=== design 1 ===
design_1/flops_by_reg.png
The bar under the picture is 50 µm long. Other sequential cells in the stronger grey, the rest of the logic in the fainter grey.
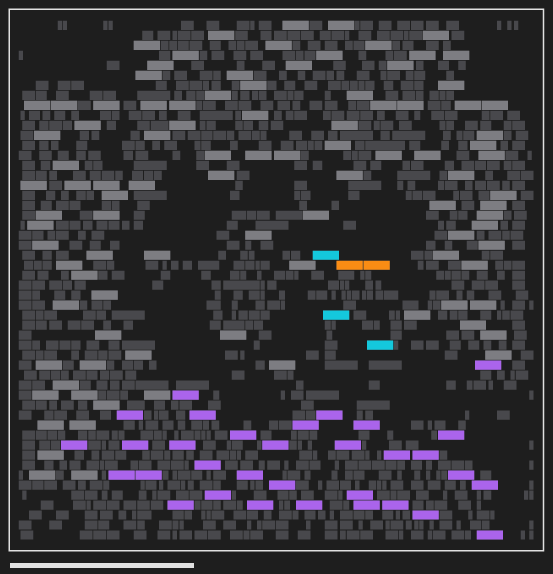
==> src/rtl/exception_unit_if.sv <==
// Pipeline <-> exception sequencer bundle: requests and current special-register
// values in, rm write port and fetch redirect out.
interface exception_unit_if #(
  parameter int ARCH_BITS = 32
);
  logic [3:0]           excReq;
  logic [ARCH_BITS-1:0] excPc;
  logic [ARCH_BITS-1:0] excAddr;
  logic                 iretReq;
  logic [ARCH_BITS-1:0] curPriv;
  logic [ARCH_BITS-1:0] rmCur0;
  logic [ARCH_BITS-1:0] rmCur1;
  logic [ARCH_BITS-1:0] rmCur2;
  logic [ARCH_BITS-1:0] rm0wData;
  logic [ARCH_BITS-1:0] rm1wData;
  logic [ARCH_BITS-1:0] rm2wData;
  logic [ARCH_BITS-1:0] rm4wData;
  logic                 rmWriteEnable;
  logic                 flush;
  logic                 stall;
  logic [ARCH_BITS-1:0] pcRedirect;
  logic                 pcRedirectValid;
  logic                 busy;

  // pipeline / regfile side
  modport master (
    output excReq, excPc, excAddr, iretReq, curPriv, rmCur0, rmCur1, rmCur2,
    input  rm0wData, rm1wData, rm2wData, rm4wData, rmWriteEnable,
           flush, stall, pcRedirect, pcRedirectValid, busy
  );

  // exception sequencer side
  modport slave (
    input  excReq, excPc, excAddr, iretReq, curPriv, rmCur0, rmCur1, rmCur2,
    output rm0wData, rm1wData, rm2wData, rm4wData, rmWriteEnable,
           flush, stall, pcRedirect, pcRedirectValid, busy
  );
endinterface

==> src/rtl/exception_unit.sv <==
// Exception / iret sequencer. Accepts one request in IDLE, flushes the pipe,
// waits for drain, writes rm0/rm1/rm2/rm4 in one shot, then redirects fetch.
module exception_unit #(
  parameter int                   ARCH_BITS     = 32,
  parameter logic [ARCH_BITS-1:0] EXC_VECTOR    = 32'h0000_2000,
  parameter logic [ARCH_BITS-1:0] PRIVILEGE_OS  = 32'd1,
  parameter logic [ARCH_BITS-1:0] PRIVILEGE_USR = 32'd0,
  parameter int                   DRAIN_CYCLES  = 3
) (
  input logic              clk,
  input logic              rst,
  exception_unit_if.slave  bus
);

  localparam int CNT_W = (DRAIN_CYCLES > 1) ? $clog2(DRAIN_CYCLES) : 1;

  typedef enum logic [2:0] {
    S_IDLE, S_FLUSH, S_DRAIN, S_COMMIT, S_REDIRECT
  } state_t;

  state_t                r_state, w_next;
  logic [CNT_W-1:0]      r_cnt;
  logic [ARCH_BITS-1:0]  r_rm0, r_rm1, r_rm2, r_rm4, r_redirect;

  logic [3:0]            w_mask;
  logic [1:0]            w_causeIdx;
  logic                  w_excHit;
  logic                  w_accept;
  logic                  w_flush, w_stall, w_we, w_redirV, w_busy;

  // External interrupts are not taken while already running in OS mode.
  assign w_mask   = bus.excReq & {bus.curPriv != PRIVILEGE_OS, 3'b111};
  assign w_excHit = |w_mask;
  assign w_accept = (r_state == S_IDLE) && (w_excHit || bus.iretReq);

  // Lowest set unmasked request bit wins (scan high to low, last hit sticks).
  always_comb begin
    w_causeIdx = 2'd0;
    for (int i = 3; i >= 0; i--)
      if (w_mask[i]) w_causeIdx = 2'(i);
  end

  // State register.
  always_ff @(posedge clk) begin
    if (rst) r_state <= S_IDLE;
    else     r_state <= w_next;
  end

  // Drain down-counter: loaded on the way into DRAIN, counts to zero there.
  always_ff @(posedge clk) begin
    if (rst)                      r_cnt <= '0;
    else if (r_state == S_FLUSH)  r_cnt <= CNT_W'(DRAIN_CYCLES - 1);
    else if (r_state == S_DRAIN && r_cnt != '0) r_cnt <= r_cnt - 1'b1;
  end

  // Latch the commit payload at accept; exception takes precedence over iret.
  always_ff @(posedge clk) begin
    if (rst) begin
      r_rm0      <= '0;
      r_rm1      <= '0;
      r_rm2      <= '0;
      r_rm4      <= '0;
      r_redirect <= '0;
    end else if (w_accept) begin
      if (w_excHit) begin
        r_rm0      <= bus.excPc;
        r_rm1      <= bus.excAddr;
        r_rm2      <= ARCH_BITS'(w_causeIdx);
        r_rm4      <= PRIVILEGE_OS;
        r_redirect <= EXC_VECTOR;
      end else begin
        r_rm0      <= bus.rmCur0;
        r_rm1      <= bus.rmCur1;
        r_rm2      <= bus.rmCur2;
        r_rm4      <= PRIVILEGE_USR;
        r_redirect <= bus.rmCur0;
      end
    end
  end

  // Next-state and per-state control outputs.
  always_comb begin
    w_next   = r_state;
    w_flush  = 1'b0;
    w_stall  = 1'b0;
    w_we     = 1'b0;
    w_redirV = 1'b0;
    w_busy   = 1'b1;
    case (r_state)
      S_IDLE: begin
        w_busy = 1'b0;
        if (w_accept) w_next = S_FLUSH;
      end
      S_FLUSH: begin
        w_flush = 1'b1;
        w_stall = 1'b1;
        w_next  = S_DRAIN;
      end
      S_DRAIN: begin
        w_stall = 1'b1;
        if (r_cnt == '0) w_next = S_COMMIT;
      end
      S_COMMIT: begin
        w_stall = 1'b1;
        w_we    = 1'b1;
        w_next  = S_REDIRECT;
      end
      S_REDIRECT: begin
        w_stall  = 1'b1;
        w_redirV = 1'b1;
        w_next   = S_IDLE;
      end
      default: w_next = S_IDLE;
    endcase
  end

  // Everything reads as zero while reset is held, including the cycle it rises.
  assign bus.flush           = w_flush  & ~rst;
  assign bus.stall           = w_stall  & ~rst;
  assign bus.rmWriteEnable   = w_we     & ~rst;
  assign bus.pcRedirectValid = w_redirV & ~rst;
  assign bus.busy            = w_busy   & ~rst;
  assign bus.rm0wData        = rst ? '0 : r_rm0;
  assign bus.rm1wData        = rst ? '0 : r_rm1;
  assign bus.rm2wData        = rst ? '0 : r_rm2;
  assign bus.rm4wData        = rst ? '0 : r_rm4;
  assign bus.pcRedirect      = rst ? '0 : r_redirect;

endmodule

==> src/flat_wrapper.sv <==
// flat-port wrapper written by rule: the top's interface ports become plain ports
module exception_unit_flat 
#(
  parameter int                   ARCH_BITS     = 32,
  parameter logic [ARCH_BITS-1:0] EXC_VECTOR    = 32'h0000_2000,
  parameter logic [ARCH_BITS-1:0] PRIVILEGE_OS  = 32'd1,
  parameter logic [ARCH_BITS-1:0] PRIVILEGE_USR = 32'd0,
  parameter int                   DRAIN_CYCLES  = 3
)
  (clk, rst, bus_excReq, bus_excPc, bus_excAddr, bus_iretReq, bus_curPriv, bus_rmCur0, bus_rmCur1, bus_rmCur2, bus_rm0wData, bus_rm1wData, bus_rm2wData, bus_rm4wData, bus_rmWriteEnable, bus_flush, bus_stall, bus_pcRedirect, bus_pcRedirectValid, bus_busy);
  exception_unit_if #(.ARCH_BITS(ARCH_BITS)) bus_i ();
  input logic clk;
  input logic rst;
  input wire logic [$bits(bus_i.excReq)-1:0] bus_excReq;
  input wire logic [$bits(bus_i.excPc)-1:0] bus_excPc;
  input wire logic [$bits(bus_i.excAddr)-1:0] bus_excAddr;
  input wire logic [$bits(bus_i.iretReq)-1:0] bus_iretReq;
  input wire logic [$bits(bus_i.curPriv)-1:0] bus_curPriv;
  input wire logic [$bits(bus_i.rmCur0)-1:0] bus_rmCur0;
  input wire logic [$bits(bus_i.rmCur1)-1:0] bus_rmCur1;
  input wire logic [$bits(bus_i.rmCur2)-1:0] bus_rmCur2;
  output wire logic [$bits(bus_i.rm0wData)-1:0] bus_rm0wData;
  output wire logic [$bits(bus_i.rm1wData)-1:0] bus_rm1wData;
  output wire logic [$bits(bus_i.rm2wData)-1:0] bus_rm2wData;
  output wire logic [$bits(bus_i.rm4wData)-1:0] bus_rm4wData;
  output wire logic [$bits(bus_i.rmWriteEnable)-1:0] bus_rmWriteEnable;
  output wire logic [$bits(bus_i.flush)-1:0] bus_flush;
  output wire logic [$bits(bus_i.stall)-1:0] bus_stall;
  output wire logic [$bits(bus_i.pcRedirect)-1:0] bus_pcRedirect;
  output wire logic [$bits(bus_i.pcRedirectValid)-1:0] bus_pcRedirectValid;
  output wire logic [$bits(bus_i.busy)-1:0] bus_busy;
  assign bus_i.excReq = bus_excReq;
  assign bus_i.excPc = bus_excPc;
  assign bus_i.excAddr = bus_excAddr;
  assign bus_i.iretReq = bus_iretReq;
  assign bus_i.curPriv = bus_curPriv;
  assign bus_i.rmCur0 = bus_rmCur0;
  assign bus_i.rmCur1 = bus_rmCur1;
  assign bus_i.rmCur2 = bus_rmCur2;
  assign bus_rm0wData = bus_i.rm0wData;
  assign bus_rm1wData = bus_i.rm1wData;
  assign bus_rm2wData = bus_i.rm2wData;
  assign bus_rm4wData = bus_i.rm4wData;
  assign bus_rmWriteEnable = bus_i.rmWriteEnable;
  assign bus_flush = bus_i.flush;
  assign bus_stall = bus_i.stall;
  assign bus_pcRedirect = bus_i.pcRedirect;
  assign bus_pcRedirectValid = bus_i.pcRedirectValid;
  assign bus_busy = bus_i.busy;
  exception_unit #(.ARCH_BITS(ARCH_BITS), .EXC_VECTOR(EXC_VECTOR), .PRIVILEGE_OS(PRIVILEGE_OS), .PRIVILEGE_USR(PRIVILEGE_USR), .DRAIN_CYCLES(DRAIN_CYCLES)) u_core (.clk(clk), .rst(rst), .bus(bus_i));
endmodule
==> config.mk <==
export PLATFORM = sky130hd
export DESIGN_NAME = exception_unit_flat
export DESIGN_NICKNAME = d
export VERILOG_FILES = /design/src/rtl/exception_unit_if.sv /design/src/rtl/exception_unit.sv /design/src/flat_wrapper.sv
export SDC_FILE = /design/constraint.sdc
export NUM_CORES = 1
export LEC_CHECK = 0
export CORE_AREA = 2 2 143 145
export DETAILED_ROUTE_END_ITERATION = 8
export DIE_AREA = 0 0 145 147
export PLACE_DENSITY = 0.81
export SETUP_SLACK_MARGIN = 0.02
export SLEW_MARGIN = 0
export SYNTH_ARGS = -nofsm -noshare
export SYNTH_HDL_FRONTEND = slang
export SYNTH_SLANG_ARGS = --single-unit
export TNS_END_PERCENT = 50
==> constraint.sdc <==
create_clock -name clk -period 4.4 [get_ports clk]
set_input_delay 0.88 -clock clk [delete_from_list [all_inputs] [get_ports clk]]
set_output_delay 0.88 -clock clk [all_outputs]
set_load 0.01 [all_outputs]
==> deck_impl_summary.md <==
Flow Results at a Glance

Run status
  – Outcome: finished clean

Clock network
  – Hold_buf cts: 0
  – H-tree lvl count: 4
  – Post-CTS setup buffers: 0

Worst setup path
  – Crit path max fanout: 81
  – Crit path capture: bus_pcRedirect[19]
  – CP Capture Type: primary output
  – Worst path max stage delay: between 600 and 700 ps

Hold path
  – WHS Endpoint: u_core.r_rm1[3]
  – Hold path start: u_core.r_rm1[3]

Cells and area
  – Logic share of the area: 0.327
  – Layout Nets: 1288
  – Clock-cell share of area: 0.0526
  – Sequential share of cell area: 0.246

Drt
  – Initial DRC Count: between 500 and 600
  – WL met3: around 1800 µm
  – DRC viols: 0
  – M1 WL: approximately 10000 µm

Global routing
  – Vias in the first global route: between 6000 and 7000
  – Met1 usage in global routing: 0.280
  – Busiest grt layer: met2

Final timing
  – Clock Skews: about 17 ps
  – Slew @ Worst Pin: roughly 850 ps

Pwr
  – Comb pwr share: 0.260
  – Int Pwr: around 2700 µW

Synth
  – Synth Seq Share: 0.383
  – Synth async-reset ratio: 0

Placed design
  – Placed cell count: around 1300

Die
  – Chip area: between 0.02 and 0.025 mm²
About design_1/flops_by_reg.png:
[u_core.r_cnt] orange | flops: 2
[u_core.r_state] cyan | flops: 3
[u_core.r_rm1] purple | flops: 32 | where: a band across the bottom


=== design 2 ===
design_2/sizes.png
The bar under the picture is 50 µm long.
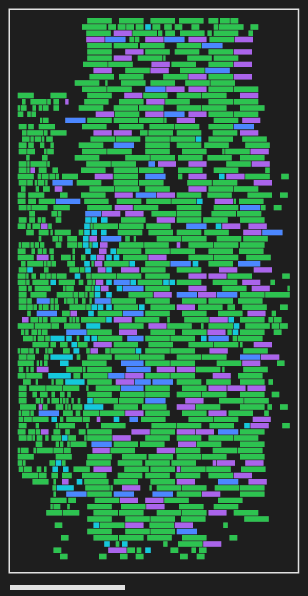
design_2/clk_routes.png
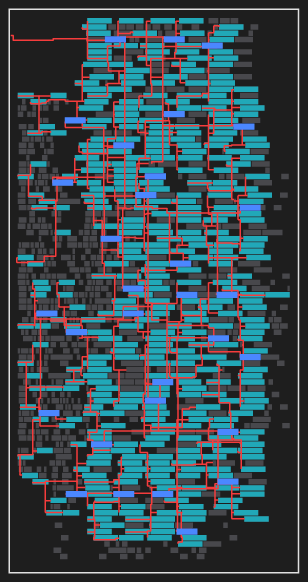
design_2/placement.png
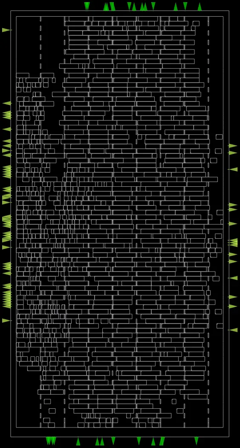
`config.mk`:
```
export PLATFORM = sky130hd
export DESIGN_NAME = hps_pixel_bridge
export DESIGN_NICKNAME = d
export VERILOG_FILES = /design/src/rtl/hps_pixel_bridge.sv
export SDC_FILE = /design/constraint.sdc
export NUM_CORES = 1
export LEC_CHECK = 0
export CORE_ASPECT_RATIO = 2
export CORE_MARGIN = 3
export CORE_UTILIZATION = 54
export CTS_CLUSTER_DIAMETER = 50
export DETAILED_ROUTE_END_ITERATION = 8
export PLACE_DENSITY = 0.76
export SETUP_SLACK_MARGIN = 0.05
export SYNTH_ARGS = -nofsm -noshare
export SYNTH_HDL_FRONTEND = slang
export SYNTH_SLANG_ARGS = --single-unit
```
`constraint.sdc`:
```
create_clock -name CLOCK_50 -period 3.85 [get_ports CLOCK_50]
set_input_delay 0.77 -clock CLOCK_50 [delete_from_list [all_inputs] [get_ports CLOCK_50]]
set_output_delay 0.77 -clock CLOCK_50 [all_outputs]
set_load 0.01 [all_outputs]
```
`src/rtl/hps_pixel_bridge.sv`:
```
// hps_pixel_bridge: turns HPS PIO pixel writes into range-checked commands held in a FWFT FIFO
// and replayed on a valid/ready plot port. Define CLEAR_FILL_EN to add the screen-fill engine.
module hps_pixel_bridge #(
   parameter int COLOUR_W   = 3,
   parameter int X_W        = 9,
   parameter int Y_W        = 8,
   parameter int FIFO_DEPTH = 16,
   parameter int CNT_W      = 16
) (
   input  logic                          CLOCK_50,
   input  logic                          reset_reset_n,
   input  logic [2+X_W+Y_W+COLOUR_W-1:0] pio_word,
   input  logic                          out_ready,
   output logic                          out_valid,
   output logic                          out_mode,
   output logic [X_W-1:0]                out_x,
   output logic [Y_W-1:0]                out_y,
   output logic [COLOUR_W-1:0]           out_colour,
   output logic                          writeEn,
   output logic [$clog2(FIFO_DEPTH):0]   fifo_count,
   output logic [CNT_W-1:0]              ovf_cnt,
   output logic [CNT_W-1:0]              clip_cnt,
   output logic                          busy
`ifdef CLEAR_FILL_EN
   ,
   input  logic                          clear_req
`endif
);

   localparam int AW = $clog2(FIFO_DEPTH);
   localparam int EW = 1 + X_W + Y_W + COLOUR_W;

   function automatic logic [CNT_W-1:0] sat_inc(input logic [CNT_W-1:0] v);
      return (&v) ? v : v + 1'b1;
   endfunction

   logic                pio_wr;
   logic                pio_mode;
   logic [X_W-1:0]      pio_x;
   logic [Y_W-1:0]      pio_y;
   logic [COLOUR_W-1:0] pio_colour;

   assign pio_wr     = pio_word[0];
   assign pio_colour = pio_word[COLOUR_W:1];
   assign pio_y      = pio_word[COLOUR_W+Y_W:COLOUR_W+1];
   assign pio_x      = pio_word[COLOUR_W+Y_W+X_W:COLOUR_W+Y_W+1];
   assign pio_mode   = pio_word[EW];

   logic          wr_q;
   logic          cmd;
   logic          in_range;
   logic          full;
   logic          fifo_valid;
   logic          push;
   logic          pop;
   logic          filling;
   logic [AW-1:0] wr_ptr;
   logic [AW-1:0] rd_ptr;
   logic [AW:0]   count;
   logic [EW-1:0] mem [FIFO_DEPTH];
   logic [EW-1:0] head;

   // Full-width compare so coordinate bits beyond the visible range still reject the command.
   assign in_range = pio_mode ? ((32'(pio_x) < 32'd320) && (32'(pio_y) < 32'd240))
                              : ((32'(pio_x) < 32'd160) && (32'(pio_y) < 32'd120));

   assign cmd        = pio_wr & ~wr_q;
   assign full       = (count == (AW+1)'(FIFO_DEPTH));
   assign fifo_valid = (count != '0);
   assign push       = cmd & in_range & ~full;
   assign pop        = fifo_valid & out_ready & ~filling;
   assign head       = mem[rd_ptr];
   assign fifo_count = count;

   // Stage p0: command capture and FIFO control
   always_ff @(posedge CLOCK_50) begin
      if (!reset_reset_n) begin
         wr_q     <= 1'b0;
         wr_ptr   <= '0;
         rd_ptr   <= '0;
         count    <= '0;
         ovf_cnt  <= '0;
         clip_cnt <= '0;
      end else begin
         wr_q <= pio_wr;
         if (push)
            wr_ptr <= wr_ptr + 1'b1;
         if (pop)
            rd_ptr <= rd_ptr + 1'b1;
         if (push && !pop)
            count <= count + 1'b1;
         else if (!push && pop)
            count <= count - 1'b1;
         if (cmd && !in_range)
            clip_cnt <= sat_inc(clip_cnt);
         if (cmd && in_range && full)
            ovf_cnt <= sat_inc(ovf_cnt);
      end
   end

   always_ff @(posedge CLOCK_50) begin
      if (push)
         mem[wr_ptr] <= {pio_mode, pio_x, pio_y, pio_colour};
   end

`ifdef CLEAR_FILL_EN
   typedef enum logic {IDLE, FILL} state_t;

   state_t              state;
   logic                clear_q;
   logic                fill_mode;
   logic [COLOUR_W-1:0] fill_colour;
   logic [X_W-1:0]      fx;
   logic [Y_W-1:0]      fy;
   logic [X_W-1:0]      last_x;
   logic [Y_W-1:0]      last_y;

   assign last_x  = fill_mode ? X_W'(319) : X_W'(159);
   assign last_y  = fill_mode ? Y_W'(239) : Y_W'(119);
   assign filling = (state == FILL);

   // Stage p0: fill sequencer, raster order, one pixel per accepted transfer
   always_ff @(posedge CLOCK_50) begin
      if (!reset_reset_n) begin
         state       <= IDLE;
         busy        <= 1'b0;
         clear_q     <= 1'b0;
         fill_mode   <= 1'b0;
         fill_colour <= '0;
         fx          <= '0;
         fy          <= '0;
      end else begin
         clear_q <= clear_req;
         case (state)
            IDLE: begin
               if (clear_req && !clear_q) begin
                  state       <= FILL;
                  busy        <= 1'b1;
                  fill_mode   <= pio_mode;
                  fill_colour <= pio_colour;
                  fx          <= '0;
                  fy          <= '0;
               end
            end
            FILL: begin
               if (out_ready) begin
                  if (fx == last_x) begin
                     fx <= '0;
                     if (fy == last_y) begin
                        fy    <= '0;
                        state <= IDLE;
                        busy  <= 1'b0;
                     end else begin
                        fy <= fy + 1'b1;
                     end
                  end else begin
                     fx <= fx + 1'b1;
                  end
               end
            end
            default: begin
               state <= IDLE;
               busy  <= 1'b0;
            end
         endcase
      end
   end
`else
   assign filling = 1'b0;
   assign busy    = 1'b0;
`endif

   // Fields are forced to zero when nothing is presented so reset leaves every output low.
   always_comb begin
      out_valid  = fifo_valid;
      out_mode   = 1'b0;
      out_x      = '0;
      out_y      = '0;
      out_colour = '0;
      if (fifo_valid)
         {out_mode, out_x, out_y, out_colour} = head;
`ifdef CLEAR_FILL_EN
      if (filling) begin
         out_valid  = 1'b1;
         out_mode   = fill_mode;
         out_x      = fx;
         out_y      = fy;
         out_colour = fill_colour;
      end
`endif
   end

   assign writeEn = out_valid & out_ready;

endmodule

```
==> deck_impl_summary.md <==
Flow Results at a Glance

Drt
  – M1 WL: ~12000 µm
  – DRC viols: 0

Cells and area
  – Layout Nets: between 900 and 1000
  – Largest cell class by area: sequential cells
  – Layout Cell Area excl Fill: roughly 0.018 mm²
  – Max reg flops: 336
  – Area occupied by multi-input gates: between 0.004 and 0.005 mm²

Worst setup path
  – Crit path capture: out_y[7]
  – R2r worst-path depth: 10
  – WP data arrival: ~3000 ps
  – Critical R2R Capture: fifo_count[4]
  – Worst path max stage delay: about 530 ps
  – CP Capture Type: primary output
  – CP bufs+invs: 3

Final timing
  – Post-Route Setup TNS: 0 ps
  – Peak Freq: ~270 MHz
  – Min Tclk post-route: roughly 3800 ps
  – Hold slack: around 490 ps

Clock network
  – Clock Path Buffers: 3
  – H-tree lvl count: 1
  – Hold_buf cts: 0
  – CTS Buf Count: 31

Global routing
  – First-pass GRT wire length: between 50000 and 60000 µm

Die
  – Chip area: between 0.03 and 0.04 mm²
  – Ports: 86

Flow run
  – Max cap viols: 0

Synth
  – XOR/XNOR Area Share: 0.00509
  – Mapped Area: 0.0155 mm²
  – Main logic family after synthesis: multiplexers
  – Number of synthesized flops with an enable pin: around 340

Placed design
  – IO Port Bufs: 84

Hold path
  – WHS Path Cells: 2
  – Hold/Removal Path Class: flip-flop to flip-flop

Pwr
  – P_sw: ~2600 µW
  – Sw Share: 0.251
  – Max rail drop VDD: 395 µV

Run status
  – Outcome: finished clean
## Picture notes: design_2/sizes.png
[_2 cells] purple | cells: 130 | share: 13% | most used: mux4_2
[_0 and _1 cells] green | cells: 735 | share: 74% | most used: edfxtp_1
[_3 and _4 cells] cyan | cells: 73 | share: 7.4% | most used: buf_4
[_6 and larger] blue | cells: 49 | share: 5.0% | most used: clkbuf_16

## Picture notes: design_2/clk_routes.png
[clock wires] red | length: 3830 µm
[flip-flops] cyan | count: 386
[clock drivers] blue | count: 31
routed clock nets: 32
flops lie: all over the die
clock latency (worst-skew pair): 580 ps
clk pwr: 3110 µW
Clock Power Share: 0.300
Clock Skews: 12.6 ps

## Picture notes: design_2/placement.png
row count: 87
sequential share of cell area: 0.603
tap cell count: 356
Post-Layout Cell Count: 1343
Fill cells: 1851


=== design 3 ===
design_3/sizes.png
The bar under the picture is 20 µm long.
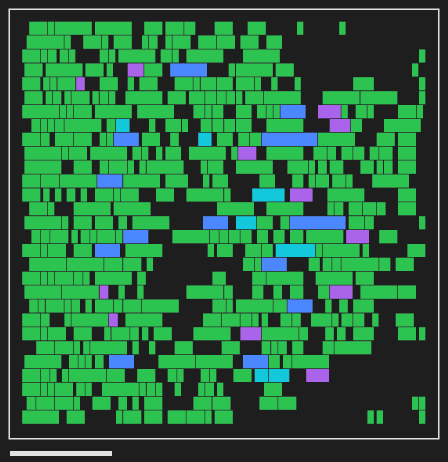
design_3/flops_by_reg.png
The bar under the picture is 20 µm long. Other sequential cells in the stronger grey, the rest of the logic in the fainter grey.
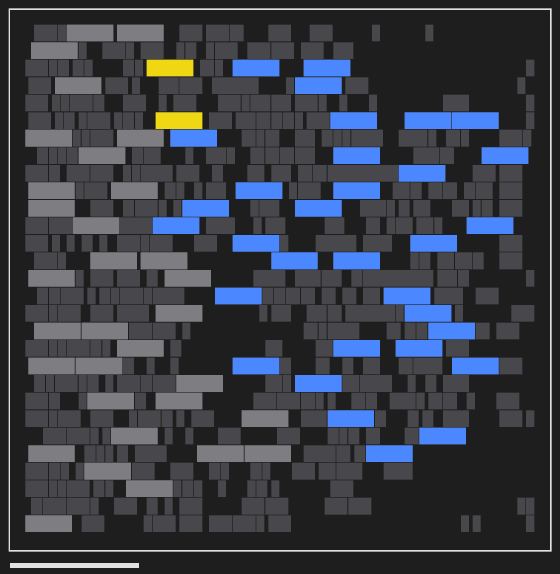
==> config.mk <==
export PLATFORM = sky130hd
export DESIGN_NAME = argo_chan_reader
export DESIGN_NICKNAME = d
export VERILOG_FILES = /design/src/rtl/argo_chan_reader.sv
export SDC_FILE = /design/constraint.sdc
export NUM_CORES = 1
export LEC_CHECK = 0
export CORE_MARGIN = 2
export CORE_UTILIZATION = 46
export DETAILED_ROUTE_END_ITERATION = 10
export PLACE_DENSITY = 0.85
export REMOVE_ABC_BUFFERS = 1
export SYNTH_ARGS = -nofsm -noshare
export SYNTH_HDL_FRONTEND = slang
export SYNTH_SLANG_ARGS = --single-unit
==> constraint.sdc <==
create_clock -name clk -period 3.1 [get_ports clk]
set_clock_uncertainty 0.05 [all_clocks]
set_input_delay 0.465 -clock clk [delete_from_list [all_inputs] [get_ports clk]]
set_output_delay 0.465 -clock clk [all_outputs]
set_load 0.005 [all_outputs]
==> src/rtl/argo_chan_reader.sv <==
// argo_chan_reader -- receive-side endpoint of an Argo channel.
//
// Turns a level receive request from a statement FSM into one pop of the
// attached argo_fifo. It absorbs the FIFO's one-cycle synchronous read
// latency and returns the item together with a one-cycle acknowledge.
//
// Optional build macro: ARGO_READER_PREFETCH_EN
//   When defined, the FSM is replaced by a one-entry prefetch holding
//   register. This gives 1-cycle request-to-ack latency and one item every
//   2 cycles. Items leave the FIFO before anyone asks for them, so use this
//   build only on buffered channels.
//
// Ports:
//   clk, rst          clock; synchronous active-high reset (shared with FIFO)
//   i_recv_req        level request, held until o_recv_ack
//   o_recv_ack        one-cycle pulse, o_recv_data valid in that cycle
//   o_recv_data       registered item, held until the next delivery
//   o_blocked         requester is waiting on an empty channel
//   o_recv_count      items delivered since reset (wraps at 2^32)
//   i_fifo_empty      FIFO empty flag
//   o_fifo_rd_en      FIFO pop strobe (combinational, never while empty)
//   i_fifo_rd_data    FIFO read data, valid the cycle after o_fifo_rd_en
//   o_reader_id       READER_ID constant, for debug visibility
module argo_chan_reader #(
  parameter int          DATA_WIDTH = 32,
  parameter logic [15:0] READER_ID  = 16'h0000
) (
  input  logic                  clk,
  input  logic                  rst,
  input  logic                  i_recv_req,
  output logic                  o_recv_ack,
  output logic [DATA_WIDTH-1:0] o_recv_data,
  output logic                  o_blocked,
  output logic [31:0]           o_recv_count,
  input  logic                  i_fifo_empty,
  output logic                  o_fifo_rd_en,
  input  logic [DATA_WIDTH-1:0] i_fifo_rd_data,
  output logic [15:0]           o_reader_id
);

  assign o_reader_id = READER_ID;

  logic [DATA_WIDTH-1:0] r_data;
  logic [31:0]           r_count;

  assign o_recv_data  = r_data;
  assign o_recv_count = r_count;

`ifdef ARGO_READER_PREFETCH_EN

  logic [DATA_WIDTH-1:0] r_hold;
  logic                  r_hold_valid;
  logic                  r_inflight;
  logic                  r_ack;
  logic                  w_consume;
  logic                  w_pop;

  // The request is ignored while an ack is showing. The requester drops it
  // on the following edge, so the same request is never served twice.
  assign w_consume = i_recv_req && r_hold_valid && !r_ack;

  // A pop may also be launched in the cycle the holding register is being
  // drained. The refill then lands one cycle later, which sustains one item
  // every two cycles.
  assign w_pop = (!r_hold_valid || w_consume) && !r_inflight && !i_fifo_empty;

  assign o_fifo_rd_en = w_pop;
  assign o_recv_ack   = r_ack;
  assign o_blocked    = i_recv_req && !r_hold_valid && !r_inflight && i_fifo_empty;

  always_ff @(posedge clk) begin
    if (rst) begin
      r_hold       <= '0;
      r_hold_valid <= 1'b0;
      r_inflight   <= 1'b0;
      r_ack        <= 1'b0;
      r_data       <= '0;
      r_count      <= '0;
    end else begin
      r_inflight <= w_pop;
      r_ack      <= w_consume;
      // A fill and a drain cannot coincide. A fill implies a pop last cycle,
      // and that pop happened only while the register was empty or being
      // drained.
      if (r_inflight) begin
        r_hold       <= i_fifo_rd_data;
        r_hold_valid <= 1'b1;
      end else if (w_consume) begin
        r_hold_valid <= 1'b0;
      end
      if (w_consume) begin
        r_data  <= r_hold;
        r_count <= r_count + 32'd1;
      end
    end
  end

`else

  typedef enum logic [1:0] {
    S_IDLE  = 2'd0,
    S_LATCH = 2'd1,
    S_ACK   = 2'd2
  } state_t;

  state_t r_state;
  state_t w_next;

  // State register
  always_ff @(posedge clk) begin
    if (rst) r_state <= S_IDLE;
    else     r_state <= w_next;
  end

  // Next-state logic
  always_comb begin
    w_next = r_state;
    case (r_state)
      S_IDLE:  if (i_recv_req && !i_fifo_empty) w_next = S_LATCH;
      S_LATCH: w_next = S_ACK;
      S_ACK:   w_next = S_IDLE;
      default: w_next = S_IDLE;
    endcase
  end

  // Outputs. The request is not looked at in LATCH or ACK. A withdrawn
  // request therefore still completes its pop.
  always_comb begin
    o_fifo_rd_en = 1'b0;
    o_recv_ack   = 1'b0;
    o_blocked    = 1'b0;
    case (r_state)
      S_IDLE: begin
        o_fifo_rd_en = i_recv_req && !i_fifo_empty;
        o_blocked    = i_recv_req && i_fifo_empty;
      end
      S_ACK:   o_recv_ack = 1'b1;
      default: ;
    endcase
  end

  // Data and count are captured on the LATCH->ACK edge. Both are therefore
  // already updated in the cycle the ack is shown.
  always_ff @(posedge clk) begin
    if (rst) begin
      r_data  <= '0;
      r_count <= '0;
    end else if (r_state == S_LATCH) begin
      r_data  <= i_fifo_rd_data;
      r_count <= r_count + 32'd1;
    end
  end

`endif

endmodule

==> deck_impl_summary.md <==
Flow Results at a Glance

Worst setup path
  – FF-to-FF Start: o_recv_count[0]
  – FF-to-FF setup slack: around 1100 ps
  – CP Capture Type: primary output
  – Crit path max fanout: 3
  – Critical R2R Capture: o_recv_count[18]
  – WP data arrival: between 1500 and 2000 ps

Global routing
  – Vias in the first global route: approximately 2600
  – GRT met2 Usage: 0.317
  – Grt met3 use: 0.101
  – Global route total overflow: 0
  – First-pass GRT wire length: approximately 12000 µm

Placed design
  – IO Port Bufs: around 100
  – Placed cell count: 509

Synth
  – Average size of a mapped cell: around 8.4 µm²
  – Number of synthesis warnings: 0
  – Basic Gates by Area: 0.295
  – Number of synthesized flops with an enable pin: 0
  – Top cells, area: dfxtp_1 (45%), nand2_1 (10%), a21oi_1 (7.7%), buf_4 (4.4%), nor2_1 (2.7%)
  – Synth async-reset ratio: 0
  – Synth top area share: 0.451
  – Multiplexer share: 0.0269

Pwr
  – Clk pwr: about 800 µW
  – PD cells: 439 mW/mm²
  – Max rail drop VDD: approximately 300 µV
  – Seq group: 872 µW
  – Flop pwr share: 0.481

Cells and area
  – Comb_multi_in: roughly 260
  – Top cells excl fill/tap: clkdlybuf4s50_1 (101), nand2_1 (79), dfxtp_1 (66)
  – Post-Layout Cell Count: between 500 and 600
  – Commonest Layout Cell: clkdlybuf4s50_1
  – Layout Cell Area excl Fill: between 0.004 and 0.005 mm²
  – Finished Core Util: 0.661
  – Flop area: approximately 0.0013 mm²
  – Logic share of the area: 0.346
  – CLK BUF: 11
  – Sequential share of cell area: 0.320
  – Buffering overhead: 0.255

Clock network
  – TritonCTS clock tree: yes
  – CTS Buf Count: 9
  – TritonCTS sink count: between 60 and 70
  – Clock latency (worst-skew pair): 340 ps
  – Post-CTS setup buffers: 0

Run status
  – Outcome: finished clean

Drt
  – Total length of routed met2 wires: 3220 µm
  – WL per Instance: 13.4 µm
  – Initial DRC Count: approximately 120
  – WL met3: a little under 800 µm

Die
  – Die X-Extent: roughly 84 µm
  – Core area: ~0.0062 mm²

Final timing
  – Peak Freq: around 470 MHz
  – Min Tclk post-route: between 2000 and 2500 ps
  – Slew @ Worst Pin: between 700 and 800 ps
## Picture notes: design_3/sizes.png
[_0 and _1 cells] green | cells: 416 | share: 93% | most used: clkdlybuf4s50_1
[_2 cells] purple | cells: 12 | share: 2.7% | most used: nor4_2
[_3 and _4 cells] cyan | cells: 7 | share: 1.6% | most used: buf_4
[_6 and larger] blue | cells: 13 | share: 2.9% | most used: clkbuf_8

## Picture notes: design_3/flops_by_reg.png
[o_recv_count] blue | flops: 32
[r_state] yellow | flops: 2
not coloured: 32


=== design 4 ===
File: config.mk
export PLATFORM = sky130hd
export DESIGN_NAME = pc_fetch_ctrl
export DESIGN_NICKNAME = d
export VERILOG_FILES = /design/src/rtl/riscv_pkg.sv /design/src/rtl/next_pc_sel.sv /design/src/rtl/pc_fetch_ctrl.sv
export SDC_FILE = /design/constraint.sdc
export NUM_CORES = 1
export LEC_CHECK = 0
export CORE_ASPECT_RATIO = 0.9
export CORE_MARGIN = 2
export CORE_UTILIZATION = 45
export CTS_CLUSTER_SIZE = 16
export DETAILED_ROUTE_END_ITERATION = 6
export PLACE_DENSITY = 0.8
export REMOVE_ABC_BUFFERS = 1
export SLEW_MARGIN = 20
export SYNTH_ARGS = -nofsm -noshare
export SYNTH_HDL_FRONTEND = slang
export SYNTH_SLANG_ARGS = --single-unit
File: constraint.sdc
create_clock -name clk -period 3.2 [get_ports clk]
set_clock_uncertainty 0.2 [all_clocks]
set_input_delay 0.32 -clock clk [delete_from_list [all_inputs] [get_ports clk]]
set_output_delay 0.32 -clock clk [all_outputs]
set_load 0.01 [all_outputs]
File: src/rtl/riscv_pkg.sv
// Shared fetch-side constants and the fetch FSM state encoding.
package riscv_pkg;
  localparam int          DEF_BUS_WIDTH    = 32;
  localparam logic [31:0] DEF_RESET_VECTOR = 32'h0000_0000;
  localparam int          INSTR_W          = 32;

  typedef enum logic [1:0] {
    IDLE      = 2'd0,
    FETCH     = 2'd1,
    WAIT_RESP = 2'd2,
    HOLD      = 2'd3
  } fetch_state_t;

  function automatic logic word_aligned(input logic [1:0] lo);
    return lo == 2'b00;
  endfunction
endpackage

File: src/rtl/next_pc_sel.sv
// Next-PC candidates: sequential pc+4 and the redirect target with alignment handling.
// MISALIGN_TRAP_EN: misaligned targets are dropped and flagged instead of being truncated.
module next_pc_sel
  import riscv_pkg::*;
#(
  parameter int BUS_WIDTH = DEF_BUS_WIDTH
) (
  input  logic [BUS_WIDTH-1:0] pc_i,
  input  logic                 br_taken_i,
  input  logic [BUS_WIDTH-1:0] br_target_i,
  output logic [BUS_WIDTH-1:0] seq_pc_o,
  output logic                 redir_o,
  output logic [BUS_WIDTH-1:0] redir_pc_o,
  output logic                 misalign_o
);
  // Natural wrap of the adder gives the modulo-2^BUS_WIDTH increment.
  assign seq_pc_o = pc_i + BUS_WIDTH'(4);

`ifdef MISALIGN_TRAP_EN
  assign redir_o    = br_taken_i && word_aligned(br_target_i[1:0]);
  assign misalign_o = br_taken_i && !word_aligned(br_target_i[1:0]);
  assign redir_pc_o = br_target_i;
`else
  assign redir_o    = br_taken_i;
  assign misalign_o = 1'b0;
  assign redir_pc_o = br_target_i & ~BUS_WIDTH'(3);
`endif
endmodule

File: src/rtl/pc_fetch_ctrl.sv
// Instruction fetch controller: request/grant/response FSM with redirect and kill handling.
// Optional MISALIGN_TRAP_EN (see next_pc_sel) turns misaligned redirects into a misalign_o pulse.
module pc_fetch_ctrl
  import riscv_pkg::*;
#(
  parameter int                   BUS_WIDTH    = DEF_BUS_WIDTH,
  parameter logic [BUS_WIDTH-1:0] RESET_VECTOR = DEF_RESET_VECTOR
) (
  input  logic                 clk,
  input  logic                 rst_n,
  input  logic                 br_taken_i,
  input  logic [BUS_WIDTH-1:0] br_target_i,
  output logic                 imem_req_o,
  output logic [BUS_WIDTH-1:0] imem_addr_o,
  input  logic                 imem_gnt_i,
  input  logic                 imem_rvalid_i,
  input  logic [INSTR_W-1:0]   imem_rdata_i,
  output logic [INSTR_W-1:0]   instr_o,
  output logic [BUS_WIDTH-1:0] instr_pc_o,
  output logic                 instr_valid_o,
  input  logic                 instr_ready_i,
  output logic                 misalign_o
);
  fetch_state_t         state_q;
  logic [BUS_WIDTH-1:0] pc_q, ipc_q;
  logic [INSTR_W-1:0]   instr_q;
  logic                 kill_q, req_q, vld_q, mis_q;

  logic [BUS_WIDTH-1:0] seq_pc, redir_pc;
  logic                 redir, mis;

  next_pc_sel #(.BUS_WIDTH(BUS_WIDTH)) u_next_pc_sel (
    .pc_i        (pc_q),
    .br_taken_i  (br_taken_i),
    .br_target_i (br_target_i),
    .seq_pc_o    (seq_pc),
    .redir_o     (redir),
    .redir_pc_o  (redir_pc),
    .misalign_o  (mis)
  );

  always_ff @(posedge clk or negedge rst_n) begin
    if (!rst_n) begin
      state_q <= IDLE;
      pc_q    <= RESET_VECTOR;
      ipc_q   <= '0;
      instr_q <= '0;
      kill_q  <= 1'b0;
      req_q   <= 1'b0;
      vld_q   <= 1'b0;
      mis_q   <= 1'b0;
    end else begin
      mis_q <= mis && (state_q != IDLE);
      case (state_q)
        IDLE: begin
          state_q <= FETCH;
          req_q   <= 1'b1;
        end
        FETCH: begin
          if (redir) pc_q <= redir_pc;
          // A redirect in the grant cycle means the in-flight response is stale.
          if (imem_gnt_i) begin
            state_q <= WAIT_RESP;
            req_q   <= 1'b0;
            kill_q  <= redir;
          end
        end
        WAIT_RESP: begin
          if (redir) pc_q <= redir_pc;
          if (imem_rvalid_i) begin
            kill_q <= 1'b0;
            if (kill_q || redir) begin
              state_q <= FETCH;
              req_q   <= 1'b1;
            end else begin
              instr_q <= imem_rdata_i;
              ipc_q   <= pc_q;
              vld_q   <= 1'b1;
              state_q <= HOLD;
            end
          end else if (redir) begin
            kill_q <= 1'b1;
          end
        end
        HOLD: begin
          if (redir || instr_ready_i) begin
            pc_q    <= redir ? redir_pc : seq_pc;
            vld_q   <= 1'b0;
            state_q <= FETCH;
            req_q   <= 1'b1;
          end
        end
        default: begin
          state_q <= IDLE;
          req_q   <= 1'b0;
        end
      endcase
    end
  end

  assign imem_req_o    = req_q;
  assign imem_addr_o   = pc_q;
  assign instr_o       = instr_q;
  assign instr_pc_o    = ipc_q;
  assign instr_valid_o = vld_q;
  assign misalign_o    = mis_q;
endmodule

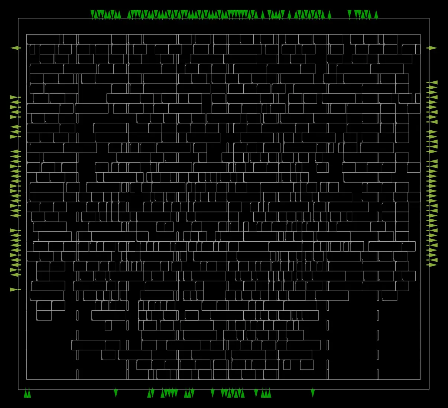
design_4/placement.png
Seq cells: 97
Post-Layout Cell Count: 725

==> deck_impl_summary.md <==
Flow Results at a Glance

Run status
  – Outcome: finished clean

Worst setup path
  – Top Family by Delay on Critical Path: simple AND/OR/NAND/NOR gates
  – CP bufs+invs: 3
  – CP Cell Sequence: inv_1, ha_1, inv_1, nor3_1, and2_2, buf_4, mux2_2
  – Crit path capture: instr_o[4]
  – WP data arrival: 2660 ps
  – FF-to-FF setup slack: between 500 and 600 ps
  – Critical R2R Capture: instr_o[4]
  – Stages on worst setup path: 7

Synth
  – Synth async-reset ratio: 1.00
  – Ao+oa area frac: 0.141
  – Mapped Area: 0.00484 mm²
  – Synth top cell by count: dfrtp_1
  – Dominant flop cell: dfrtp_1
  – Ys cells: roughly 450
  – Basic Gates by Area: 0.142
  – Yosys top cell by area: dfrtp_1
  – XOR/XNOR Area Share: 0
  – Synth Seq Share: 0.502
  – Multiplexer share: 0.151
  – Number of synthesized flops with an enable pin: 0

Die
  – Die X-Extent: about 110 µm
  – Row count: 35
  – Tap cell count: between 100 and 150
  – Core area: a little over 0.01 mm²

Pwr
  – Static Leakage: 0.00278 µW
  – Clock Power Share: 0.170
  – Sw Share: 0.360
  – Main power group: combinational logic
  – PD cells: between 900 and 1000 mW/mm²
  – Clk pwr: approximately 1100 µW
  – Pwr Total: roughly 6600 µW
  – Comb group: between 3000 and 4000 µW
  – Max rail drop VDD: 593 µV

Drt
  – Vias post-DR: approximately 4200
  – DRC viols: 0
  – Detail Route Antenna Nets: 0
  – WL final: ~13000 µm
  – Total length of routed met2 wires: 6590 µm

Final timing
  – PnR worst setup slack: about 560 ps
  – Fin. Hold Viols: 0
  – Post-Route Setup TNS: 0 ps
  – Rel. slew slack: 0.478
  – Count of final setup violators: 0

Clock network
  – Post_cts resized: 0
  – Root buffer cell: clkbuf_16
  – CTS Buf Count: 9
  – H-tree lvl count: 3

Hold path
  – WHS Path Cells: 1

Cells and area
  – Logic share of the area: 0.320
  – Inverter count: 15
  – Flop area: between 0.002 and 0.0025 mm²
  – Largest cell class by area: sequential cells
  – Synthesis-to-finish area growth: 40.8%
  – Buffers excl. clock: between 150 and 200
  – Layout Cell Area excl Fill: 0.00682 mm²
  – Area occupied by multi-input gates: ~0.0022 mm²
  – CLK BUF: 11
  – Buffering overhead: 0.248
  – Fill cells: 805

Global routing
  – GRT met2 Usage: 0.376
  – Global route total overflow: 0
  – Met1 usage in global routing: 0.295
  – Initial antenna violation count: 0
  – Grt met3 use: 0.0469
  – GRT Util Overall: 0.225

Placed design
  – IO Port Bufs: approximately 160
  – Placed cell count: 710
  – DP Wirelength: 9390 µm
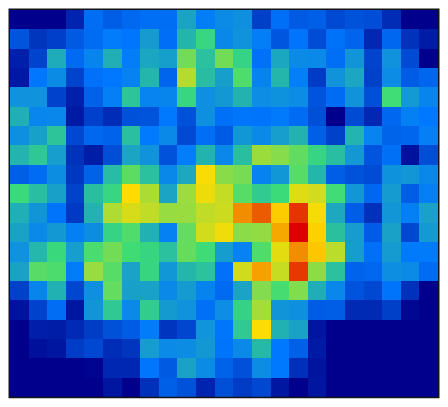
design_4/metal_density.png
23 x 20 tiles, from dark blue (low) to red (high), scaled to the fullest tile. Values are wire area over tile area, all layers added.
tiles over half the peak: 15%
densest ninth of the die: middle
mean over tiles: 0.18
emptiest ninth of the die: bottom right
fullest tile: 0.63


=== design 5 ===
design_5/flops_by_reg.png
The bar under the picture is 50 µm long. Other sequential cells in the stronger grey, the rest of the logic in the fainter grey.
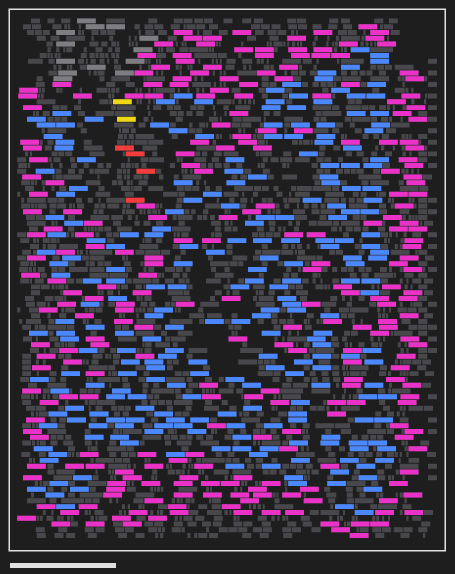
$ cat config.mk
export PLATFORM = sky130hd
export DESIGN_NAME = weight_loader
export DESIGN_NICKNAME = d
export VERILOG_FILES = /design/src/rtl/ffn_pkg.sv /design/src/rtl/weight_loader.sv
export SDC_FILE = /design/constraint.sdc
export NUM_CORES = 1
export LEC_CHECK = 0
export CELL_PAD_IN_SITES_DETAIL_PLACEMENT = 0
export CELL_PAD_IN_SITES_GLOBAL_PLACEMENT = 1
export CORE_ASPECT_RATIO = 1.25
export CORE_MARGIN = 3
export CORE_UTILIZATION = 44
export CTS_CLUSTER_DIAMETER = 30
export CTS_CLUSTER_SIZE = 28
export DETAILED_ROUTE_END_ITERATION = 7
export MAX_ROUTING_LAYER = met4
export PLACE_DENSITY_LB_ADDON = 0.1
export SKIP_CTS_REPAIR_TIMING = 1
export SLEW_MARGIN = 10
export SYNTH_ARGS = -nofsm -noshare
export SYNTH_HDL_FRONTEND = slang
export SYNTH_SLANG_ARGS = --single-unit
export TNS_END_PERCENT = 1
$ cat constraint.sdc
create_clock -name clk -period 2.5 [get_ports clk]
set_input_delay 0.75 -clock clk [delete_from_list [all_inputs] [get_ports clk]]
set_output_delay 0.75 -clock clk [all_outputs]
set_load 0.05 [all_outputs]
$ cat src/rtl/ffn_pkg.sv
// Shared FFN types and default dimensions for weight_loader, weight_buffer and ffn.
package ffn_pkg;

  localparam int unsigned FFN_DATA_WIDTH = 16;
  localparam int unsigned FFN_PE_NUM     = 16;
  localparam int unsigned FFN_ADDR_WIDTH = 4;

  typedef enum logic [1:0] {
    IDLE  = 2'd0,
    PACK  = 2'd1,
    WRITE = 2'd2,
    DONE  = 2'd3
  } loader_state_t;

endpackage

$ cat src/rtl/weight_loader.sv
// Packs PE_NUM streamed weight elements per row and writes ROWS rows into weight_buffer from address 0.
// Optional stream framing check via WEIGHT_LOADER_LAST_CHECK_EN (adds s_last_i, drives err_o).
module weight_loader
  import ffn_pkg::*;
#(
  parameter int unsigned DATA_WIDTH = FFN_DATA_WIDTH,
  parameter int unsigned PE_NUM     = FFN_PE_NUM,
  parameter int unsigned ADDR_WIDTH = FFN_ADDR_WIDTH
) (
  input  logic                         clk,
  input  logic                         rstn,
  input  logic                         start_i,
  input  logic [ADDR_WIDTH-1:0]        rows_i,
  input  logic                         s_valid_i,
  input  logic [DATA_WIDTH-1:0]        s_data_i,
`ifdef WEIGHT_LOADER_LAST_CHECK_EN
  input  logic                         s_last_i,
`endif
  output logic                         s_ready_o,
  output logic                         wr_en_o,
  output logic [ADDR_WIDTH-1:0]        wr_addr_o,
  output logic [DATA_WIDTH*PE_NUM-1:0] wr_data_o,
  output logic                         busy_o,
  output logic                         done_o,
  output logic                         err_o
);

  localparam int unsigned CNT_W = (PE_NUM > 1) ? $clog2(PE_NUM) : 1;
  localparam int unsigned ROW_W = DATA_WIDTH * PE_NUM;
  localparam logic [CNT_W-1:0] LAST_ELEM = CNT_W'(PE_NUM - 1);

  loader_state_t r_state, w_next;

  logic [ADDR_WIDTH-1:0] r_row;
  logic [ADDR_WIDTH-1:0] r_rows_m1;
  logic [CNT_W-1:0]      r_elem;
  logic [ROW_W-1:0]      r_pack;
  logic [ROW_W-1:0]      w_pack_next;
  logic                  r_wr_en;
  logic [ADDR_WIDTH-1:0] r_wr_addr;
  logic [ROW_W-1:0]      r_wr_data;
  logic                  r_err;

  logic w_accept;
  logic w_row_full;
  logic w_last_row;
  logic w_abort;
  logic w_frame_err;

  assign w_accept   = (r_state == PACK) && s_valid_i;
  assign w_row_full = w_accept && (r_elem == LAST_ELEM);
  // rows_i == 0 latches as all-ones, so "last row" naturally covers the full depth
  assign w_last_row = (r_row == r_rows_m1);

`ifdef WEIGHT_LOADER_LAST_CHECK_EN
  logic w_final_beat;
  assign w_final_beat = w_row_full && w_last_row;
  assign w_abort      = w_accept && s_last_i && !w_final_beat;
  assign w_frame_err  = w_abort || (w_final_beat && !s_last_i);
`else
  assign w_abort     = 1'b0;
  assign w_frame_err = 1'b0;
`endif

  always_comb begin
    w_pack_next = r_pack;
    for (int unsigned k = 0; k < PE_NUM; k++) begin
      if (r_elem == CNT_W'(k)) w_pack_next[k*DATA_WIDTH +: DATA_WIDTH] = s_data_i;
    end
  end

  always_ff @(posedge clk or negedge rstn) begin
    if (!rstn) r_state <= IDLE;
    else       r_state <= w_next;
  end

  always_comb begin
    w_next    = r_state;
    s_ready_o = 1'b0;
    busy_o    = 1'b0;
    done_o    = 1'b0;
    unique case (r_state)
      IDLE: begin
        if (start_i) w_next = PACK;
      end
      PACK: begin
        s_ready_o = 1'b1;
        busy_o    = 1'b1;
        if (w_abort)         w_next = DONE;
        else if (w_row_full) w_next = WRITE;
      end
      WRITE: begin
        busy_o = 1'b1;
        w_next = w_last_row ? DONE : PACK;
      end
      DONE: begin
        done_o = 1'b1;
        w_next = IDLE;
      end
      default: w_next = IDLE;
    endcase
  end

  // Write port is loaded on the accepting edge so it is valid exactly during WRITE.
  always_ff @(posedge clk or negedge rstn) begin
    if (!rstn) begin
      r_row     <= '0;
      r_rows_m1 <= '0;
      r_elem    <= '0;
      r_pack    <= '0;
      r_wr_en   <= 1'b0;
      r_wr_addr <= '0;
      r_wr_data <= '0;
      r_err     <= 1'b0;
    end else begin
      r_wr_en <= 1'b0;
      unique case (r_state)
        IDLE: begin
          if (start_i) begin
            r_rows_m1 <= rows_i - ADDR_WIDTH'(1);
            r_row     <= '0;
            r_elem    <= '0;
            r_pack    <= '0;
            r_err     <= 1'b0;
          end
        end
        PACK: begin
          if (w_accept) begin
            if (w_frame_err) r_err <= 1'b1;
            if (w_abort) begin
              r_elem <= '0;
            end else if (w_row_full) begin
              r_elem    <= '0;
              r_wr_en   <= 1'b1;
              r_wr_addr <= r_row;
              r_wr_data <= w_pack_next;
            end else begin
              r_elem <= r_elem + CNT_W'(1);
              r_pack <= w_pack_next;
            end
          end
        end
        WRITE: begin
          if (!w_last_row) r_row <= r_row + ADDR_WIDTH'(1);
        end
        default: ;
      endcase
    end
  end

  assign wr_en_o   = r_wr_en;
  assign wr_addr_o = r_wr_addr;
  assign wr_data_o = r_wr_data;
  assign err_o     = r_err;

endmodule
==> deck_impl_summary.md <==
Flow Results at a Glance

Cells and area
  – Buffering overhead: 0.164
  – Seq cells: a little over 500
  – Share of cells above drive strength 1: 0.161
  – Sequential share of cell area: 0.427
  – Clock-cell share of area: 0.118
  – Inverter count: 13
  – Layout Nets: ~2200
  – Post-Layout Cell Count: around 2900
  – Largest cell class by area: sequential cells

Worst setup path
  – Critical path class: flip-flop to primary output
  – Critical R2R Capture: r_pack[155]
  – Crit path capture: s_ready_o
  – FF-to-FF setup slack: 150 ps
  – CP required: 1750 ps
  – CP Cell Sequence: inv_1, ha_2, buf_12
  – Top Family by Delay on Critical Path: flip-flops
  – CP bufs+invs: 2
  – CP Launch Type: flip-flop

Global routing
  – Grt met3 use: 0.0443
  – Vias in the first global route: between 15000 and 20000

Clock network
  – Root buffer cell: clkbuf_16
  – Clock Path Buffers: 3

Synth
  – Ao+oa area frac: 0.170
  – Synth Area in Adders: 0.00694
  – Dominant flop cell: dfrtp_1
  – Ys cells: ~1900
  – Average size of a mapped cell: 11.7 µm²
  – Yosys top cell by area: dfrtp_1
  – Synth top cell by count: dfrtp_1
  – Mapped Area: between 0.02 and 0.025 mm²

Pwr
  – Max rail drop VDD: 632 µV
  – Sw Share: 0.273
  – Main power group: the clock network

Hold path
  – Hold/Removal Path Class: input pin to async pin

Final timing
  – Post-Route Setup TNS: 0 ps
  – Clock Skews: approximately 21 ps
  – Slew Limit Fails: 0
  – Rel. slew slack: 0.574
  – Min Tclk post-route: between 2000 and 2500 ps

Drt
  – Top Layer Used: met4
  – DRC viols: 0
  – Detail Route Antenna Nets: 0
  – WL met3: roughly 3000 µm

Placed design
  – Placed cell count: approximately 2700

Run status
  – Outcome: finished clean
## Picture notes: design_5/flops_by_reg.png
[r_elem] red | flops: 4
[r_pack] blue | flops: 240 | where: all over the die
[r_state] yellow | flops: 2
[wr_data_o] magenta | flops: 256 | where: all over the die
not coloured: 13


=== design 6 ===
===== config.mk =====
export PLATFORM = sky130hd
export DESIGN_NAME = mem_arbiter
export DESIGN_NICKNAME = d
export VERILOG_FILES = /design/src/rtl/mem_arbiter_pkg.sv /design/src/rtl/mem_arb_rd_pipe.sv /design/src/rtl/mem_arbiter.sv
export SDC_FILE = /design/constraint.sdc
export NUM_CORES = 1
export LEC_CHECK = 0
export ABC_AREA = 0
export CAP_MARGIN = 15
export CORE_MARGIN = 5
export CORE_UTILIZATION = 36
export DETAILED_ROUTE_END_ITERATION = 10
export GPL_ROUTABILITY_DRIVEN = 0
export PLACE_DENSITY = 0.85
export SETUP_SLACK_MARGIN = 0.1
export SLEW_MARGIN = 30
export SYNTH_ARGS = -nofsm -noshare
export SYNTH_HDL_FRONTEND = slang
export SYNTH_SLANG_ARGS = --single-unit

===== constraint.sdc =====
create_clock -name CLK -period 1.2 [get_ports CLK]
set_input_delay 0.18 -clock CLK [delete_from_list [all_inputs] [get_ports CLK]]
set_output_delay 0.18 -clock CLK [all_outputs]
set_load 0.02 [all_outputs]

===== src/rtl/mem_arbiter_pkg.sv =====
// mem_arbiter_pkg: shared port ids, read latency, mask encodings and read-slot type.
package mem_arbiter_pkg;
    localparam logic PORT_CPU = 1'b0;
    localparam logic PORT_DMA = 1'b1;
    localparam int MEM_RD_LATENCY = 2;
    localparam logic [1:0] MASK_NONE = 2'b00;
    localparam logic [1:0] MASK_LO = 2'b01;
    localparam logic [1:0] MASK_HI = 2'b10;
    localparam logic [1:0] MASK_WORD = 2'b11;
    typedef struct packed {
        logic valid;
        logic port;
    } rd_slot_t;
endpackage


===== src/rtl/mem_arb_rd_pipe.sv =====
// mem_arb_rd_pipe: {valid, port} shift register matching memory read latency; drives both RVALIDs.
module mem_arb_rd_pipe
    import mem_arbiter_pkg::*;
(
    input  logic     clk,
    input  logic     rst,
    input  rd_slot_t in_slot,
    output logic     rvalid0,
    output logic     rvalid1
);
    rd_slot_t [MEM_RD_LATENCY-1:0] stage;
    always_ff @(posedge clk) begin
        if (rst) stage <= '0;
        else stage <= {stage[MEM_RD_LATENCY-2:0], in_slot};
    end
    assign rvalid0 = stage[MEM_RD_LATENCY-1].valid && stage[MEM_RD_LATENCY-1].port == PORT_CPU;
    assign rvalid1 = stage[MEM_RD_LATENCY-1].valid && stage[MEM_RD_LATENCY-1].port == PORT_DMA;
endmodule


===== src/rtl/mem_arbiter.sv =====
// mem_arbiter: two-port arbiter in front of a single-port SPRAM, fixed-latency read return.
// Define MEM_ARB_ROUND_ROBIN_EN for round-robin tie-breaking instead of port 0 priority.
module mem_arbiter
    import mem_arbiter_pkg::*;
#(
    parameter int BITS = 16,
    parameter int ADDRESS_BITS = 15
) (
    input  logic                    CLK,
    input  logic                    RST,
    input  logic                    M0_REQ,
    input  logic                    M0_WR,
    input  logic [ADDRESS_BITS-1:0] M0_ADDR,
    input  logic [BITS-1:0]         M0_WDATA,
    input  logic [1:0]              M0_MASK,
    output logic                    M0_ACK,
    output logic [BITS-1:0]         M0_RDATA,
    output logic                    M0_RVALID,
    input  logic                    M1_REQ,
    input  logic                    M1_WR,
    input  logic [ADDRESS_BITS-1:0] M1_ADDR,
    input  logic [BITS-1:0]         M1_WDATA,
    input  logic [1:0]              M1_MASK,
    output logic                    M1_ACK,
    output logic [BITS-1:0]         M1_RDATA,
    output logic                    M1_RVALID,
    output logic [ADDRESS_BITS-1:0] MEM_ADDRESS,
    output logic [BITS-1:0]         MEM_DATA_IN,
    output logic [1:0]              MEM_MASK,
    output logic                    MEM_WR,
    input  logic [BITS-1:0]         MEM_DATA_OUT
);
    logic sel;
    logic grant;
    logic wr_sel;
`ifdef MEM_ARB_ROUND_ROBIN_EN
    logic last;
    always_ff @(posedge CLK) begin
        if (RST) last <= PORT_DMA;
        else if (grant) last <= sel;
    end
    assign sel = M1_REQ && (!M0_REQ || last == PORT_CPU);
`else
    assign sel = M1_REQ && !M0_REQ;
`endif
    assign grant = !RST && (M0_REQ || M1_REQ);
    assign M0_ACK = grant && sel == PORT_CPU;
    assign M1_ACK = grant && sel == PORT_DMA;
    assign wr_sel = sel ? M1_WR : M0_WR;
    always_ff @(posedge CLK) begin
        if (RST) begin
            MEM_ADDRESS <= '0;
            MEM_DATA_IN <= '0;
            MEM_MASK <= MASK_NONE;
            MEM_WR <= 1'b0;
        end else if (grant) begin
            MEM_ADDRESS <= sel ? M1_ADDR : M0_ADDR;
            MEM_DATA_IN <= sel ? M1_WDATA : M0_WDATA;
            MEM_MASK <= wr_sel ? (sel ? M1_MASK : M0_MASK) : MASK_NONE;
            MEM_WR <= wr_sel;
        end else begin
            MEM_WR <= 1'b0;
        end
    end
    mem_arb_rd_pipe u_rd_pipe (
        .clk     (CLK),
        .rst     (RST),
        .in_slot ('{valid: grant && !wr_sel, port: sel}),
        .rvalid0 (M0_RVALID),
        .rvalid1 (M1_RVALID)
    );
    assign M0_RDATA = MEM_DATA_OUT;
    assign M1_RDATA = MEM_DATA_OUT;
endmodule


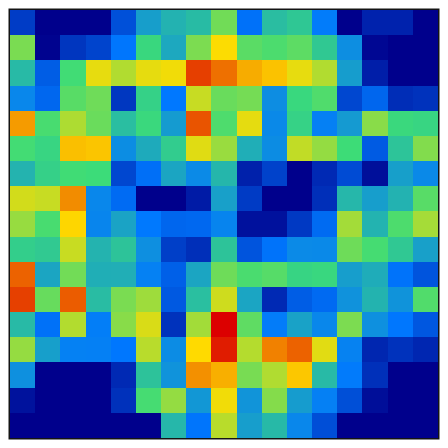
design_6/metal_density.png
17 x 17 tiles, from dark blue (low) to red (high), scaled to the fullest tile. Values are wire area over tile area, all layers added.
tiles over half the peak: 32%
nearly empty tiles: 13%
mean over tiles: 0.12
fullest tile: 0.33
WL final: 5320 µm
WL per Instance: 15.2 µm
vias post-DR: 1644
GRT Util Overall: 0.146

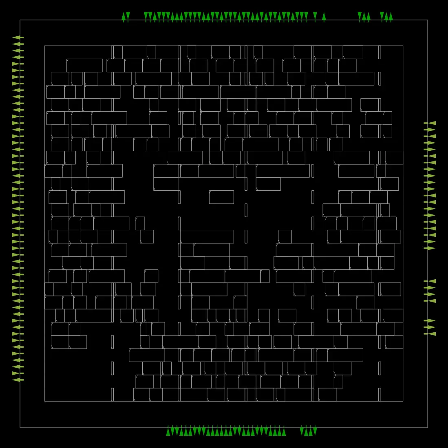
design_6/placement.png
Seq cells: 38
Post-Layout Cell Count: 350

==> deck_impl_summary.md <==
Flow Results at a Glance

Cells and area
  – Buffering overhead: 0.353
  – Synthesis-to-finish area growth: 46.8%
  – Comb_multi_in: around 110
  – Commonest Layout Cell: clkdlybuf4s50_1
  – Sequential share of cell area: 0.262
  – Top cells excl fill/tap: clkdlybuf4s50_1 (68), dfxtp_1 (37), nor2b_1 (34)
  – Buffers excl. clock: 117
  – Area occupied by multi-input gates: roughly 900 µm²

Global routing
  – GRT met2 Usage: 0.260

Final timing
  – Slew @ Worst Pin: approximately 340 ps
  – Min Tclk post-route: approximately 1100 ps

Worst setup path
  – R2r worst-path depth: 2
  – Critical path's slowest cell: dfxtp_2
  – Critical R2R Capture: MEM_MASK[1]
  – Top Family by Delay on Critical Path: flip-flops
  – Setup crit start: u_rd_pipe.stage[2]
  – FF-to-FF setup slack: roughly 360 ps

Pwr
  – Clock Power Share: 0.383
  – Comb group: 745 µW
  – Main power group: registers
  – Sw Share: 0.236

Synth
  – Yosys reg bits: 38
  – Synth async-reset ratio: 0
  – XOR/XNOR Area Share: 0
  – Synth Seq Share: 0.384
  – Average size of a mapped cell: just under 10 µm²
  – Mapped Area: between 0.0015 and 0.002 mm²
  – Yosys cell types: 26
  – Chip Area, Yosys: just under 0.002 mm²

Clock network
  – Clock Path Buffers: 2
  – TritonCTS sink count: 38
  – Hold_buf cts: 0
  – H-tree lvl count: 2

Die
  – Row count: 27

Placed design
  – IO Port Bufs: between 100 and 150

Flow run
  – Max cap viols: 0

Drt
  – Drt first pass iters: 4
  – M1 WL: between 2000 and 2500 µm

Run status
  – Outcome: finished clean

=== design 7 ===
`config.mk`:
```
export PLATFORM = sky130hd
export DESIGN_NAME = ascii_to_scancode
export DESIGN_NICKNAME = d
export VERILOG_FILES = /design/src/rtl/ascii_to_scancode.sv
export SDC_FILE = /design/constraint.sdc
export NUM_CORES = 1
export LEC_CHECK = 0
export CAP_MARGIN = 40
export CORE_MARGIN = 3
export CORE_UTILIZATION = 39
export DETAILED_ROUTE_END_ITERATION = 12
export MAX_ROUTING_LAYER = met4
export PLACE_DENSITY_LB_ADDON = 0.15
export SETUP_SLACK_MARGIN = 0.2
export SLEW_MARGIN = 30
export SYNTH_ARGS = -nofsm -noshare
export SYNTH_HDL_FRONTEND = slang
export SYNTH_SLANG_ARGS = --single-unit
```
`constraint.sdc`:
```
create_clock -name clk -period 2.8 [get_ports clk]
set_input_delay 0.28 -clock clk [delete_from_list [all_inputs] [get_ports clk]]
set_output_delay 0.28 -clock clk [all_outputs]
set_load 0.02 [all_outputs]
```
`src/rtl/ascii_to_scancode.sv`:
```
// ASCII character to PS/2 Set-2 make/break byte sequence, with an optional Left Shift wrapper.
// Optional build macro CAPS_AWARE_EN adds a caps_lock input that flips the shift wrapper for letters.
//
// state   | meaning
// --------+--------------------------------------------
// IDLE    | waiting for a character (ascii_ready=1)
// SH_MK   | presenting SHIFT_CODE (shift make)
// KEY_MK  | presenting key code (make)
// KEY_F0  | presenting F0 (key break prefix)
// KEY_BRK | presenting key code (break)
// SH_F0   | presenting F0 (shift break prefix)
// SH_BRK  | presenting SHIFT_CODE (shift break)
module ascii_to_scancode #(
  parameter int unsigned GAP_CYCLES = 4,
  parameter logic [7:0]  SHIFT_CODE = 8'h12
) (
  input  logic       clk,
  input  logic       rst_n,
  input  logic [7:0] ascii,
  input  logic       ascii_valid,
  output logic       ascii_ready,
  output logic [7:0] sc_byte,
  output logic       sc_valid,
  input  logic       sc_ready,
  output logic       busy,
  output logic       unsupported
`ifdef CAPS_AWARE_EN
  ,
  input  logic       caps_lock
`endif
);

  localparam int GW = (GAP_CYCLES < 1) ? 1 : $clog2(GAP_CYCLES + 1);

  typedef enum logic [2:0] {
    IDLE, SH_MK, KEY_MK, KEY_F0, KEY_BRK, SH_F0, SH_BRK
  } state_t;

  state_t          state, state_n;
  logic [7:0]      sc_byte_n, code_q, code_n;
  logic            sc_valid_n, shift_q, shift_n, unsup_n;
  logic [GW-1:0]   gap_cnt, gap_n;
  logic            caps_s;
  logic [9:0]      lk;

`ifdef CAPS_AWARE_EN
  assign caps_s = caps_lock;
`else
  assign caps_s = 1'b0;
`endif

  function automatic logic [7:0] letter_code(input logic [4:0] idx);
    logic [7:0] r;
    r = 8'h00;
    case (idx)
      5'd1:  r = 8'h1C;  5'd2:  r = 8'h32;  5'd3:  r = 8'h21;  5'd4:  r = 8'h23;
      5'd5:  r = 8'h24;  5'd6:  r = 8'h2B;  5'd7:  r = 8'h34;  5'd8:  r = 8'h33;
      5'd9:  r = 8'h43;  5'd10: r = 8'h3B;  5'd11: r = 8'h42;  5'd12: r = 8'h4B;
      5'd13: r = 8'h3A;  5'd14: r = 8'h31;  5'd15: r = 8'h44;  5'd16: r = 8'h4D;
      5'd17: r = 8'h15;  5'd18: r = 8'h2D;  5'd19: r = 8'h1B;  5'd20: r = 8'h2C;
      5'd21: r = 8'h3C;  5'd22: r = 8'h2A;  5'd23: r = 8'h1D;  5'd24: r = 8'h22;
      5'd25: r = 8'h35;  5'd26: r = 8'h1A;
      default: r = 8'h00;
    endcase
    return r;
  endfunction

  // Returns {supported, need_shift, code}.
  function automatic logic [9:0] lookup(input logic [7:0] c, input logic caps);
    logic       sup;
    logic       sh;
    logic [7:0] code;
    sup  = 1'b1;
    sh   = 1'b0;
    code = 8'h00;
    if (c >= 8'h61 && c <= 8'h7A) begin
      code = letter_code(c[4:0]);
      sh   = caps;
    end else if (c >= 8'h41 && c <= 8'h5A) begin
      code = letter_code(c[4:0]);
      sh   = ~caps;
    end else begin
      case (c)
        8'h30: code = 8'h45;  8'h31: code = 8'h16;  8'h32: code = 8'h1E;
        8'h33: code = 8'h26;  8'h34: code = 8'h25;  8'h35: code = 8'h2E;
        8'h36: code = 8'h36;  8'h37: code = 8'h3D;  8'h38: code = 8'h3E;
        8'h39: code = 8'h46;
        8'h21: begin code = 8'h16; sh = 1'b1; end
        8'h40: begin code = 8'h1E; sh = 1'b1; end
        8'h23: begin code = 8'h26; sh = 1'b1; end
        8'h24: begin code = 8'h25; sh = 1'b1; end
        8'h25: begin code = 8'h2E; sh = 1'b1; end
        8'h5E: begin code = 8'h36; sh = 1'b1; end
        8'h26: begin code = 8'h3D; sh = 1'b1; end
        8'h2A: begin code = 8'h3E; sh = 1'b1; end
        8'h28: begin code = 8'h46; sh = 1'b1; end
        8'h29: begin code = 8'h45; sh = 1'b1; end
        8'h20: code = 8'h29;
        8'h0D: code = 8'h5A;
        8'h08: code = 8'h66;
        8'h09: code = 8'h0D;
        8'h2D: code = 8'h4E;  8'h5F: begin code = 8'h4E; sh = 1'b1; end
        8'h3D: code = 8'h55;  8'h2B: begin code = 8'h55; sh = 1'b1; end
        8'h5B: code = 8'h54;  8'h7B: begin code = 8'h54; sh = 1'b1; end
        8'h5D: code = 8'h5B;  8'h7D: begin code = 8'h5B; sh = 1'b1; end
        8'h3B: code = 8'h4C;  8'h3A: begin code = 8'h4C; sh = 1'b1; end
        8'h27: code = 8'h52;  8'h22: begin code = 8'h52; sh = 1'b1; end
        8'h2C: code = 8'h41;  8'h3C: begin code = 8'h41; sh = 1'b1; end
        8'h2E: code = 8'h49;  8'h3E: begin code = 8'h49; sh = 1'b1; end
        8'h2F: code = 8'h4A;  8'h3F: begin code = 8'h4A; sh = 1'b1; end
        8'h60: code = 8'h0E;  8'h7E: begin code = 8'h0E; sh = 1'b1; end
        8'h5C: code = 8'h5D;  8'h7C: begin code = 8'h5D; sh = 1'b1; end
        default: sup = 1'b0;
      endcase
    end
    return {sup, sh, code};
  endfunction

  function automatic logic [7:0] byte_for(input state_t s, input logic [7:0] code);
    logic [7:0] r;
    case (s)
      SH_MK, SH_BRK: r = SHIFT_CODE;
      KEY_F0, SH_F0: r = 8'hF0;
      default:       r = code;
    endcase
    return r;
  endfunction

  function automatic state_t step(input state_t s, input logic sh);
    state_t r;
    case (s)
      SH_MK:   r = KEY_MK;
      KEY_MK:  r = KEY_F0;
      KEY_F0:  r = KEY_BRK;
      KEY_BRK: r = sh ? SH_F0 : IDLE;
      SH_F0:   r = SH_BRK;
      default: r = IDLE;
    endcase
    return r;
  endfunction

  assign lk = lookup(ascii, caps_s);

  always_ff @(posedge clk or negedge rst_n) begin
    if (!rst_n) begin
      state       <= IDLE;
      sc_byte     <= 8'h00;
      sc_valid    <= 1'b0;
      gap_cnt     <= '0;
      code_q      <= 8'h00;
      shift_q     <= 1'b0;
      unsupported <= 1'b0;
    end else begin
      state       <= state_n;
      sc_byte     <= sc_byte_n;
      sc_valid    <= sc_valid_n;
      gap_cnt     <= gap_n;
      code_q      <= code_n;
      shift_q     <= shift_n;
      unsupported <= unsup_n;
    end
  end

  // The gap counter free-runs down to zero so a new character still honours
  // the spacing after the previous sequence's last byte.
  always_comb begin
    state_n    = state;
    sc_byte_n  = sc_byte;
    sc_valid_n = sc_valid;
    gap_n      = (gap_cnt != '0) ? gap_cnt - 1'b1 : gap_cnt;
    code_n     = code_q;
    shift_n    = shift_q;
    unsup_n    = 1'b0;
    if (state == IDLE) begin
      if (ascii_valid) begin
        if (lk[9]) begin
          code_n     = lk[7:0];
          shift_n    = lk[8];
          state_n    = lk[8] ? SH_MK : KEY_MK;
          sc_byte_n  = byte_for(state_n, lk[7:0]);
          sc_valid_n = (gap_cnt <= GW'(1));
        end else begin
          unsup_n = 1'b1;
        end
      end
    end else if (sc_valid && sc_ready) begin
      state_n = step(state, shift_q);
      gap_n   = GW'(GAP_CYCLES);
      if (state_n == IDLE) begin
        sc_valid_n = 1'b0;
      end else begin
        sc_byte_n  = byte_for(state_n, code_q);
        sc_valid_n = (GAP_CYCLES == 0);
      end
    end else if (!sc_valid && gap_cnt <= GW'(1)) begin
      sc_valid_n = 1'b1;
    end
  end

  assign ascii_ready = (state == IDLE);
  assign busy        = (state != IDLE);

endmodule

```
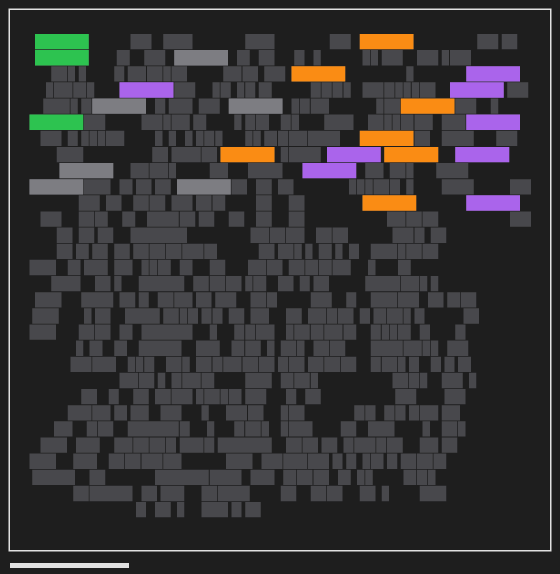
design_7/flops_by_reg.png
The bar under the picture is 20 µm long. Other sequential cells in the stronger grey, the rest of the logic in the fainter grey.
[gap_cnt] green | flops: 3
[code_q] orange | flops: 7
[sc_byte] purple | flops: 8
not coloured: 6

==> deck_impl_summary.md <==
Flow Results at a Glance

Die
  – Die Ht: 91 µm
  – Row count: 30
  – Chip area: 0.00828 mm²

Placed design
  – IO Port Bufs: 23
  – DP Wirelength: approximately 7400 µm
  – Area after detailed placement: roughly 0.0037 mm²

Cells and area
  – Largest regs: sc_byte (8), code_q (7)
  – Buffering overhead: 0.266
  – Seq cells: 24
  – Commonest Layout Cell: buf_4

Pwr
  – Max rail drop VDD: approximately 470 µV
  – Sw Share: 0.415
  – Clk pwr: between 200 and 250 µW
  – Static Leakage: around 0.0018 µW

Global routing
  – GRT met2 Usage: 0.358
  – Vias in the first global route: just over 3000

Clock network
  – H-tree lvl count: 1
  – Clock Path Buffers: 2

Synth
  – Chip Area, Yosys: 0.00282 mm²
  – Synth Area in Adders: 0.0444
  – Ao+oa area frac: 0.331

Worst setup path
  – CP bufs+invs: 2
  – Setup crit start: state[1]

Run status
  – Outcome: finished clean

=== design 8 ===
design_8/placement.png
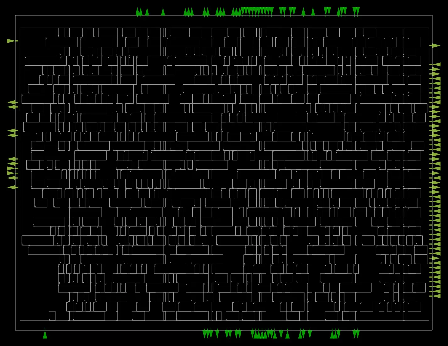
design_8/metal_density.png
24 x 18 tiles, from dark blue (low) to red (high), scaled to the fullest tile. Values are wire area over tile area, all layers added.
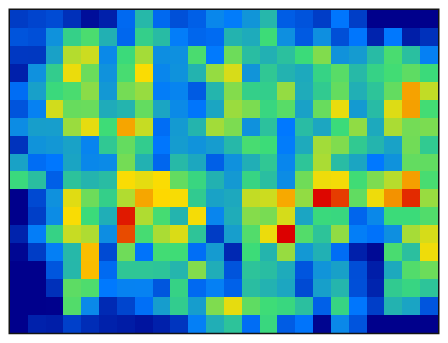
--- config.mk ---
export PLATFORM = sky130hd
export DESIGN_NAME = instr_encode_loader
export DESIGN_NICKNAME = d
export VERILOG_FILES = /design/src/rtl/isa_pkg.sv /design/src/rtl/instr_packer.sv /design/src/rtl/instr_encode_loader.sv
export SDC_FILE = /design/constraint.sdc
export NUM_CORES = 1
export LEC_CHECK = 0
export ABC_AREA = 1
export CAP_MARGIN = 10
export CELL_PAD_IN_SITES_DETAIL_PLACEMENT = 1
export CELL_PAD_IN_SITES_GLOBAL_PLACEMENT = 1
export CORE_ASPECT_RATIO = 0.75
export CORE_UTILIZATION = 35
export DETAILED_ROUTE_END_ITERATION = 8
export PLACE_DENSITY_LB_ADDON = 0.05
export SETUP_SLACK_MARGIN = 0.4
export SLEW_MARGIN = 5
export SYNTH_ARGS = -nofsm -noshare
export SYNTH_HDL_FRONTEND = slang
export SYNTH_SLANG_ARGS = --single-unit
--- constraint.sdc ---
create_clock -name clk -period 4.7 [get_ports clk]
set_clock_uncertainty 0.1 [all_clocks]
set_input_delay 0.705 -clock clk [delete_from_list [all_inputs] [get_ports clk]]
set_output_delay 0.705 -clock clk [all_outputs]
set_load 0.05 [all_outputs]
--- src/rtl/isa_pkg.sv ---
// Shared KGP-RISC instruction-set definitions.
// Holds the opcode values, the stack-pointer register index, the bit
// positions of each instruction field, the loader FSM state type and a
// helper that checks whether a 32-bit immediate fits the 16-bit field.
// The instruction decoder imports this same package, so an encoder/decoder
// pair can never disagree on field placement.
package isa_pkg;

  localparam logic [5:0] OP_RTYPE = 6'b000000;
  localparam logic [5:0] OP_MOVE  = 6'b010010;
  localparam logic [5:0] OP_PUSH  = 6'b010011;
  localparam logic [5:0] OP_POP   = 6'b010100;
  localparam logic [5:0] OP_CALL  = 6'b010101;
  localparam logic [5:0] OP_HALT  = 6'b010110;
  localparam logic [5:0] OP_NOP   = 6'b010111;
  localparam logic [5:0] OP_RET   = 6'b011000;

  localparam logic [4:0] SP_REG = 5'd16;

  // Least-significant bit of each field within the 32-bit word.
  localparam int OP_LSB    = 26;
  localparam int RS_LSB    = 21;
  localparam int RT_LSB    = 16;
  localparam int RD_LSB    = 11;
  localparam int SHAMT_LSB = 6;
  localparam int FUNCT_LSB = 0;
  localparam int IMM_LSB   = 0;

  typedef enum logic [1:0] {
    ST_IDLE = 2'd0,
    ST_RUN  = 2'd1,
    ST_DONE = 2'd2
  } ld_state_t;

  // A value fits in a signed 16-bit field when bits 31..15 are all copies
  // of the sign bit.
  function automatic logic imm_fits16(input logic signed [31:0] imm);
    return (imm[31:15] == '0) || (imm[31:15] == '1);
  endfunction

endpackage

--- src/rtl/instr_packer.sv ---
// Combinational instruction packer.
// Ports:
//   opcode, rs, rt, rd, shamt, funct, imm : instruction fields
//   word   : encoded 32-bit instruction word
//   imm_ok : low when an immediate-carrying opcode has an immediate that
//            does not fit the signed 16-bit field
module instr_packer
  import isa_pkg::*;
(
  input  logic        [5:0]  opcode,
  input  logic        [4:0]  rs,
  input  logic        [4:0]  rt,
  input  logic        [4:0]  rd,
  input  logic        [4:0]  shamt,
  input  logic        [5:0]  funct,
  input  logic signed [31:0] imm,
  output logic        [31:0] word,
  output logic               imm_ok
);

  logic [31:0] op_f, rs_f, rt_f, rd_f, sh_f, fn_f, imm_f;

  assign op_f  = 32'(opcode) << OP_LSB;
  assign rs_f  = 32'(rs)     << RS_LSB;
  assign rt_f  = 32'(rt)     << RT_LSB;
  assign rd_f  = 32'(rd)     << RD_LSB;
  assign sh_f  = 32'(shamt)  << SHAMT_LSB;
  assign fn_f  = 32'(funct)  << FUNCT_LSB;
  assign imm_f = 32'(imm[15:0]) << IMM_LSB;

  always_comb begin
    word   = op_f;
    imm_ok = 1'b1;
    case (opcode)
      OP_RTYPE:                word = op_f | rs_f | rt_f | rd_f | sh_f | fn_f;
      OP_PUSH, OP_POP:         word = op_f | rs_f;
      OP_MOVE:                 word = op_f | rs_f | rt_f;
      OP_RET, OP_HALT, OP_NOP: word = op_f;
      OP_CALL: begin
        word   = op_f | imm_f;
        imm_ok = imm_fits16(imm);
      end
      default: begin
        word   = op_f | rs_f | rt_f | imm_f;
        imm_ok = imm_fits16(imm);
      end
    endcase
  end

endmodule

--- src/rtl/instr_encode_loader.sv ---
// Instruction encoder / loader.
// Streams field-level instruction descriptions into instruction memory, one
// encoded word per cycle, starting at BASE_ADDR after a start pulse and
// ending on HALT or when the last memory word is written.
// Ports:
//   clk, rst_n            : clock, asynchronous active-low reset
//   start                 : begins a session from IDLE or DONE
//   in_valid / in_ready   : field handshake (in_ready high exactly in RUN)
//   opcode..imm           : instruction fields
//   mem_we/addr/wdata     : registered instruction-memory write port
//   count                 : words written this session
//   busy, done            : RUN / DONE state flags
//   err_imm, err_full     : sticky session error flags
module instr_encode_loader
  import isa_pkg::*;
#(
  parameter int                ADDR_W    = 10,
  parameter logic [ADDR_W-1:0] BASE_ADDR = '0
) (
  input  logic                clk,
  input  logic                rst_n,
  input  logic                start,
  input  logic                in_valid,
  output logic                in_ready,
  input  logic        [5:0]   opcode,
  input  logic        [4:0]   rs,
  input  logic        [4:0]   rt,
  input  logic        [4:0]   rd,
  input  logic        [4:0]   shamt,
  input  logic        [5:0]   funct,
  input  logic signed [31:0]  imm,
  output logic                mem_we,
  output logic [ADDR_W-1:0]   mem_addr,
  output logic [31:0]         mem_wdata,
  output logic [ADDR_W:0]     count,
  output logic                busy,
  output logic                done,
  output logic                err_imm,
  output logic                err_full
);

  ld_state_t         state, state_nxt;
  logic [ADDR_W-1:0] addr;
  logic [31:0]       word_p0;
  logic              imm_ok_p0;
  logic              accept_p0, wr_p0, halt_p0, last_p0, begin_p0;

  instr_packer u_packer (
    .opcode (opcode),
    .rs     (rs),
    .rt     (rt),
    .rd     (rd),
    .shamt  (shamt),
    .funct  (funct),
    .imm    (imm),
    .word   (word_p0),
    .imm_ok (imm_ok_p0)
  );

  // Stage 0: handshake and write decision on the incoming fields
  assign accept_p0 = in_valid && (state == ST_RUN);
  assign wr_p0     = accept_p0 && imm_ok_p0;
  assign halt_p0   = (opcode == OP_HALT);
  assign last_p0   = &addr;
  assign begin_p0  = start && (state != ST_RUN);

  assign in_ready = (state == ST_RUN);
  assign busy     = (state == ST_RUN);
  assign done     = (state == ST_DONE);

  always_ff @(posedge clk or negedge rst_n) begin
    if (!rst_n) state <= ST_IDLE;
    else        state <= state_nxt;
  end

  always_comb begin
    state_nxt = state;
    case (state)
      ST_IDLE, ST_DONE: if (start) state_nxt = ST_RUN;
      ST_RUN:           if (wr_p0 && (halt_p0 || last_p0)) state_nxt = ST_DONE;
      default:          state_nxt = ST_IDLE;
    endcase
  end

  // Stage 1: registered memory write port, address/count and sticky flags
  always_ff @(posedge clk or negedge rst_n) begin
    if (!rst_n) begin
      mem_we    <= 1'b0;
      mem_addr  <= BASE_ADDR;
      mem_wdata <= '0;
      addr      <= BASE_ADDR;
      count     <= '0;
      err_imm   <= 1'b0;
      err_full  <= 1'b0;
    end else begin
      mem_we <= wr_p0;
      if (wr_p0) begin
        mem_addr  <= addr;
        mem_wdata <= word_p0;
        count     <= count + 1'b1;
        // Hold at the top address: the session ends there, so no wrap.
        if (!last_p0) addr <= addr + 1'b1;
        if (last_p0 && !halt_p0) err_full <= 1'b1;
      end
      if (accept_p0 && !imm_ok_p0) err_imm <= 1'b1;
      if (begin_p0) begin
        addr     <= BASE_ADDR;
        count    <= '0;
        err_imm  <= 1'b0;
        err_full <= 1'b0;
      end
    end
  end

endmodule

==> deck_impl_summary.md <==
Flow Results at a Glance

Die
  – Ports: between 100 and 150

Clock network
  – Root buffer cell: clkbuf_16
  – CTS Buf Count: 9
  – H-tree lvl count: 3
  – Clock latency (worst-skew pair): roughly 340 ps
  – TritonCTS clock tree: yes

Synth
  – Number of synthesis warnings: 0
  – Main logic family after synthesis: simple AND/OR/NAND/NOR gates
  – Synth Seq Share: 0.464
  – XOR/XNOR Area Share: 0.0358
  – Dominant flop cell: dfrtp_1
  – Number of synthesized flops with an enable pin: 0
  – Average size of a mapped cell: 7.60 µm²

Pwr
  – Int Pwr: approximately 1600 µW
  – Static Leakage: 0.00260 µW
  – PD cells: ~500 mW/mm²
  – Max rail drop VDD: around 250 µV

Final timing
  – Count of final setup violators: 0
  – Rel. slew slack: 0.333
  – Fin. Hold Viols: 0
  – Post-Route Setup TNS: 0 ps
  – Fin crit share: 0.637

Drt
  – M1 WL: around 5300 µm
  – WL final: about 11000 µm
  – WL met3: around 700 µm
  – Vias post-DR: 3527
  – DRC viols: 0

Placed design
  – DP Wirelength: 8110 µm
  – Placed cell count: just over 700

Worst setup path
  – Critical path class: input pin to flip-flop
  – Stages on worst setup path: 11
  – FF-to-FF setup slack: between 2000 and 2500 ps

Global routing
  – Met1 usage in global routing: 0.299
  – Largest net degree at the start of global routing: roughly 64
  – Global route total overflow: 0
  – Grt met3 use: 0.0505

Flow run
  – Max cap viols: 0

Hold path
  – Hold/Removal Path Class: flip-flop to flip-flop

Run status
  – Outcome: finished clean

Cells and area
  – Post-Layout Cell Count: roughly 740
About design_8/placement.png:
Fill cells: 1222
tap cell count: 132
sequential share of cell area: 0.322
row count: 31
core area: 0.00993 mm²

About design_8/metal_density.png:
tiles over half the peak: 30%
fullest tile: 0.42
nearly empty tiles: 4.9%


=== design 9 ===
design_9/metal_density.png
9 x 9 tiles, from dark blue (low) to red (high), scaled to the fullest tile. Values are wire area over tile area, all layers added.
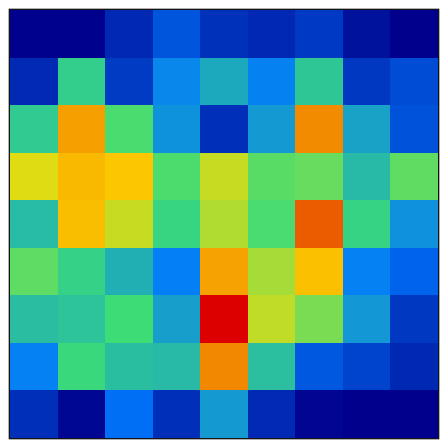
design_9/layer_met3.png
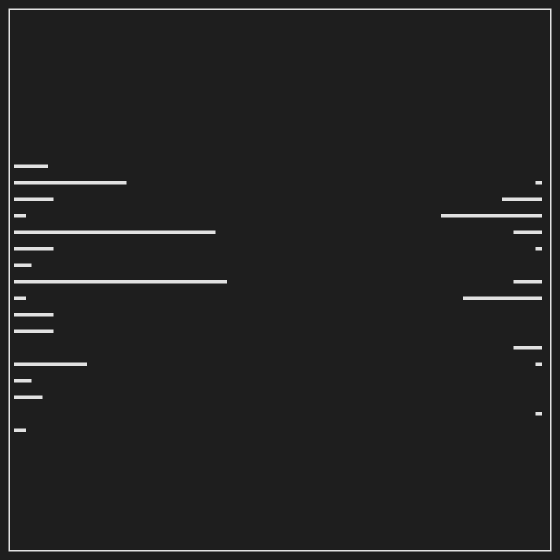
--- src/rtl/uart_tx_arbiter.sv ---
// uart_tx_arbiter
// Round-robin arbiter sharing one UART TX byte stream between NUM_REQ
// requesters. A requester keeps the grant for a whole message, which ends
// with a byte flagged 'last', so messages never interleave on the line.
// The output byte register feeds the input side of the TX CDC FIFO.
//
// Optional feature macro: UART_ARB_TIMEOUT_EN
//   defined   : a lock with no owner byte for IDLE_TIMEOUT cycles is
//               force-released and timeout_o pulses for one cycle.
//   undefined : no idle counter is built and timeout_o is tied to 0.
//
// state  | meaning
// -------+------------------------------------------------------------
// IDLE   | no owner; arbitrate round-robin starting at ptr+1
// LOCKED | owner gnt_id_o fixed until its 'last' byte (or a timeout)

module uart_tx_arbiter #(
  parameter int NUM_REQ      = 2,
  parameter int IDLE_TIMEOUT = 64
) (
  input  logic                       clk_i,
  input  logic                       arst_ni,
  input  logic [NUM_REQ*8-1:0]       req_data_i,
  input  logic [NUM_REQ-1:0]         req_valid_i,
  input  logic [NUM_REQ-1:0]         req_last_i,
  output logic [NUM_REQ-1:0]         req_ready_o,
  output logic [7:0]                 tx_data_o,
  output logic                       tx_valid_o,
  input  logic                       tx_ready_i,
  output logic [$clog2(NUM_REQ)-1:0] gnt_id_o,
  output logic                       gnt_valid_o,
  output logic                       timeout_o
);

  localparam int IW = $clog2(NUM_REQ);

  typedef enum logic {
    IDLE,
    LOCKED
  } state_e;

  state_e          state_q, state_d;
  logic [IW-1:0]   gnt_q, gnt_d;
  logic [IW-1:0]   ptr_q, ptr_d;
  logic [7:0]      tx_data_q;
  logic            tx_valid_q;

  logic [7:0]      req_bytes [NUM_REQ];
  logic            owner_valid;
  logic            owner_last;
  logic            accept;
  logic            hs;

  logic            pick_found;
  logic [IW-1:0]   pick_idx;
  logic [IW-1:0]   cand;

`ifdef UART_ARB_TIMEOUT_EN
  localparam logic [15:0] TO_LIM = 16'(IDLE_TIMEOUT - 1);
  logic [15:0]     idle_cnt_q, idle_cnt_d;
  logic            timeout_q, timeout_d;
`else
  logic            unused_timeout_cfg;
  assign unused_timeout_cfg = ^16'(IDLE_TIMEOUT);
`endif

  for (genvar i = 0; i < NUM_REQ; i++) begin : g_unpack
    assign req_bytes[i] = req_data_i[i*8 +: 8];
  end

  // The output register can take a byte when empty or draining this cycle.
  assign accept      = ~tx_valid_q | tx_ready_i;
  assign owner_valid = req_valid_i[gnt_q];
  assign owner_last  = req_last_i[gnt_q];
  assign hs          = (state_q == LOCKED) & owner_valid & accept;

  // Round-robin search upward from ptr+1 with wrap; the last owner is tried last.
  always_comb begin
    pick_found = 1'b0;
    pick_idx   = '0;
    cand       = '0;
    for (int off = 1; off <= NUM_REQ; off++) begin
      cand = IW'((int'(ptr_q) + off) % NUM_REQ);
      if (!pick_found && req_valid_i[cand]) begin
        pick_found = 1'b1;
        pick_idx   = cand;
      end
    end
  end

  // Only the owner sees ready, and only while locked.
  always_comb begin
    req_ready_o = '0;
    if (state_q == LOCKED) begin
      req_ready_o[gnt_q] = accept;
    end
  end

  // Next-state logic: grant in IDLE, release on the owner's last byte or on idle timeout.
  always_comb begin
    state_d = state_q;
    gnt_d   = gnt_q;
    ptr_d   = ptr_q;
`ifdef UART_ARB_TIMEOUT_EN
    idle_cnt_d = idle_cnt_q;
    timeout_d  = 1'b0;
`endif
    case (state_q)
      IDLE: begin
`ifdef UART_ARB_TIMEOUT_EN
        idle_cnt_d = '0;
`endif
        if (pick_found) begin
          state_d = LOCKED;
          gnt_d   = pick_idx;
        end
      end
      LOCKED: begin
        if (hs) begin
`ifdef UART_ARB_TIMEOUT_EN
          idle_cnt_d = '0;
`endif
          if (owner_last) begin
            state_d = IDLE;
            ptr_d   = gnt_q;
          end
        end
`ifdef UART_ARB_TIMEOUT_EN
        else if (idle_cnt_q == TO_LIM) begin
          state_d    = IDLE;
          ptr_d      = gnt_q;
          timeout_d  = 1'b1;
          idle_cnt_d = '0;
        end else begin
          idle_cnt_d = idle_cnt_q + 16'd1;
        end
`endif
      end
      default: state_d = IDLE;
    endcase
  end

  // FSM, grant and fairness pointer registers; ptr resets so requester 0 wins first.
  always_ff @(posedge clk_i or negedge arst_ni) begin
    if (!arst_ni) begin
      state_q <= IDLE;
      gnt_q   <= '0;
      ptr_q   <= IW'(NUM_REQ - 1);
    end else begin
      state_q <= state_d;
      gnt_q   <= gnt_d;
      ptr_q   <= ptr_d;
    end
  end

`ifdef UART_ARB_TIMEOUT_EN
  // Idle counter and the one-cycle forced-release pulse.
  always_ff @(posedge clk_i or negedge arst_ni) begin
    if (!arst_ni) begin
      idle_cnt_q <= '0;
      timeout_q  <= 1'b0;
    end else begin
      idle_cnt_q <= idle_cnt_d;
      timeout_q  <= timeout_d;
    end
  end

  assign timeout_o = timeout_q;
`else
  assign timeout_o = 1'b0;
`endif

  // Output byte register; drains on tx_ready_i independently of the FSM state.
  always_ff @(posedge clk_i or negedge arst_ni) begin
    if (!arst_ni) begin
      tx_data_q  <= '0;
      tx_valid_q <= 1'b0;
    end else if (hs) begin
      tx_data_q  <= req_bytes[gnt_q];
      tx_valid_q <= 1'b1;
    end else if (tx_ready_i) begin
      tx_valid_q <= 1'b0;
    end
  end

  assign tx_data_o   = tx_data_q;
  assign tx_valid_o  = tx_valid_q;
  assign gnt_id_o    = gnt_q;
  assign gnt_valid_o = (state_q == LOCKED);

endmodule

--- config.mk ---
export PLATFORM = sky130hd
export DESIGN_NAME = uart_tx_arbiter
export DESIGN_NICKNAME = d
export VERILOG_FILES = /design/src/rtl/uart_tx_arbiter.sv
export SDC_FILE = /design/constraint.sdc
export NUM_CORES = 1
export LEC_CHECK = 0
export CAP_MARGIN = 20
export CORE_UTILIZATION = 37
export DETAILED_ROUTE_END_ITERATION = 8
export PLACE_DENSITY = 0.77
export SLEW_MARGIN = 10
export SYNTH_ARGS = -nofsm -noshare
export SYNTH_HDL_FRONTEND = slang
export SYNTH_SLANG_ARGS = --single-unit
--- constraint.sdc ---
create_clock -name clk_i -period 1.87 [get_ports clk_i]
set_clock_uncertainty 0.2 [all_clocks]
set_input_delay 0.374 -clock clk_i [delete_from_list [all_inputs] [get_ports clk_i]]
set_output_delay 0.374 -clock clk_i [all_outputs]
set_load 0.1 [all_outputs]
==> deck_impl_summary.md <==
Flow Results at a Glance

Die
  – Chip area: ~0.0020 mm²
  – Row count: 14
  – Die X-Extent: between 40 and 50 µm
  – Die Ht: around 44 µm

Run status
  – Failing checks: negative setup slack
  – Outcome: finished with violations

Synth
  – Synth async-reset ratio: 1.00
  – Mapped Area: roughly 670 µm²
  – Number of synthesis warnings: 0
  – Average size of a mapped cell: around 14 µm²
  – Number of synthesized flops with an enable pin: 0
  – Yosys cell types: 19
  – Chip Area, Yosys: 668 µm²

Clock network
  – TritonCTS sink count: 12
  – Hold_buf cts: 0
  – Worst-path clk slew: about 80 ps
  – Post-CTS setup buffers: 2
  – Clock latency (worst-skew pair): roughly 260 ps

Final timing
  – Count of final setup violators: 1
  – PnR worst setup slack: -5.42 ps
  – Hold slack: between 200 and 250 ps
  – Fin. Hold Viols: 0

Cells and area
  – Fill cells: ~94
  – Largest cell class by area: non-clock buffers
  – Buffers excl. clock: between 40 and 50
  – Buffering overhead: 0.418

Worst setup path
  – Setup crit start: tx_valid_o
  – Stages on worst setup path: 3
  – CP Cell Sequence: or2b_4, and3_4, buf_12
  – Critical R2R Capture: tx_data_o[1]
  – CP bufs+invs: 1

Global routing
  – GRT met2 Usage: 0.350

Placed design
  – DP Wirelength: 1240 µm

Drt
  – M1 WL: between 600 and 700 µm
About design_9/metal_density.png:
nearly empty tiles: 8.6%
fullest tile: 0.33
densest ninth of the die: left middle
mean over tiles: 0.12
emptiest ninth of the die: bottom right
tiles over half the peak: 31%
vias post-DR: 548
WL final: 1560 µm
GRT Util Overall: 0.192

About design_9/layer_met3.png:
wire length on this layer: 93.6 µm
main direction: horizontal
share of all routed wire: 6.0%
longest straight run: 17.2 µm


=== design 10 ===
design_10/metal_density.png
31 x 31 tiles, from dark blue (low) to red (high), scaled to the fullest tile. Values are wire area over tile area, all layers added.
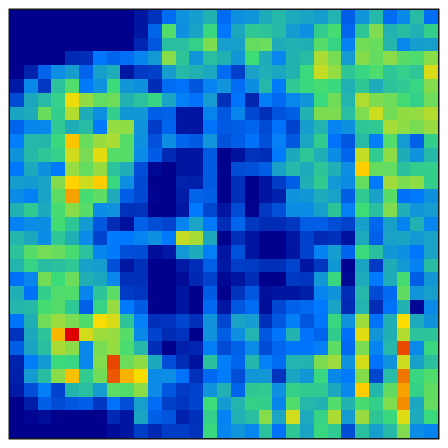
design_10/flops_by_reg.png
The bar under the picture is 50 µm long. Other sequential cells in the stronger grey, the rest of the logic in the fainter grey.
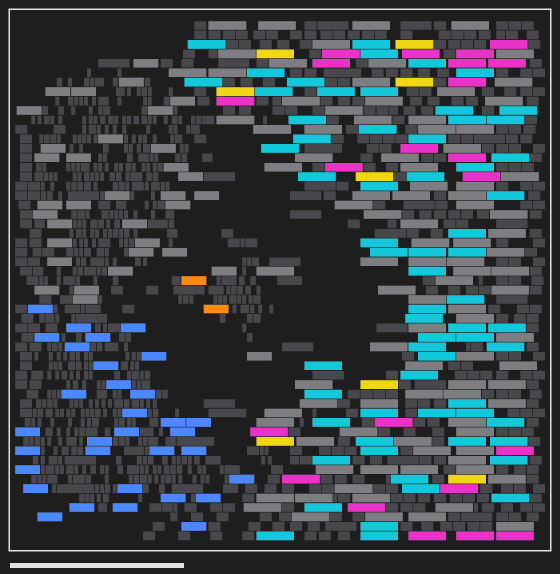
## config.mk

```make
export PLATFORM = sky130hd
export DESIGN_NAME = tlp_rx_demux_flat
export DESIGN_NICKNAME = d
export VERILOG_FILES = /design/src/rtl/tlp_rx_demux_if.sv /design/src/rtl/tlp_rx_demux.sv /design/src/flat_wrapper.sv
export SDC_FILE = /design/constraint.sdc
export NUM_CORES = 1
export LEC_CHECK = 0
export ABC_AREA = 1
export CAP_MARGIN = 10
export CORE_UTILIZATION = 40
export CTS_CLUSTER_SIZE = 20
export DETAILED_ROUTE_END_ITERATION = 6
export HOLD_SLACK_MARGIN = 0.03
export PLACE_DENSITY = 0.82
export SLEW_MARGIN = 20
export SYNTH_ARGS = -nofsm -noshare
export SYNTH_HDL_FRONTEND = slang
export SYNTH_SLANG_ARGS = --single-unit
export TNS_END_PERCENT = 20
```

## constraint.sdc

```tcl
create_clock -name pcie_clk -period 5.54 [get_ports pcie_clk]
set_input_delay 1.108 -clock pcie_clk [delete_from_list [all_inputs] [get_ports pcie_clk]]
set_output_delay 1.108 -clock pcie_clk [all_outputs]
set_load 0.005 [all_outputs]
```

## src/rtl/tlp_rx_demux_if.sv

```systemverilog
`default_nettype none
// ---------------------------------------------------------------------------
// tlp_rx_demux_if : AXI-Stream bundle for the PCIe RX path and its two sinks
// Revision: 1.0
// ---------------------------------------------------------------------------
interface tlp_rx_demux_if #(
   parameter int C_DATA_WIDTH = 64,
   parameter int KEEP_WIDTH   = C_DATA_WIDTH / 8,
   parameter int USER_WIDTH   = 22
);
   logic                    tvalid;
   logic                    tready;
   logic                    tlast;
   logic [KEEP_WIDTH-1:0]   tkeep;
   logic [C_DATA_WIDTH-1:0] tdata;
   logic [USER_WIDTH-1:0]   tuser;

   modport master (output tvalid, tlast, tkeep, tdata, tuser, input tready);
   modport slave  (input tvalid, tlast, tkeep, tdata, tuser, output tready);
endinterface
`default_nettype wire

```

## src/rtl/tlp_rx_demux.sv

```systemverilog
`default_nettype none
// ---------------------------------------------------------------------------
// tlp_rx_demux : steers whole RX TLPs to sink 1 (requests) or sink 2 (completions)
// Revision: 1.0
// ---------------------------------------------------------------------------
module tlp_rx_demux #(
   parameter int C_DATA_WIDTH = 64,
   parameter int KEEP_WIDTH   = C_DATA_WIDTH / 8
) (
   input  wire logic         pcie_clk,
   input  wire logic         pcie_rst,
   tlp_rx_demux_if.slave     pcie_rx,
   tlp_rx_demux_if.master    pcie_rx1,
   tlp_rx_demux_if.master    pcie_rx2,
   output logic [31:0]       rx1_tlp_count,
   output logic [31:0]       rx2_tlp_count
);

   localparam int USER_WIDTH = 22;

   typedef enum logic [1:0] {
      ST_SOP   = 2'd0,
      ST_BODY1 = 2'd1,
      ST_BODY2 = 2'd2
   } state_t;

   state_t                  state_q, state_d;

   logic                    rx1_tvalid_q, rx1_tvalid_d;
   logic                    rx1_tlast_q,  rx1_tlast_d;
   logic [KEEP_WIDTH-1:0]   rx1_tkeep_q,  rx1_tkeep_d;
   logic [C_DATA_WIDTH-1:0] rx1_tdata_q,  rx1_tdata_d;
   logic [USER_WIDTH-1:0]   rx1_tuser_q,  rx1_tuser_d;

   logic                    rx2_tvalid_q, rx2_tvalid_d;
   logic                    rx2_tlast_q,  rx2_tlast_d;
   logic [KEEP_WIDTH-1:0]   rx2_tkeep_q,  rx2_tkeep_d;
   logic [C_DATA_WIDTH-1:0] rx2_tdata_q,  rx2_tdata_d;
   logic [USER_WIDTH-1:0]   rx2_tuser_q,  rx2_tuser_d;

   logic [31:0]             rx1_tlp_count_q, rx1_tlp_count_d;
   logic [31:0]             rx2_tlp_count_q, rx2_tlp_count_d;

   logic dest_is_cpl, is_sop, free1, free2, sel2, rx_ready, accept, load1, load2;

   always_comb begin
      // Type 01010 / 01011 (Cpl, CplD, CplLk, CplDLk) regardless of Fmt
      dest_is_cpl = (pcie_rx.tdata[28:25] == 4'b0101);
      free1       = ~rx1_tvalid_q | pcie_rx1.tready;
      free2       = ~rx2_tvalid_q | pcie_rx2.tready;

      is_sop   = 1'b0;
      sel2     = 1'b0;
      rx_ready = 1'b0;
      case (state_q)
         ST_BODY1: rx_ready = free1;
         ST_BODY2: begin
            sel2     = 1'b1;
            rx_ready = free2;
         end
         default: begin
            is_sop   = 1'b1;
            sel2     = dest_is_cpl;
            rx_ready = dest_is_cpl ? free2 : free1;
         end
      endcase

      accept = pcie_rx.tvalid & rx_ready;
      load1  = accept & ~sel2;
      load2  = accept &  sel2;

      state_d = state_q;
      if (accept) begin
         if (pcie_rx.tlast) begin
            state_d = ST_SOP;
         end else if (is_sop) begin
            state_d = dest_is_cpl ? ST_BODY2 : ST_BODY1;
         end
      end

      rx1_tvalid_d = load1 ? 1'b1 : (pcie_rx1.tready ? 1'b0 : rx1_tvalid_q);
      rx1_tlast_d  = load1 ? pcie_rx.tlast : rx1_tlast_q;
      rx1_tkeep_d  = load1 ? pcie_rx.tkeep : rx1_tkeep_q;
      rx1_tdata_d  = load1 ? pcie_rx.tdata : rx1_tdata_q;
      rx1_tuser_d  = load1 ? pcie_rx.tuser : rx1_tuser_q;

      rx2_tvalid_d = load2 ? 1'b1 : (pcie_rx2.tready ? 1'b0 : rx2_tvalid_q);
      rx2_tlast_d  = load2 ? pcie_rx.tlast : rx2_tlast_q;
      rx2_tkeep_d  = load2 ? pcie_rx.tkeep : rx2_tkeep_q;
      rx2_tdata_d  = load2 ? pcie_rx.tdata : rx2_tdata_q;
      rx2_tuser_d  = load2 ? pcie_rx.tuser : rx2_tuser_q;

      // A TLP counts once its final beat leaves the output register
      rx1_tlp_count_d = rx1_tlp_count_q + 32'(rx1_tvalid_q & pcie_rx1.tready & rx1_tlast_q);
      rx2_tlp_count_d = rx2_tlp_count_q + 32'(rx2_tvalid_q & pcie_rx2.tready & rx2_tlast_q);
   end

   always_ff @(posedge pcie_clk) begin
      if (pcie_rst) begin
         state_q         <= ST_SOP;
         rx1_tvalid_q    <= 1'b0;
         rx2_tvalid_q    <= 1'b0;
         rx1_tlp_count_q <= 32'd0;
         rx2_tlp_count_q <= 32'd0;
      end else begin
         state_q         <= state_d;
         rx1_tvalid_q    <= rx1_tvalid_d;
         rx2_tvalid_q    <= rx2_tvalid_d;
         rx1_tlp_count_q <= rx1_tlp_count_d;
         rx2_tlp_count_q <= rx2_tlp_count_d;
      end
   end

   // Payload registers need no reset: they are only observed behind tvalid
   always_ff @(posedge pcie_clk) begin
      rx1_tlast_q <= rx1_tlast_d;
      rx1_tkeep_q <= rx1_tkeep_d;
      rx1_tdata_q <= rx1_tdata_d;
      rx1_tuser_q <= rx1_tuser_d;
      rx2_tlast_q <= rx2_tlast_d;
      rx2_tkeep_q <= rx2_tkeep_d;
      rx2_tdata_q <= rx2_tdata_d;
      rx2_tuser_q <= rx2_tuser_d;
   end

   assign pcie_rx.tready  = rx_ready;

   assign pcie_rx1.tvalid = rx1_tvalid_q;
   assign pcie_rx1.tlast  = rx1_tlast_q;
   assign pcie_rx1.tkeep  = rx1_tkeep_q;
   assign pcie_rx1.tdata  = rx1_tdata_q;
   assign pcie_rx1.tuser  = rx1_tuser_q;

   assign pcie_rx2.tvalid = rx2_tvalid_q;
   assign pcie_rx2.tlast  = rx2_tlast_q;
   assign pcie_rx2.tkeep  = rx2_tkeep_q;
   assign pcie_rx2.tdata  = rx2_tdata_q;
   assign pcie_rx2.tuser  = rx2_tuser_q;

   assign rx1_tlp_count   = rx1_tlp_count_q;
   assign rx2_tlp_count   = rx2_tlp_count_q;

endmodule
`default_nettype wire

```

## src/flat_wrapper.sv

```systemverilog
// flat-port wrapper written by rule: the top's interface ports become plain ports
module tlp_rx_demux_flat 
#(
   parameter int C_DATA_WIDTH = 64,
   parameter int KEEP_WIDTH   = C_DATA_WIDTH / 8
)
  (pcie_clk, pcie_rst, rx1_tlp_count, rx2_tlp_count, pcie_rx_tvalid, pcie_rx_tlast, pcie_rx_tkeep, pcie_rx_tdata, pcie_rx_tuser, pcie_rx_tready, pcie_rx1_tvalid, pcie_rx1_tlast, pcie_rx1_tkeep, pcie_rx1_tdata, pcie_rx1_tuser, pcie_rx1_tready, pcie_rx2_tvalid, pcie_rx2_tlast, pcie_rx2_tkeep, pcie_rx2_tdata, pcie_rx2_tuser, pcie_rx2_tready);
  tlp_rx_demux_if #(.C_DATA_WIDTH(C_DATA_WIDTH), .KEEP_WIDTH(KEEP_WIDTH)) pcie_rx_i ();
  tlp_rx_demux_if #(.C_DATA_WIDTH(C_DATA_WIDTH), .KEEP_WIDTH(KEEP_WIDTH)) pcie_rx1_i ();
  tlp_rx_demux_if #(.C_DATA_WIDTH(C_DATA_WIDTH), .KEEP_WIDTH(KEEP_WIDTH)) pcie_rx2_i ();
  input  wire logic pcie_clk;
  input  wire logic pcie_rst;
  output logic [31:0] rx1_tlp_count;
  output logic [31:0] rx2_tlp_count;
  input wire logic [$bits(pcie_rx_i.tvalid)-1:0] pcie_rx_tvalid;
  input wire logic [$bits(pcie_rx_i.tlast)-1:0] pcie_rx_tlast;
  input wire logic [$bits(pcie_rx_i.tkeep)-1:0] pcie_rx_tkeep;
  input wire logic [$bits(pcie_rx_i.tdata)-1:0] pcie_rx_tdata;
  input wire logic [$bits(pcie_rx_i.tuser)-1:0] pcie_rx_tuser;
  output wire logic [$bits(pcie_rx_i.tready)-1:0] pcie_rx_tready;
  output wire logic [$bits(pcie_rx1_i.tvalid)-1:0] pcie_rx1_tvalid;
  output wire logic [$bits(pcie_rx1_i.tlast)-1:0] pcie_rx1_tlast;
  output wire logic [$bits(pcie_rx1_i.tkeep)-1:0] pcie_rx1_tkeep;
  output wire logic [$bits(pcie_rx1_i.tdata)-1:0] pcie_rx1_tdata;
  output wire logic [$bits(pcie_rx1_i.tuser)-1:0] pcie_rx1_tuser;
  input wire logic [$bits(pcie_rx1_i.tready)-1:0] pcie_rx1_tready;
  output wire logic [$bits(pcie_rx2_i.tvalid)-1:0] pcie_rx2_tvalid;
  output wire logic [$bits(pcie_rx2_i.tlast)-1:0] pcie_rx2_tlast;
  output wire logic [$bits(pcie_rx2_i.tkeep)-1:0] pcie_rx2_tkeep;
  output wire logic [$bits(pcie_rx2_i.tdata)-1:0] pcie_rx2_tdata;
  output wire logic [$bits(pcie_rx2_i.tuser)-1:0] pcie_rx2_tuser;
  input wire logic [$bits(pcie_rx2_i.tready)-1:0] pcie_rx2_tready;
  assign pcie_rx_i.tvalid = pcie_rx_tvalid;
  assign pcie_rx_i.tlast = pcie_rx_tlast;
  assign pcie_rx_i.tkeep = pcie_rx_tkeep;
  assign pcie_rx_i.tdata = pcie_rx_tdata;
  assign pcie_rx_i.tuser = pcie_rx_tuser;
  assign pcie_rx_tready = pcie_rx_i.tready;
  assign pcie_rx1_tvalid = pcie_rx1_i.tvalid;
  assign pcie_rx1_tlast = pcie_rx1_i.tlast;
  assign pcie_rx1_tkeep = pcie_rx1_i.tkeep;
  assign pcie_rx1_tdata = pcie_rx1_i.tdata;
  assign pcie_rx1_tuser = pcie_rx1_i.tuser;
  assign pcie_rx1_i.tready = pcie_rx1_tready;
  assign pcie_rx2_tvalid = pcie_rx2_i.tvalid;
  assign pcie_rx2_tlast = pcie_rx2_i.tlast;
  assign pcie_rx2_tkeep = pcie_rx2_i.tkeep;
  assign pcie_rx2_tdata = pcie_rx2_i.tdata;
  assign pcie_rx2_tuser = pcie_rx2_i.tuser;
  assign pcie_rx2_i.tready = pcie_rx2_tready;
  tlp_rx_demux #(.C_DATA_WIDTH(C_DATA_WIDTH), .KEEP_WIDTH(KEEP_WIDTH)) u_core (.pcie_clk(pcie_clk), .pcie_rst(pcie_rst), .pcie_rx(pcie_rx_i), .pcie_rx1(pcie_rx1_i), .pcie_rx2(pcie_rx2_i), .rx1_tlp_count(rx1_tlp_count), .rx2_tlp_count(rx2_tlp_count));
endmodule
```

==> deck_impl_summary.md <==
Flow Results at a Glance

Hold path
  – WHS Endpoint: u_core.rx2_tlp_count[31]

Clock network
  – H-tree lvl count: 1
  – Clock Path Buffers: 3

Pwr
  – Comb pwr share: 0.072
  – Clock Power Share: 0.428

Cells and area
  – Buffering overhead: 0.252
  – Clock-cell share of area: 0.0639
  – Post-Layout Cell Count: between 1000 and 1500

Synth
  – Syn_nets: 867
  – Synth top cell by count: edfxtp_1
  – Syn Inst Count: 760
  – Dominant flop cell: edfxtp_1

Die
  – Die Ht: 155 µm
  – Tap cell count: between 300 and 400

Drt
  – Total length of routed met2 wires: 14200 µm
  – DRC viols: 0
  – Drt first pass iters: 5
  – M1 WL: roughly 10000 µm

Run status
  – Outcome: finished clean

Global routing
  – Busiest grt layer: met2
  – GRT Util Overall: 0.219
  – Vias in the first global route: 6877
  – Initial antenna violation count: 7

Placed design
  – DP Wirelength: 20600 µm

Final timing
  – Rel. slew slack: 0.434

Worst setup path
  – FF-to-FF Start: u_core.state_q[0]
  – Worst path max stage delay: between 500 and 600 ps
## Picture notes: design_10/metal_density.png
densest ninth of the die: top right
emptiest ninth of the die: middle
nearly empty tiles: 8.8%
tiles over half the peak: 17%

## Picture notes: design_10/flops_by_reg.png
[u_core.pcie_rx1.tdata] cyan | flops: 64
[u_core.pcie_rx2.tuser] magenta | flops: 22
[u_core.state_q] orange | flops: 2
[u_core.pcie_rx2.tkeep] yellow | flops: 8
[u_core.rx2_tlp_count] blue | flops: 32 | where: bottom left


=== design 11 ===
===== config.mk =====
export PLATFORM = sky130hd
export DESIGN_NAME = parking_lot_manager
export DESIGN_NICKNAME = d
export VERILOG_FILES = /design/src/rtl/parking_lot_manager_pkg.sv /design/src/rtl/parking_lot_manager_gate_fsm.sv /design/src/rtl/parking_lot_manager.sv
export SDC_FILE = /design/constraint.sdc
export NUM_CORES = 1
export LEC_CHECK = 0
export ABC_AREA = 0
export CORE_MARGIN = 8
export CORE_UTILIZATION = 63
export CTS_BUF_LIST = sky130_fd_sc_hd__clkbuf_4
export DETAILED_ROUTE_END_ITERATION = 7
export PLACE_DENSITY = 0.89
export SYNTH_ARGS = -nofsm -noshare
export SYNTH_HDL_FRONTEND = slang
export SYNTH_SLANG_ARGS = --single-unit

===== constraint.sdc =====
create_clock -name clock -period 5.3 [get_ports clock]
set_clock_uncertainty 0.2 [all_clocks]
set_input_delay 0.53 -clock clock [delete_from_list [all_inputs] [get_ports clock]]
set_output_delay 0.53 -clock clock [all_outputs]
set_load 0.01 [all_outputs]

===== src/rtl/parking_lot_manager_pkg.sv =====
// Shared types for the parking-lot manager: day and gate state encodings,
// plus the index of each direction in the per-gate vectors.
package parking_pkg;

  typedef enum logic {DAY_RUN, DAY_END} day_state_t;
  typedef enum logic {G_IDLE, G_OPEN} gate_state_t;

  localparam int N_GATES  = 2;
  localparam int GATE_IN  = 0;
  localparam int GATE_OUT = 1;

endpackage


===== src/rtl/parking_lot_manager_gate_fsm.sv =====
// One gate: opens on sensor && allow, closes when the sensor falls and
// reports the completed passage as a one-cycle pulse.
module gate_fsm
  import parking_pkg::*;
(
  input  logic clock,
  input  logic reset,
  input  logic sensor,
  input  logic allow,
  output logic open,
  output logic passed
);

  gate_state_t state_q, state_d;
  logic        passed_q, passed_d;

  always_ff @(posedge clock) begin
    if (!reset) begin
      state_q  <= G_IDLE;
      passed_q <= 1'b0;
    end else begin
      state_q  <= state_d;
      passed_q <= passed_d;
    end
  end

  // allow only matters while closed; an open gate waits for the car to clear
  always_comb begin
    state_d  = state_q;
    passed_d = 1'b0;
    unique case (state_q)
      G_IDLE: if (sensor && allow) state_d = G_OPEN;
      G_OPEN: if (!sensor) begin
        state_d  = G_IDLE;
        passed_d = 1'b1;
      end
      default: state_d = G_IDLE;
    endcase
  end

  always_comb begin
    open   = (state_q == G_OPEN);
    passed = passed_q;
  end

endmodule


===== src/rtl/parking_lot_manager.sv =====
// Parking-lot manager: occupancy count, entrance/exit gates, hour-of-day
// tracking, rush-window detection and a per-hour entry history.
module parking_lot_manager
  import parking_pkg::*;
#(
  parameter int N_SPOTS = 3,
  parameter int N_HOURS = 8,
  parameter int ENT_W   = 4,
  parameter int CNT_W   = $clog2(N_SPOTS + 1),
  parameter int HR_W    = $clog2(N_HOURS)
) (
  input  logic             clock,
  input  logic             reset,
  input  logic             enter_s,
  input  logic             exit_s,
  input  logic             hour_inc,
  input  logic [HR_W-1:0]  rd_addr,
  output logic [CNT_W-1:0] count,
  output logic             full,
  output logic             empty,
  output logic             gate_in,
  output logic             gate_out,
  output logic [HR_W-1:0]  hour,
  output logic             day_over,
  output logic [HR_W-1:0]  rush_start,
  output logic             rush_start_vld,
  output logic [HR_W-1:0]  rush_end,
  output logic             rush_end_vld,
  output logic [ENT_W-1:0] rd_data
);

  localparam logic [CNT_W-1:0] FULL_CNT = CNT_W'(N_SPOTS);
  localparam logic [HR_W-1:0]  LAST_HR  = HR_W'(N_HOURS - 1);

  day_state_t       day_q, day_d;
  logic [HR_W-1:0]  hour_q, hour_d;
  logic [CNT_W-1:0] count_q, count_d;
  logic [HR_W-1:0]  rush_start_q, rush_start_d, rush_end_q, rush_end_d;
  logic             rush_start_vld_q, rush_start_vld_d;
  logic             rush_end_vld_q, rush_end_vld_d;
  logic [ENT_W-1:0] hist_q [N_HOURS];
  logic [ENT_W-1:0] hist_d [N_HOURS];

  logic [N_GATES-1:0] sensor_v, allow_v, open_v, passed_v;

  assign full     = (count_q == FULL_CNT);
  assign empty    = (count_q == '0);
  assign sensor_v = {exit_s, enter_s};
  assign allow_v  = {!empty, !full && (day_q == DAY_RUN)};

  for (genvar g = 0; g < N_GATES; g++) begin : g_gate
    gate_fsm u_gate (
      .clock  (clock),
      .reset  (reset),
      .sensor (sensor_v[g]),
      .allow  (allow_v[g]),
      .open   (open_v[g]),
      .passed (passed_v[g])
    );
  end

  always_ff @(posedge clock) begin
    if (!reset) begin
      day_q            <= DAY_RUN;
      hour_q           <= '0;
      count_q          <= '0;
      rush_start_q     <= '0;
      rush_end_q       <= '0;
      rush_start_vld_q <= 1'b0;
      rush_end_vld_q   <= 1'b0;
      for (int i = 0; i < N_HOURS; i++) hist_q[i] <= '0;
    end else begin
      day_q            <= day_d;
      hour_q           <= hour_d;
      count_q          <= count_d;
      rush_start_q     <= rush_start_d;
      rush_end_q       <= rush_end_d;
      rush_start_vld_q <= rush_start_vld_d;
      rush_end_vld_q   <= rush_end_vld_d;
      for (int i = 0; i < N_HOURS; i++) hist_q[i] <= hist_d[i];
    end
  end

  // Day FSM next state; the last hour holds once the day has ended
  always_comb begin
    day_d  = day_q;
    hour_d = hour_q;
    unique case (day_q)
      DAY_RUN: if (hour_inc) begin
        if (hour_q == LAST_HR) day_d  = DAY_END;
        else                   hour_d = hour_q + 1'b1;
      end
      DAY_END: ;
      default: day_d = DAY_RUN;
    endcase
  end

  always_comb begin
    day_over = (day_q == DAY_END);
  end

  always_comb begin
    count_d = count_q;
    unique case ({passed_v[GATE_OUT], passed_v[GATE_IN]})
      2'b01:   if (count_q != FULL_CNT) count_d = count_q + 1'b1;
      2'b10:   if (count_q != '0)       count_d = count_q - 1'b1;
      default: ;
    endcase
  end

  // Rush latches use the hour current while the new count is being written
  always_comb begin
    rush_start_d     = rush_start_q;
    rush_end_d       = rush_end_q;
    rush_start_vld_d = rush_start_vld_q;
    rush_end_vld_d   = rush_end_vld_q;
    if (count_d == FULL_CNT && count_q != FULL_CNT && !rush_start_vld_q) begin
      rush_start_d     = hour_q;
      rush_start_vld_d = 1'b1;
    end else if (count_d == '0 && count_q != '0 && rush_start_vld_q && !rush_end_vld_q) begin
      rush_end_d     = hour_q;
      rush_end_vld_d = 1'b1;
    end
  end

  always_comb begin
    hist_d = hist_q;
    if (passed_v[GATE_IN] && hist_q[hour_q] != '1)
      hist_d[hour_q] = hist_q[hour_q] + 1'b1;
  end

  always_comb begin
    rd_data = '0;
    if ({1'b0, rd_addr} < (HR_W + 1)'(N_HOURS)) rd_data = hist_q[rd_addr];
  end

  assign count          = count_q;
  assign gate_in        = open_v[GATE_IN];
  assign gate_out       = open_v[GATE_OUT];
  assign hour           = hour_q;
  assign rush_start     = rush_start_q;
  assign rush_start_vld = rush_start_vld_q;
  assign rush_end       = rush_end_q;
  assign rush_end_vld   = rush_end_vld_q;

endmodule

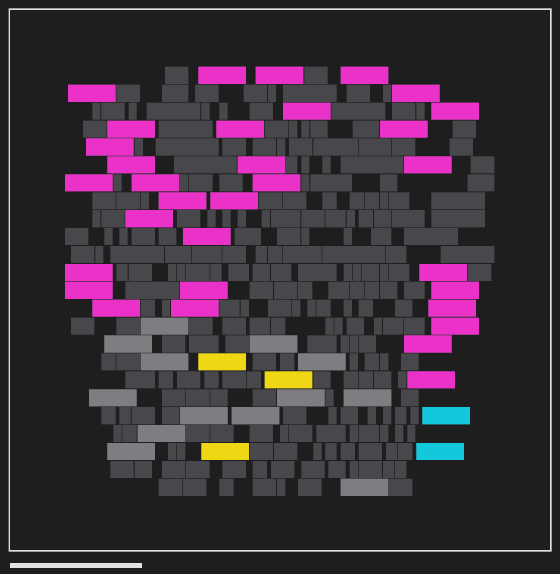
design_11/flops_by_reg.png
The bar under the picture is 20 µm long. Other sequential cells in the stronger grey, the rest of the logic in the fainter grey.
[count] cyan | flops: 2
[hist_q] magenta | flops: 32
[rush_end] yellow | flops: 3
not coloured: 13

==> deck_impl_summary.md <==
Flow Results at a Glance

Run status
  – Outcome: finished clean

Clock network
  – Post_cts resized: 0
  – Hold_buf cts: 0
  – CTS Buf Count: 5
  – TritonCTS clock tree: yes
  – TritonCTS sink count: ~50

Final timing
  – Count of final setup violators: 0
  – RSZ-0062 raised after global routing: no
  – Peak Freq: around 280 MHz

Synth
  – Yosys cell types: 43
  – Basic Gates by Area: 0.192
  – Synth top area share: 0.365
  – Ao+oa area frac: 0.0925
  – Average size of a mapped cell: between 10 and 15 µm²
  – Top cells, area: dfxtp_1 (36%), mux2i_1 (12%), mux4_2 (8.2%), nand2_1 (6.0%), mux4_1 (3.8%)

Hold path
  – WHS Endpoint: g_gate[0].u_gate.passed

Placed design
  – DP Wirelength: 4560 µm
  – Area after detailed placement: 0.00301 mm²

Drt
  – Vias per inst: roughly 6.3
  – Top Layer Used: met4
  – WL met3: around 410 µm

Worst setup path
  – Worst path max stage delay: between 700 and 800 ps
  – CP Capture Type: flip-flop

Cells and area
  – Post-Layout Cell Count: between 300 and 400
  – Layout Nets: a little under 300

Pwr
  – Comb pwr share: 0.086

=== design 12 ===
design_12/metal_density.png
18 x 18 tiles, from dark blue (low) to red (high), scaled to the fullest tile. Values are wire area over tile area, all layers added.
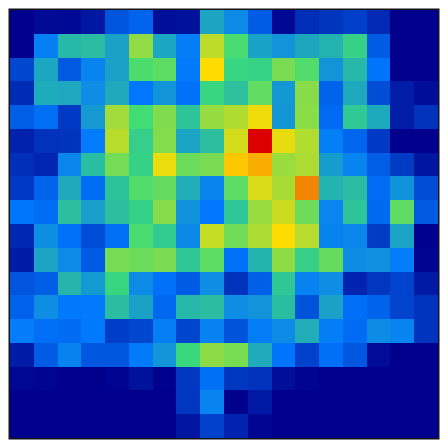
design_12/sizes.png
The bar under the picture is 20 µm long.
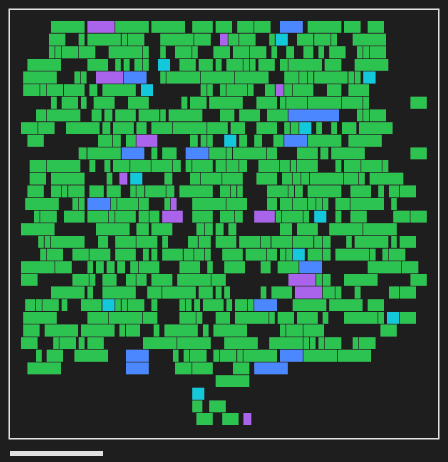
design_12/placement.png
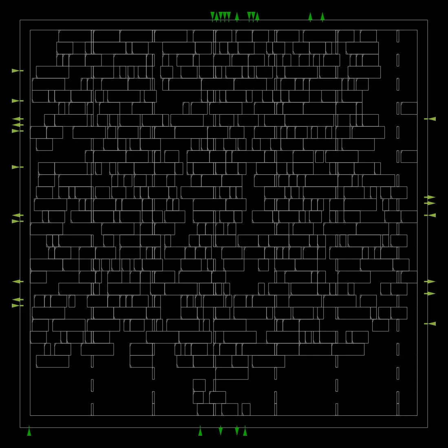
File: src/rtl/stoch_hyst_act_array.sv
// stoch_hyst_act_array
//
// Multi-channel stochastic-bitstream activation with hysteresis.
// Each channel has a sliding window over its last DEPTH input bits and a
// running ones-count. A registered PASS/BLOCK mode switches on that count
// against runtime thresholds:
//   PASS  -> BLOCK when the new count <= LO_TH
//   BLOCK -> PASS  when the new count >= HI_TH
// Only the transition that leaves the current mode is evaluated, so
// overlapping thresholds cannot conflict.
//
// The output is combinational: the current input bit is gated by the mode
// that earlier bits decided. A blocked channel outputs 0. With LEAK_EN set,
// it instead outputs z & LEAK, a scaled copy of the input.
//
// Parameters
//   N          number of independent channels
//   DEPTH      sliding-window length in bits (>= 2)
//   CW         count/threshold width; derived from DEPTH, do not override
//   INIT_STATE mode and window fill value loaded on reset
//   LEAK_EN    1: a blocked channel outputs z & LEAK; 0: it outputs 0
//
// Ports
//   CLK    clock; all state updates on the rising edge
//   INIT   synchronous active-high reset; has priority over EN
//   EN     stream-valid; 0 holds all state
//   z      input bitstreams, one bit per channel
//   LEAK   shared leak bitstream
//   LO_TH  PASS->BLOCK threshold (count <= LO_TH)
//   HI_TH  BLOCK->PASS threshold (count >= HI_TH)
//   a      activated bitstreams
//   mode   registered per-channel mode, 1 = PASS
module stoch_hyst_act_array #(
  parameter int       N          = 8,
  parameter int       DEPTH      = 4,
  parameter int       CW         = $clog2(DEPTH + 1),
  parameter logic     INIT_STATE = 1'b0,
  parameter logic     LEAK_EN    = 1'b0
) (
  input  logic          CLK,
  input  logic          INIT,
  input  logic          EN,
  input  logic [N-1:0]  z,
  input  logic          LEAK,
  input  logic [CW-1:0] LO_TH,
  input  logic [CW-1:0] HI_TH,
  output logic [N-1:0]  a,
  output logic [N-1:0]  mode
);

  localparam logic [CW-1:0] FILL_CNT = INIT_STATE ? CW'(DEPTH) : '0;

  // The result always lies in 0..DEPTH. Modulo-2^CW arithmetic is
  // therefore exact, even when cnt + z would briefly exceed CW bits.
  function automatic logic [CW-1:0] next_count(input logic [CW-1:0] cnt_cur,
                                               input logic          bit_in,
                                               input logic          bit_out);
    next_count = cnt_cur + CW'(bit_in) - CW'(bit_out);
  endfunction

  for (genvar gi = 0; gi < N; gi++) begin : g_ch
    logic [DEPTH-1:0] win;
    logic [CW-1:0]    cnt;
    logic [CW-1:0]    cnt_n;
    logic             mode_q;

    assign cnt_n = next_count(cnt, z[gi], win[DEPTH-1]);

    always_ff @(posedge CLK) begin
      if (INIT) begin
        win    <= {DEPTH{INIT_STATE}};
        cnt    <= FILL_CNT;
        mode_q <= INIT_STATE;
      end else if (EN) begin
        win <= {win[DEPTH-2:0], z[gi]};
        cnt <= cnt_n;
        if (mode_q && (cnt_n <= LO_TH)) begin
          mode_q <= 1'b0;
        end else if (!mode_q && (cnt_n >= HI_TH)) begin
          mode_q <= 1'b1;
        end
      end
    end

    assign mode[gi] = mode_q;
    assign a[gi]    = mode_q ? z[gi] : (LEAK_EN & z[gi] & LEAK);
  end

endmodule
File: config.mk
export PLATFORM = sky130hd
export DESIGN_NAME = stoch_hyst_act_array
export DESIGN_NICKNAME = d
export VERILOG_FILES = /design/src/rtl/stoch_hyst_act_array.sv
export SDC_FILE = /design/constraint.sdc
export NUM_CORES = 1
export LEC_CHECK = 0
export CAP_MARGIN = 30
export CORE_MARGIN = 2
export CORE_UTILIZATION = 52
export CTS_CLUSTER_DIAMETER = 60
export DETAILED_ROUTE_END_ITERATION = 6
export MAX_ROUTING_LAYER = met4
export PLACE_DENSITY = 0.77
export SYNTH_ARGS = -nofsm -noshare
export SYNTH_HDL_FRONTEND = slang
export SYNTH_SLANG_ARGS = --single-unit
File: constraint.sdc
create_clock -name CLK -period 2.81 [get_ports CLK]
set_input_delay 0.4215 -clock CLK [delete_from_list [all_inputs] [get_ports CLK]]
set_output_delay 0.4215 -clock CLK [all_outputs]
set_load 0.05 [all_outputs]
==> deck_impl_summary.md <==
Flow Results at a Glance

Clock network
  – Post_cts resized: 0
  – H-tree lvl count: 3
  – Post-CTS setup buffers: 0
  – TritonCTS sink count: between 60 and 70

Die
  – Row count: 32
  – Ports: 34
  – Tap cell count: slightly above 100
  – FP Util: 0.530
  – Chip area: 0.00847 mm²

Synth
  – Main logic family after synthesis: adder cells
  – Mapped Area: roughly 0.004 mm²
  – Multiplexer share: 0.117
  – Top cells, area: dfxtp_1 (32%), ha_1 (20%), mux2i_1 (12%), nor2_1 (7.4%), inv_1 (4.1%)
  – Ys cells: between 400 and 500
  – Synth Seq Share: 0.318
  – Synth top cells by count: nor2_1 (79), dfxtp_1 (64), ha_1 (64)
  – Dominant flop cell: dfxtp_1

Placed design
  – IO Port Bufs: 32
  – Place WS: -70.9 ps
  – Area after detailed placement: approximately 0.0044 mm²
  – DP Wirelength: 5500 µm

Drt
  – M1 WL: about 3500 µm
  – Total length of routed met2 wires: 3770 µm
  – DRC viols: 0
  – Initial DRC Count: about 62

Worst setup path
  – Critical path's slowest cell: fa_1
  – CP bufs+invs: 3
  – CP Capture Type: flip-flop
  – Critical R2R Capture: g_ch[2].mode_q
  – FF-to-FF Start: g_ch[2].cnt[0]
  – Critical path class: flip-flop to flip-flop
  – FF-to-FF setup slack: 130 ps
  – WP data arrival: 2960 ps
  – Worst path max stage delay: 380 ps

Pwr
  – Max rail drop VDD: 306 µV
  – Clock Power Share: 0.319
  – Comb group: approximately 750 µW
  – Main power group: registers
  – P_sw: between 800 and 900 µW
  – Flop pwr share: 0.391
  – Int Pwr: ~1800 µW
  – Static Leakage: roughly 0.0022 µW

Cells and area
  – Commonest Layout Cell: nor2_1
  – Buffering overhead: 0.0872
  – Share of cells above drive strength 1: 0.0786
  – CLK BUF: 11
  – Largest regs: g_ch.win (32), g_ch.cnt (24), g_ch.mode_q (8)
  – Top reg by flops: g_ch.win
  – Area occupied by multi-input gates: 0.00246 mm²
  – Seq cells: about 64
  – Layout Cell Area excl Fill: between 0.004 and 0.005 mm²

Final timing
  – Fin crit share: 0.953
  – RSZ-0062 raised after global routing: yes
  – Peak Freq: ~370 MHz
  – Min Tclk post-route: about 2700 ps
  – Fin. Hold Viols: 0
  – PnR worst setup slack: between 100 and 150 ps
  – Slew Limit Fails: 0

Hold path
  – WHS Path Cells: 2
  – Hold/Removal Path Class: input pin to flip-flop

Global routing
  – Largest net degree at the start of global routing: 43
  – Met1 usage in global routing: 0.231
  – Initial antenna violation count: 0
  – Global route total overflow: 0
  – Grt met3 use: 0.0444
  – Vias in the first global route: around 3000
  – First-pass GRT wire length: about 13000 µm

Run status
  – Outcome: finished clean

Flow run
  – Tool warnings: 28
About design_12/metal_density.png:
tiles over half the peak: 17%
mean over tiles: 0.14
densest ninth of the die: middle
emptiest ninth of the die: bottom right
nearly empty tiles: 18%
fullest tile: 0.52
WL final: 7730 µm
vias post-DR: 2962

About design_12/sizes.png:
[_6 and larger] blue | cells: 13 | share: 2.8% | most used: clkbuf_8
[_0 and _1 cells] green | cells: 434 | share: 92% | most used: nor2_1
[_3 and _4 cells] cyan | cells: 12 | share: 2.5% | most used: buf_4
[_2 cells] purple | cells: 12 | share: 2.5% | most used: xnor2_2

About design_12/placement.png:
sequential share of cell area: 0.275
Fill cells: 635
Finished Core Util: 0.611
Post-Layout Cell Count: 573
core area: 0.00761 mm²



==> layout pictures side by side <==
Wire density map.
picture 1
29 x 29 tiles, from dark blue (low) to red (high), scaled to the fullest tile. Values are wire area over tile area, all layers added.
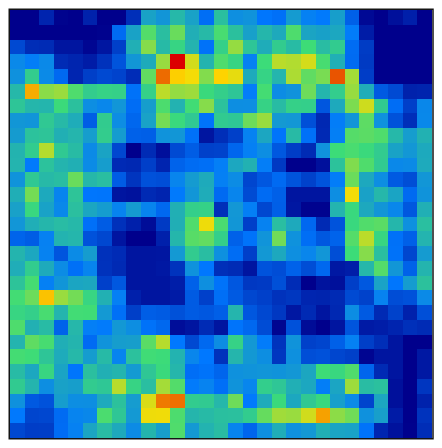
picture 2
18 x 18 tiles, from dark blue (low) to red (high), scaled to the fullest tile. Values are wire area over tile area, all layers added.
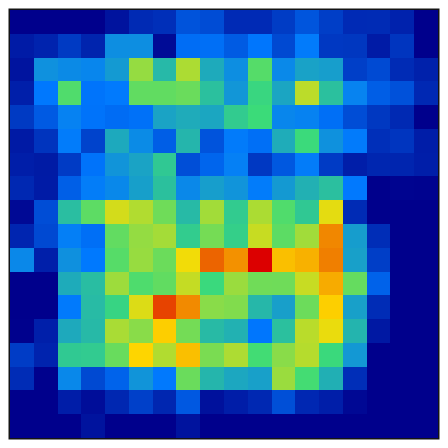
picture 3
13 x 25 tiles, from dark blue (low) to red (high), scaled to the fullest tile. Values are wire area over tile area, all layers added.
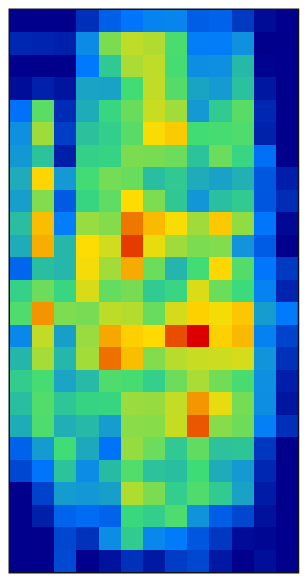
picture 4
17 x 17 tiles, from dark blue (low) to red (high), scaled to the fullest tile. Values are wire area over tile area, all layers added.
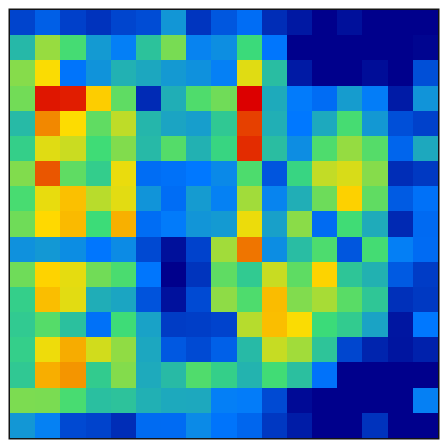
picture 5
20 x 25 tiles, from dark blue (low) to red (high), scaled to the fullest tile. Values are wire area over tile area, all layers added.
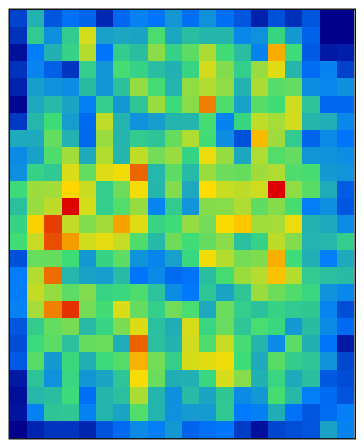
picture 6
16 x 16 tiles, from dark blue (low) to red (high), scaled to the fullest tile. Values are wire area over tile area, all layers added.
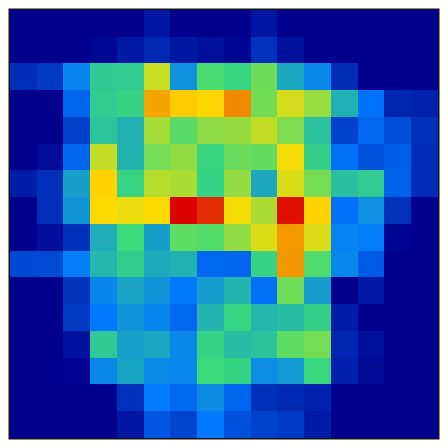
| picture | from |
|---|---|
| picture 6 | design 11 |
| picture 3 | design 2 |
| picture 4 | design 3 |
| picture 1 | design 1 |
| picture 5 | design 5 |
| picture 2 | design 7 |


==> screenshots <==
Cell outlines without signal wires.
panel A
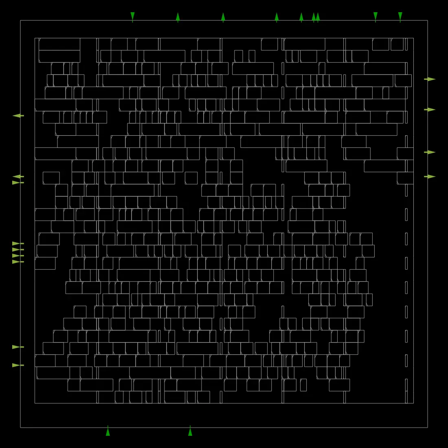
panel B
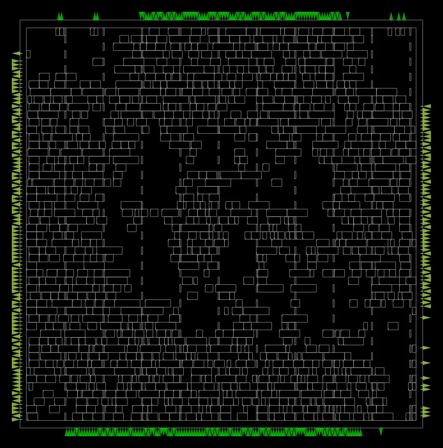
panel C
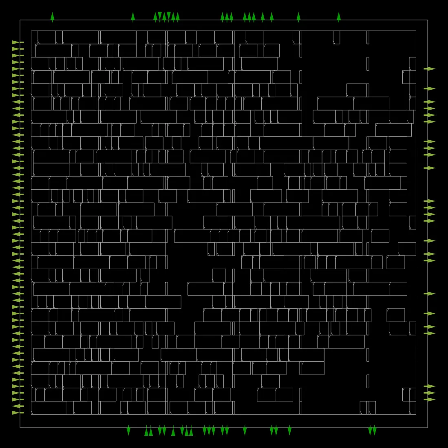
panel D
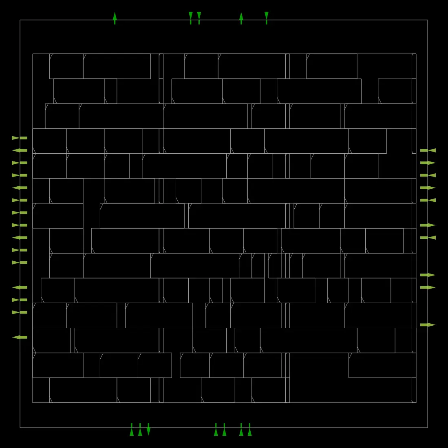
panel E
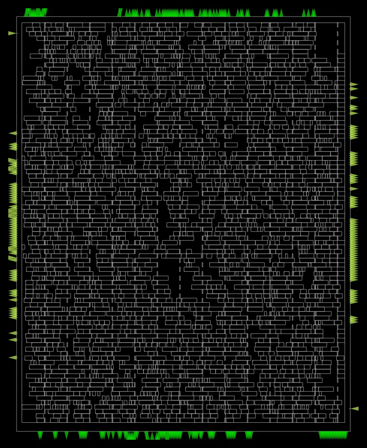
panel F
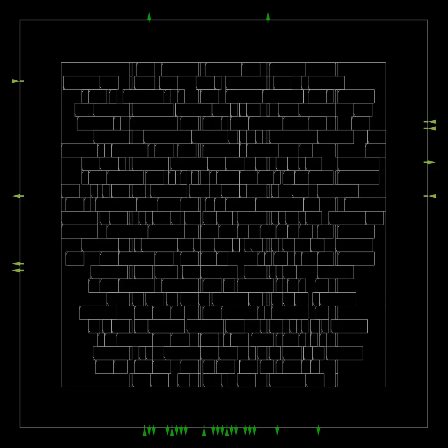
panel C -> design 3
panel D -> design 9
panel B -> design 1
panel A -> design 7
panel E -> design 5
panel F -> design 11
- fewest sequential cells: panel D

Power and IR drop assume default switching activity.
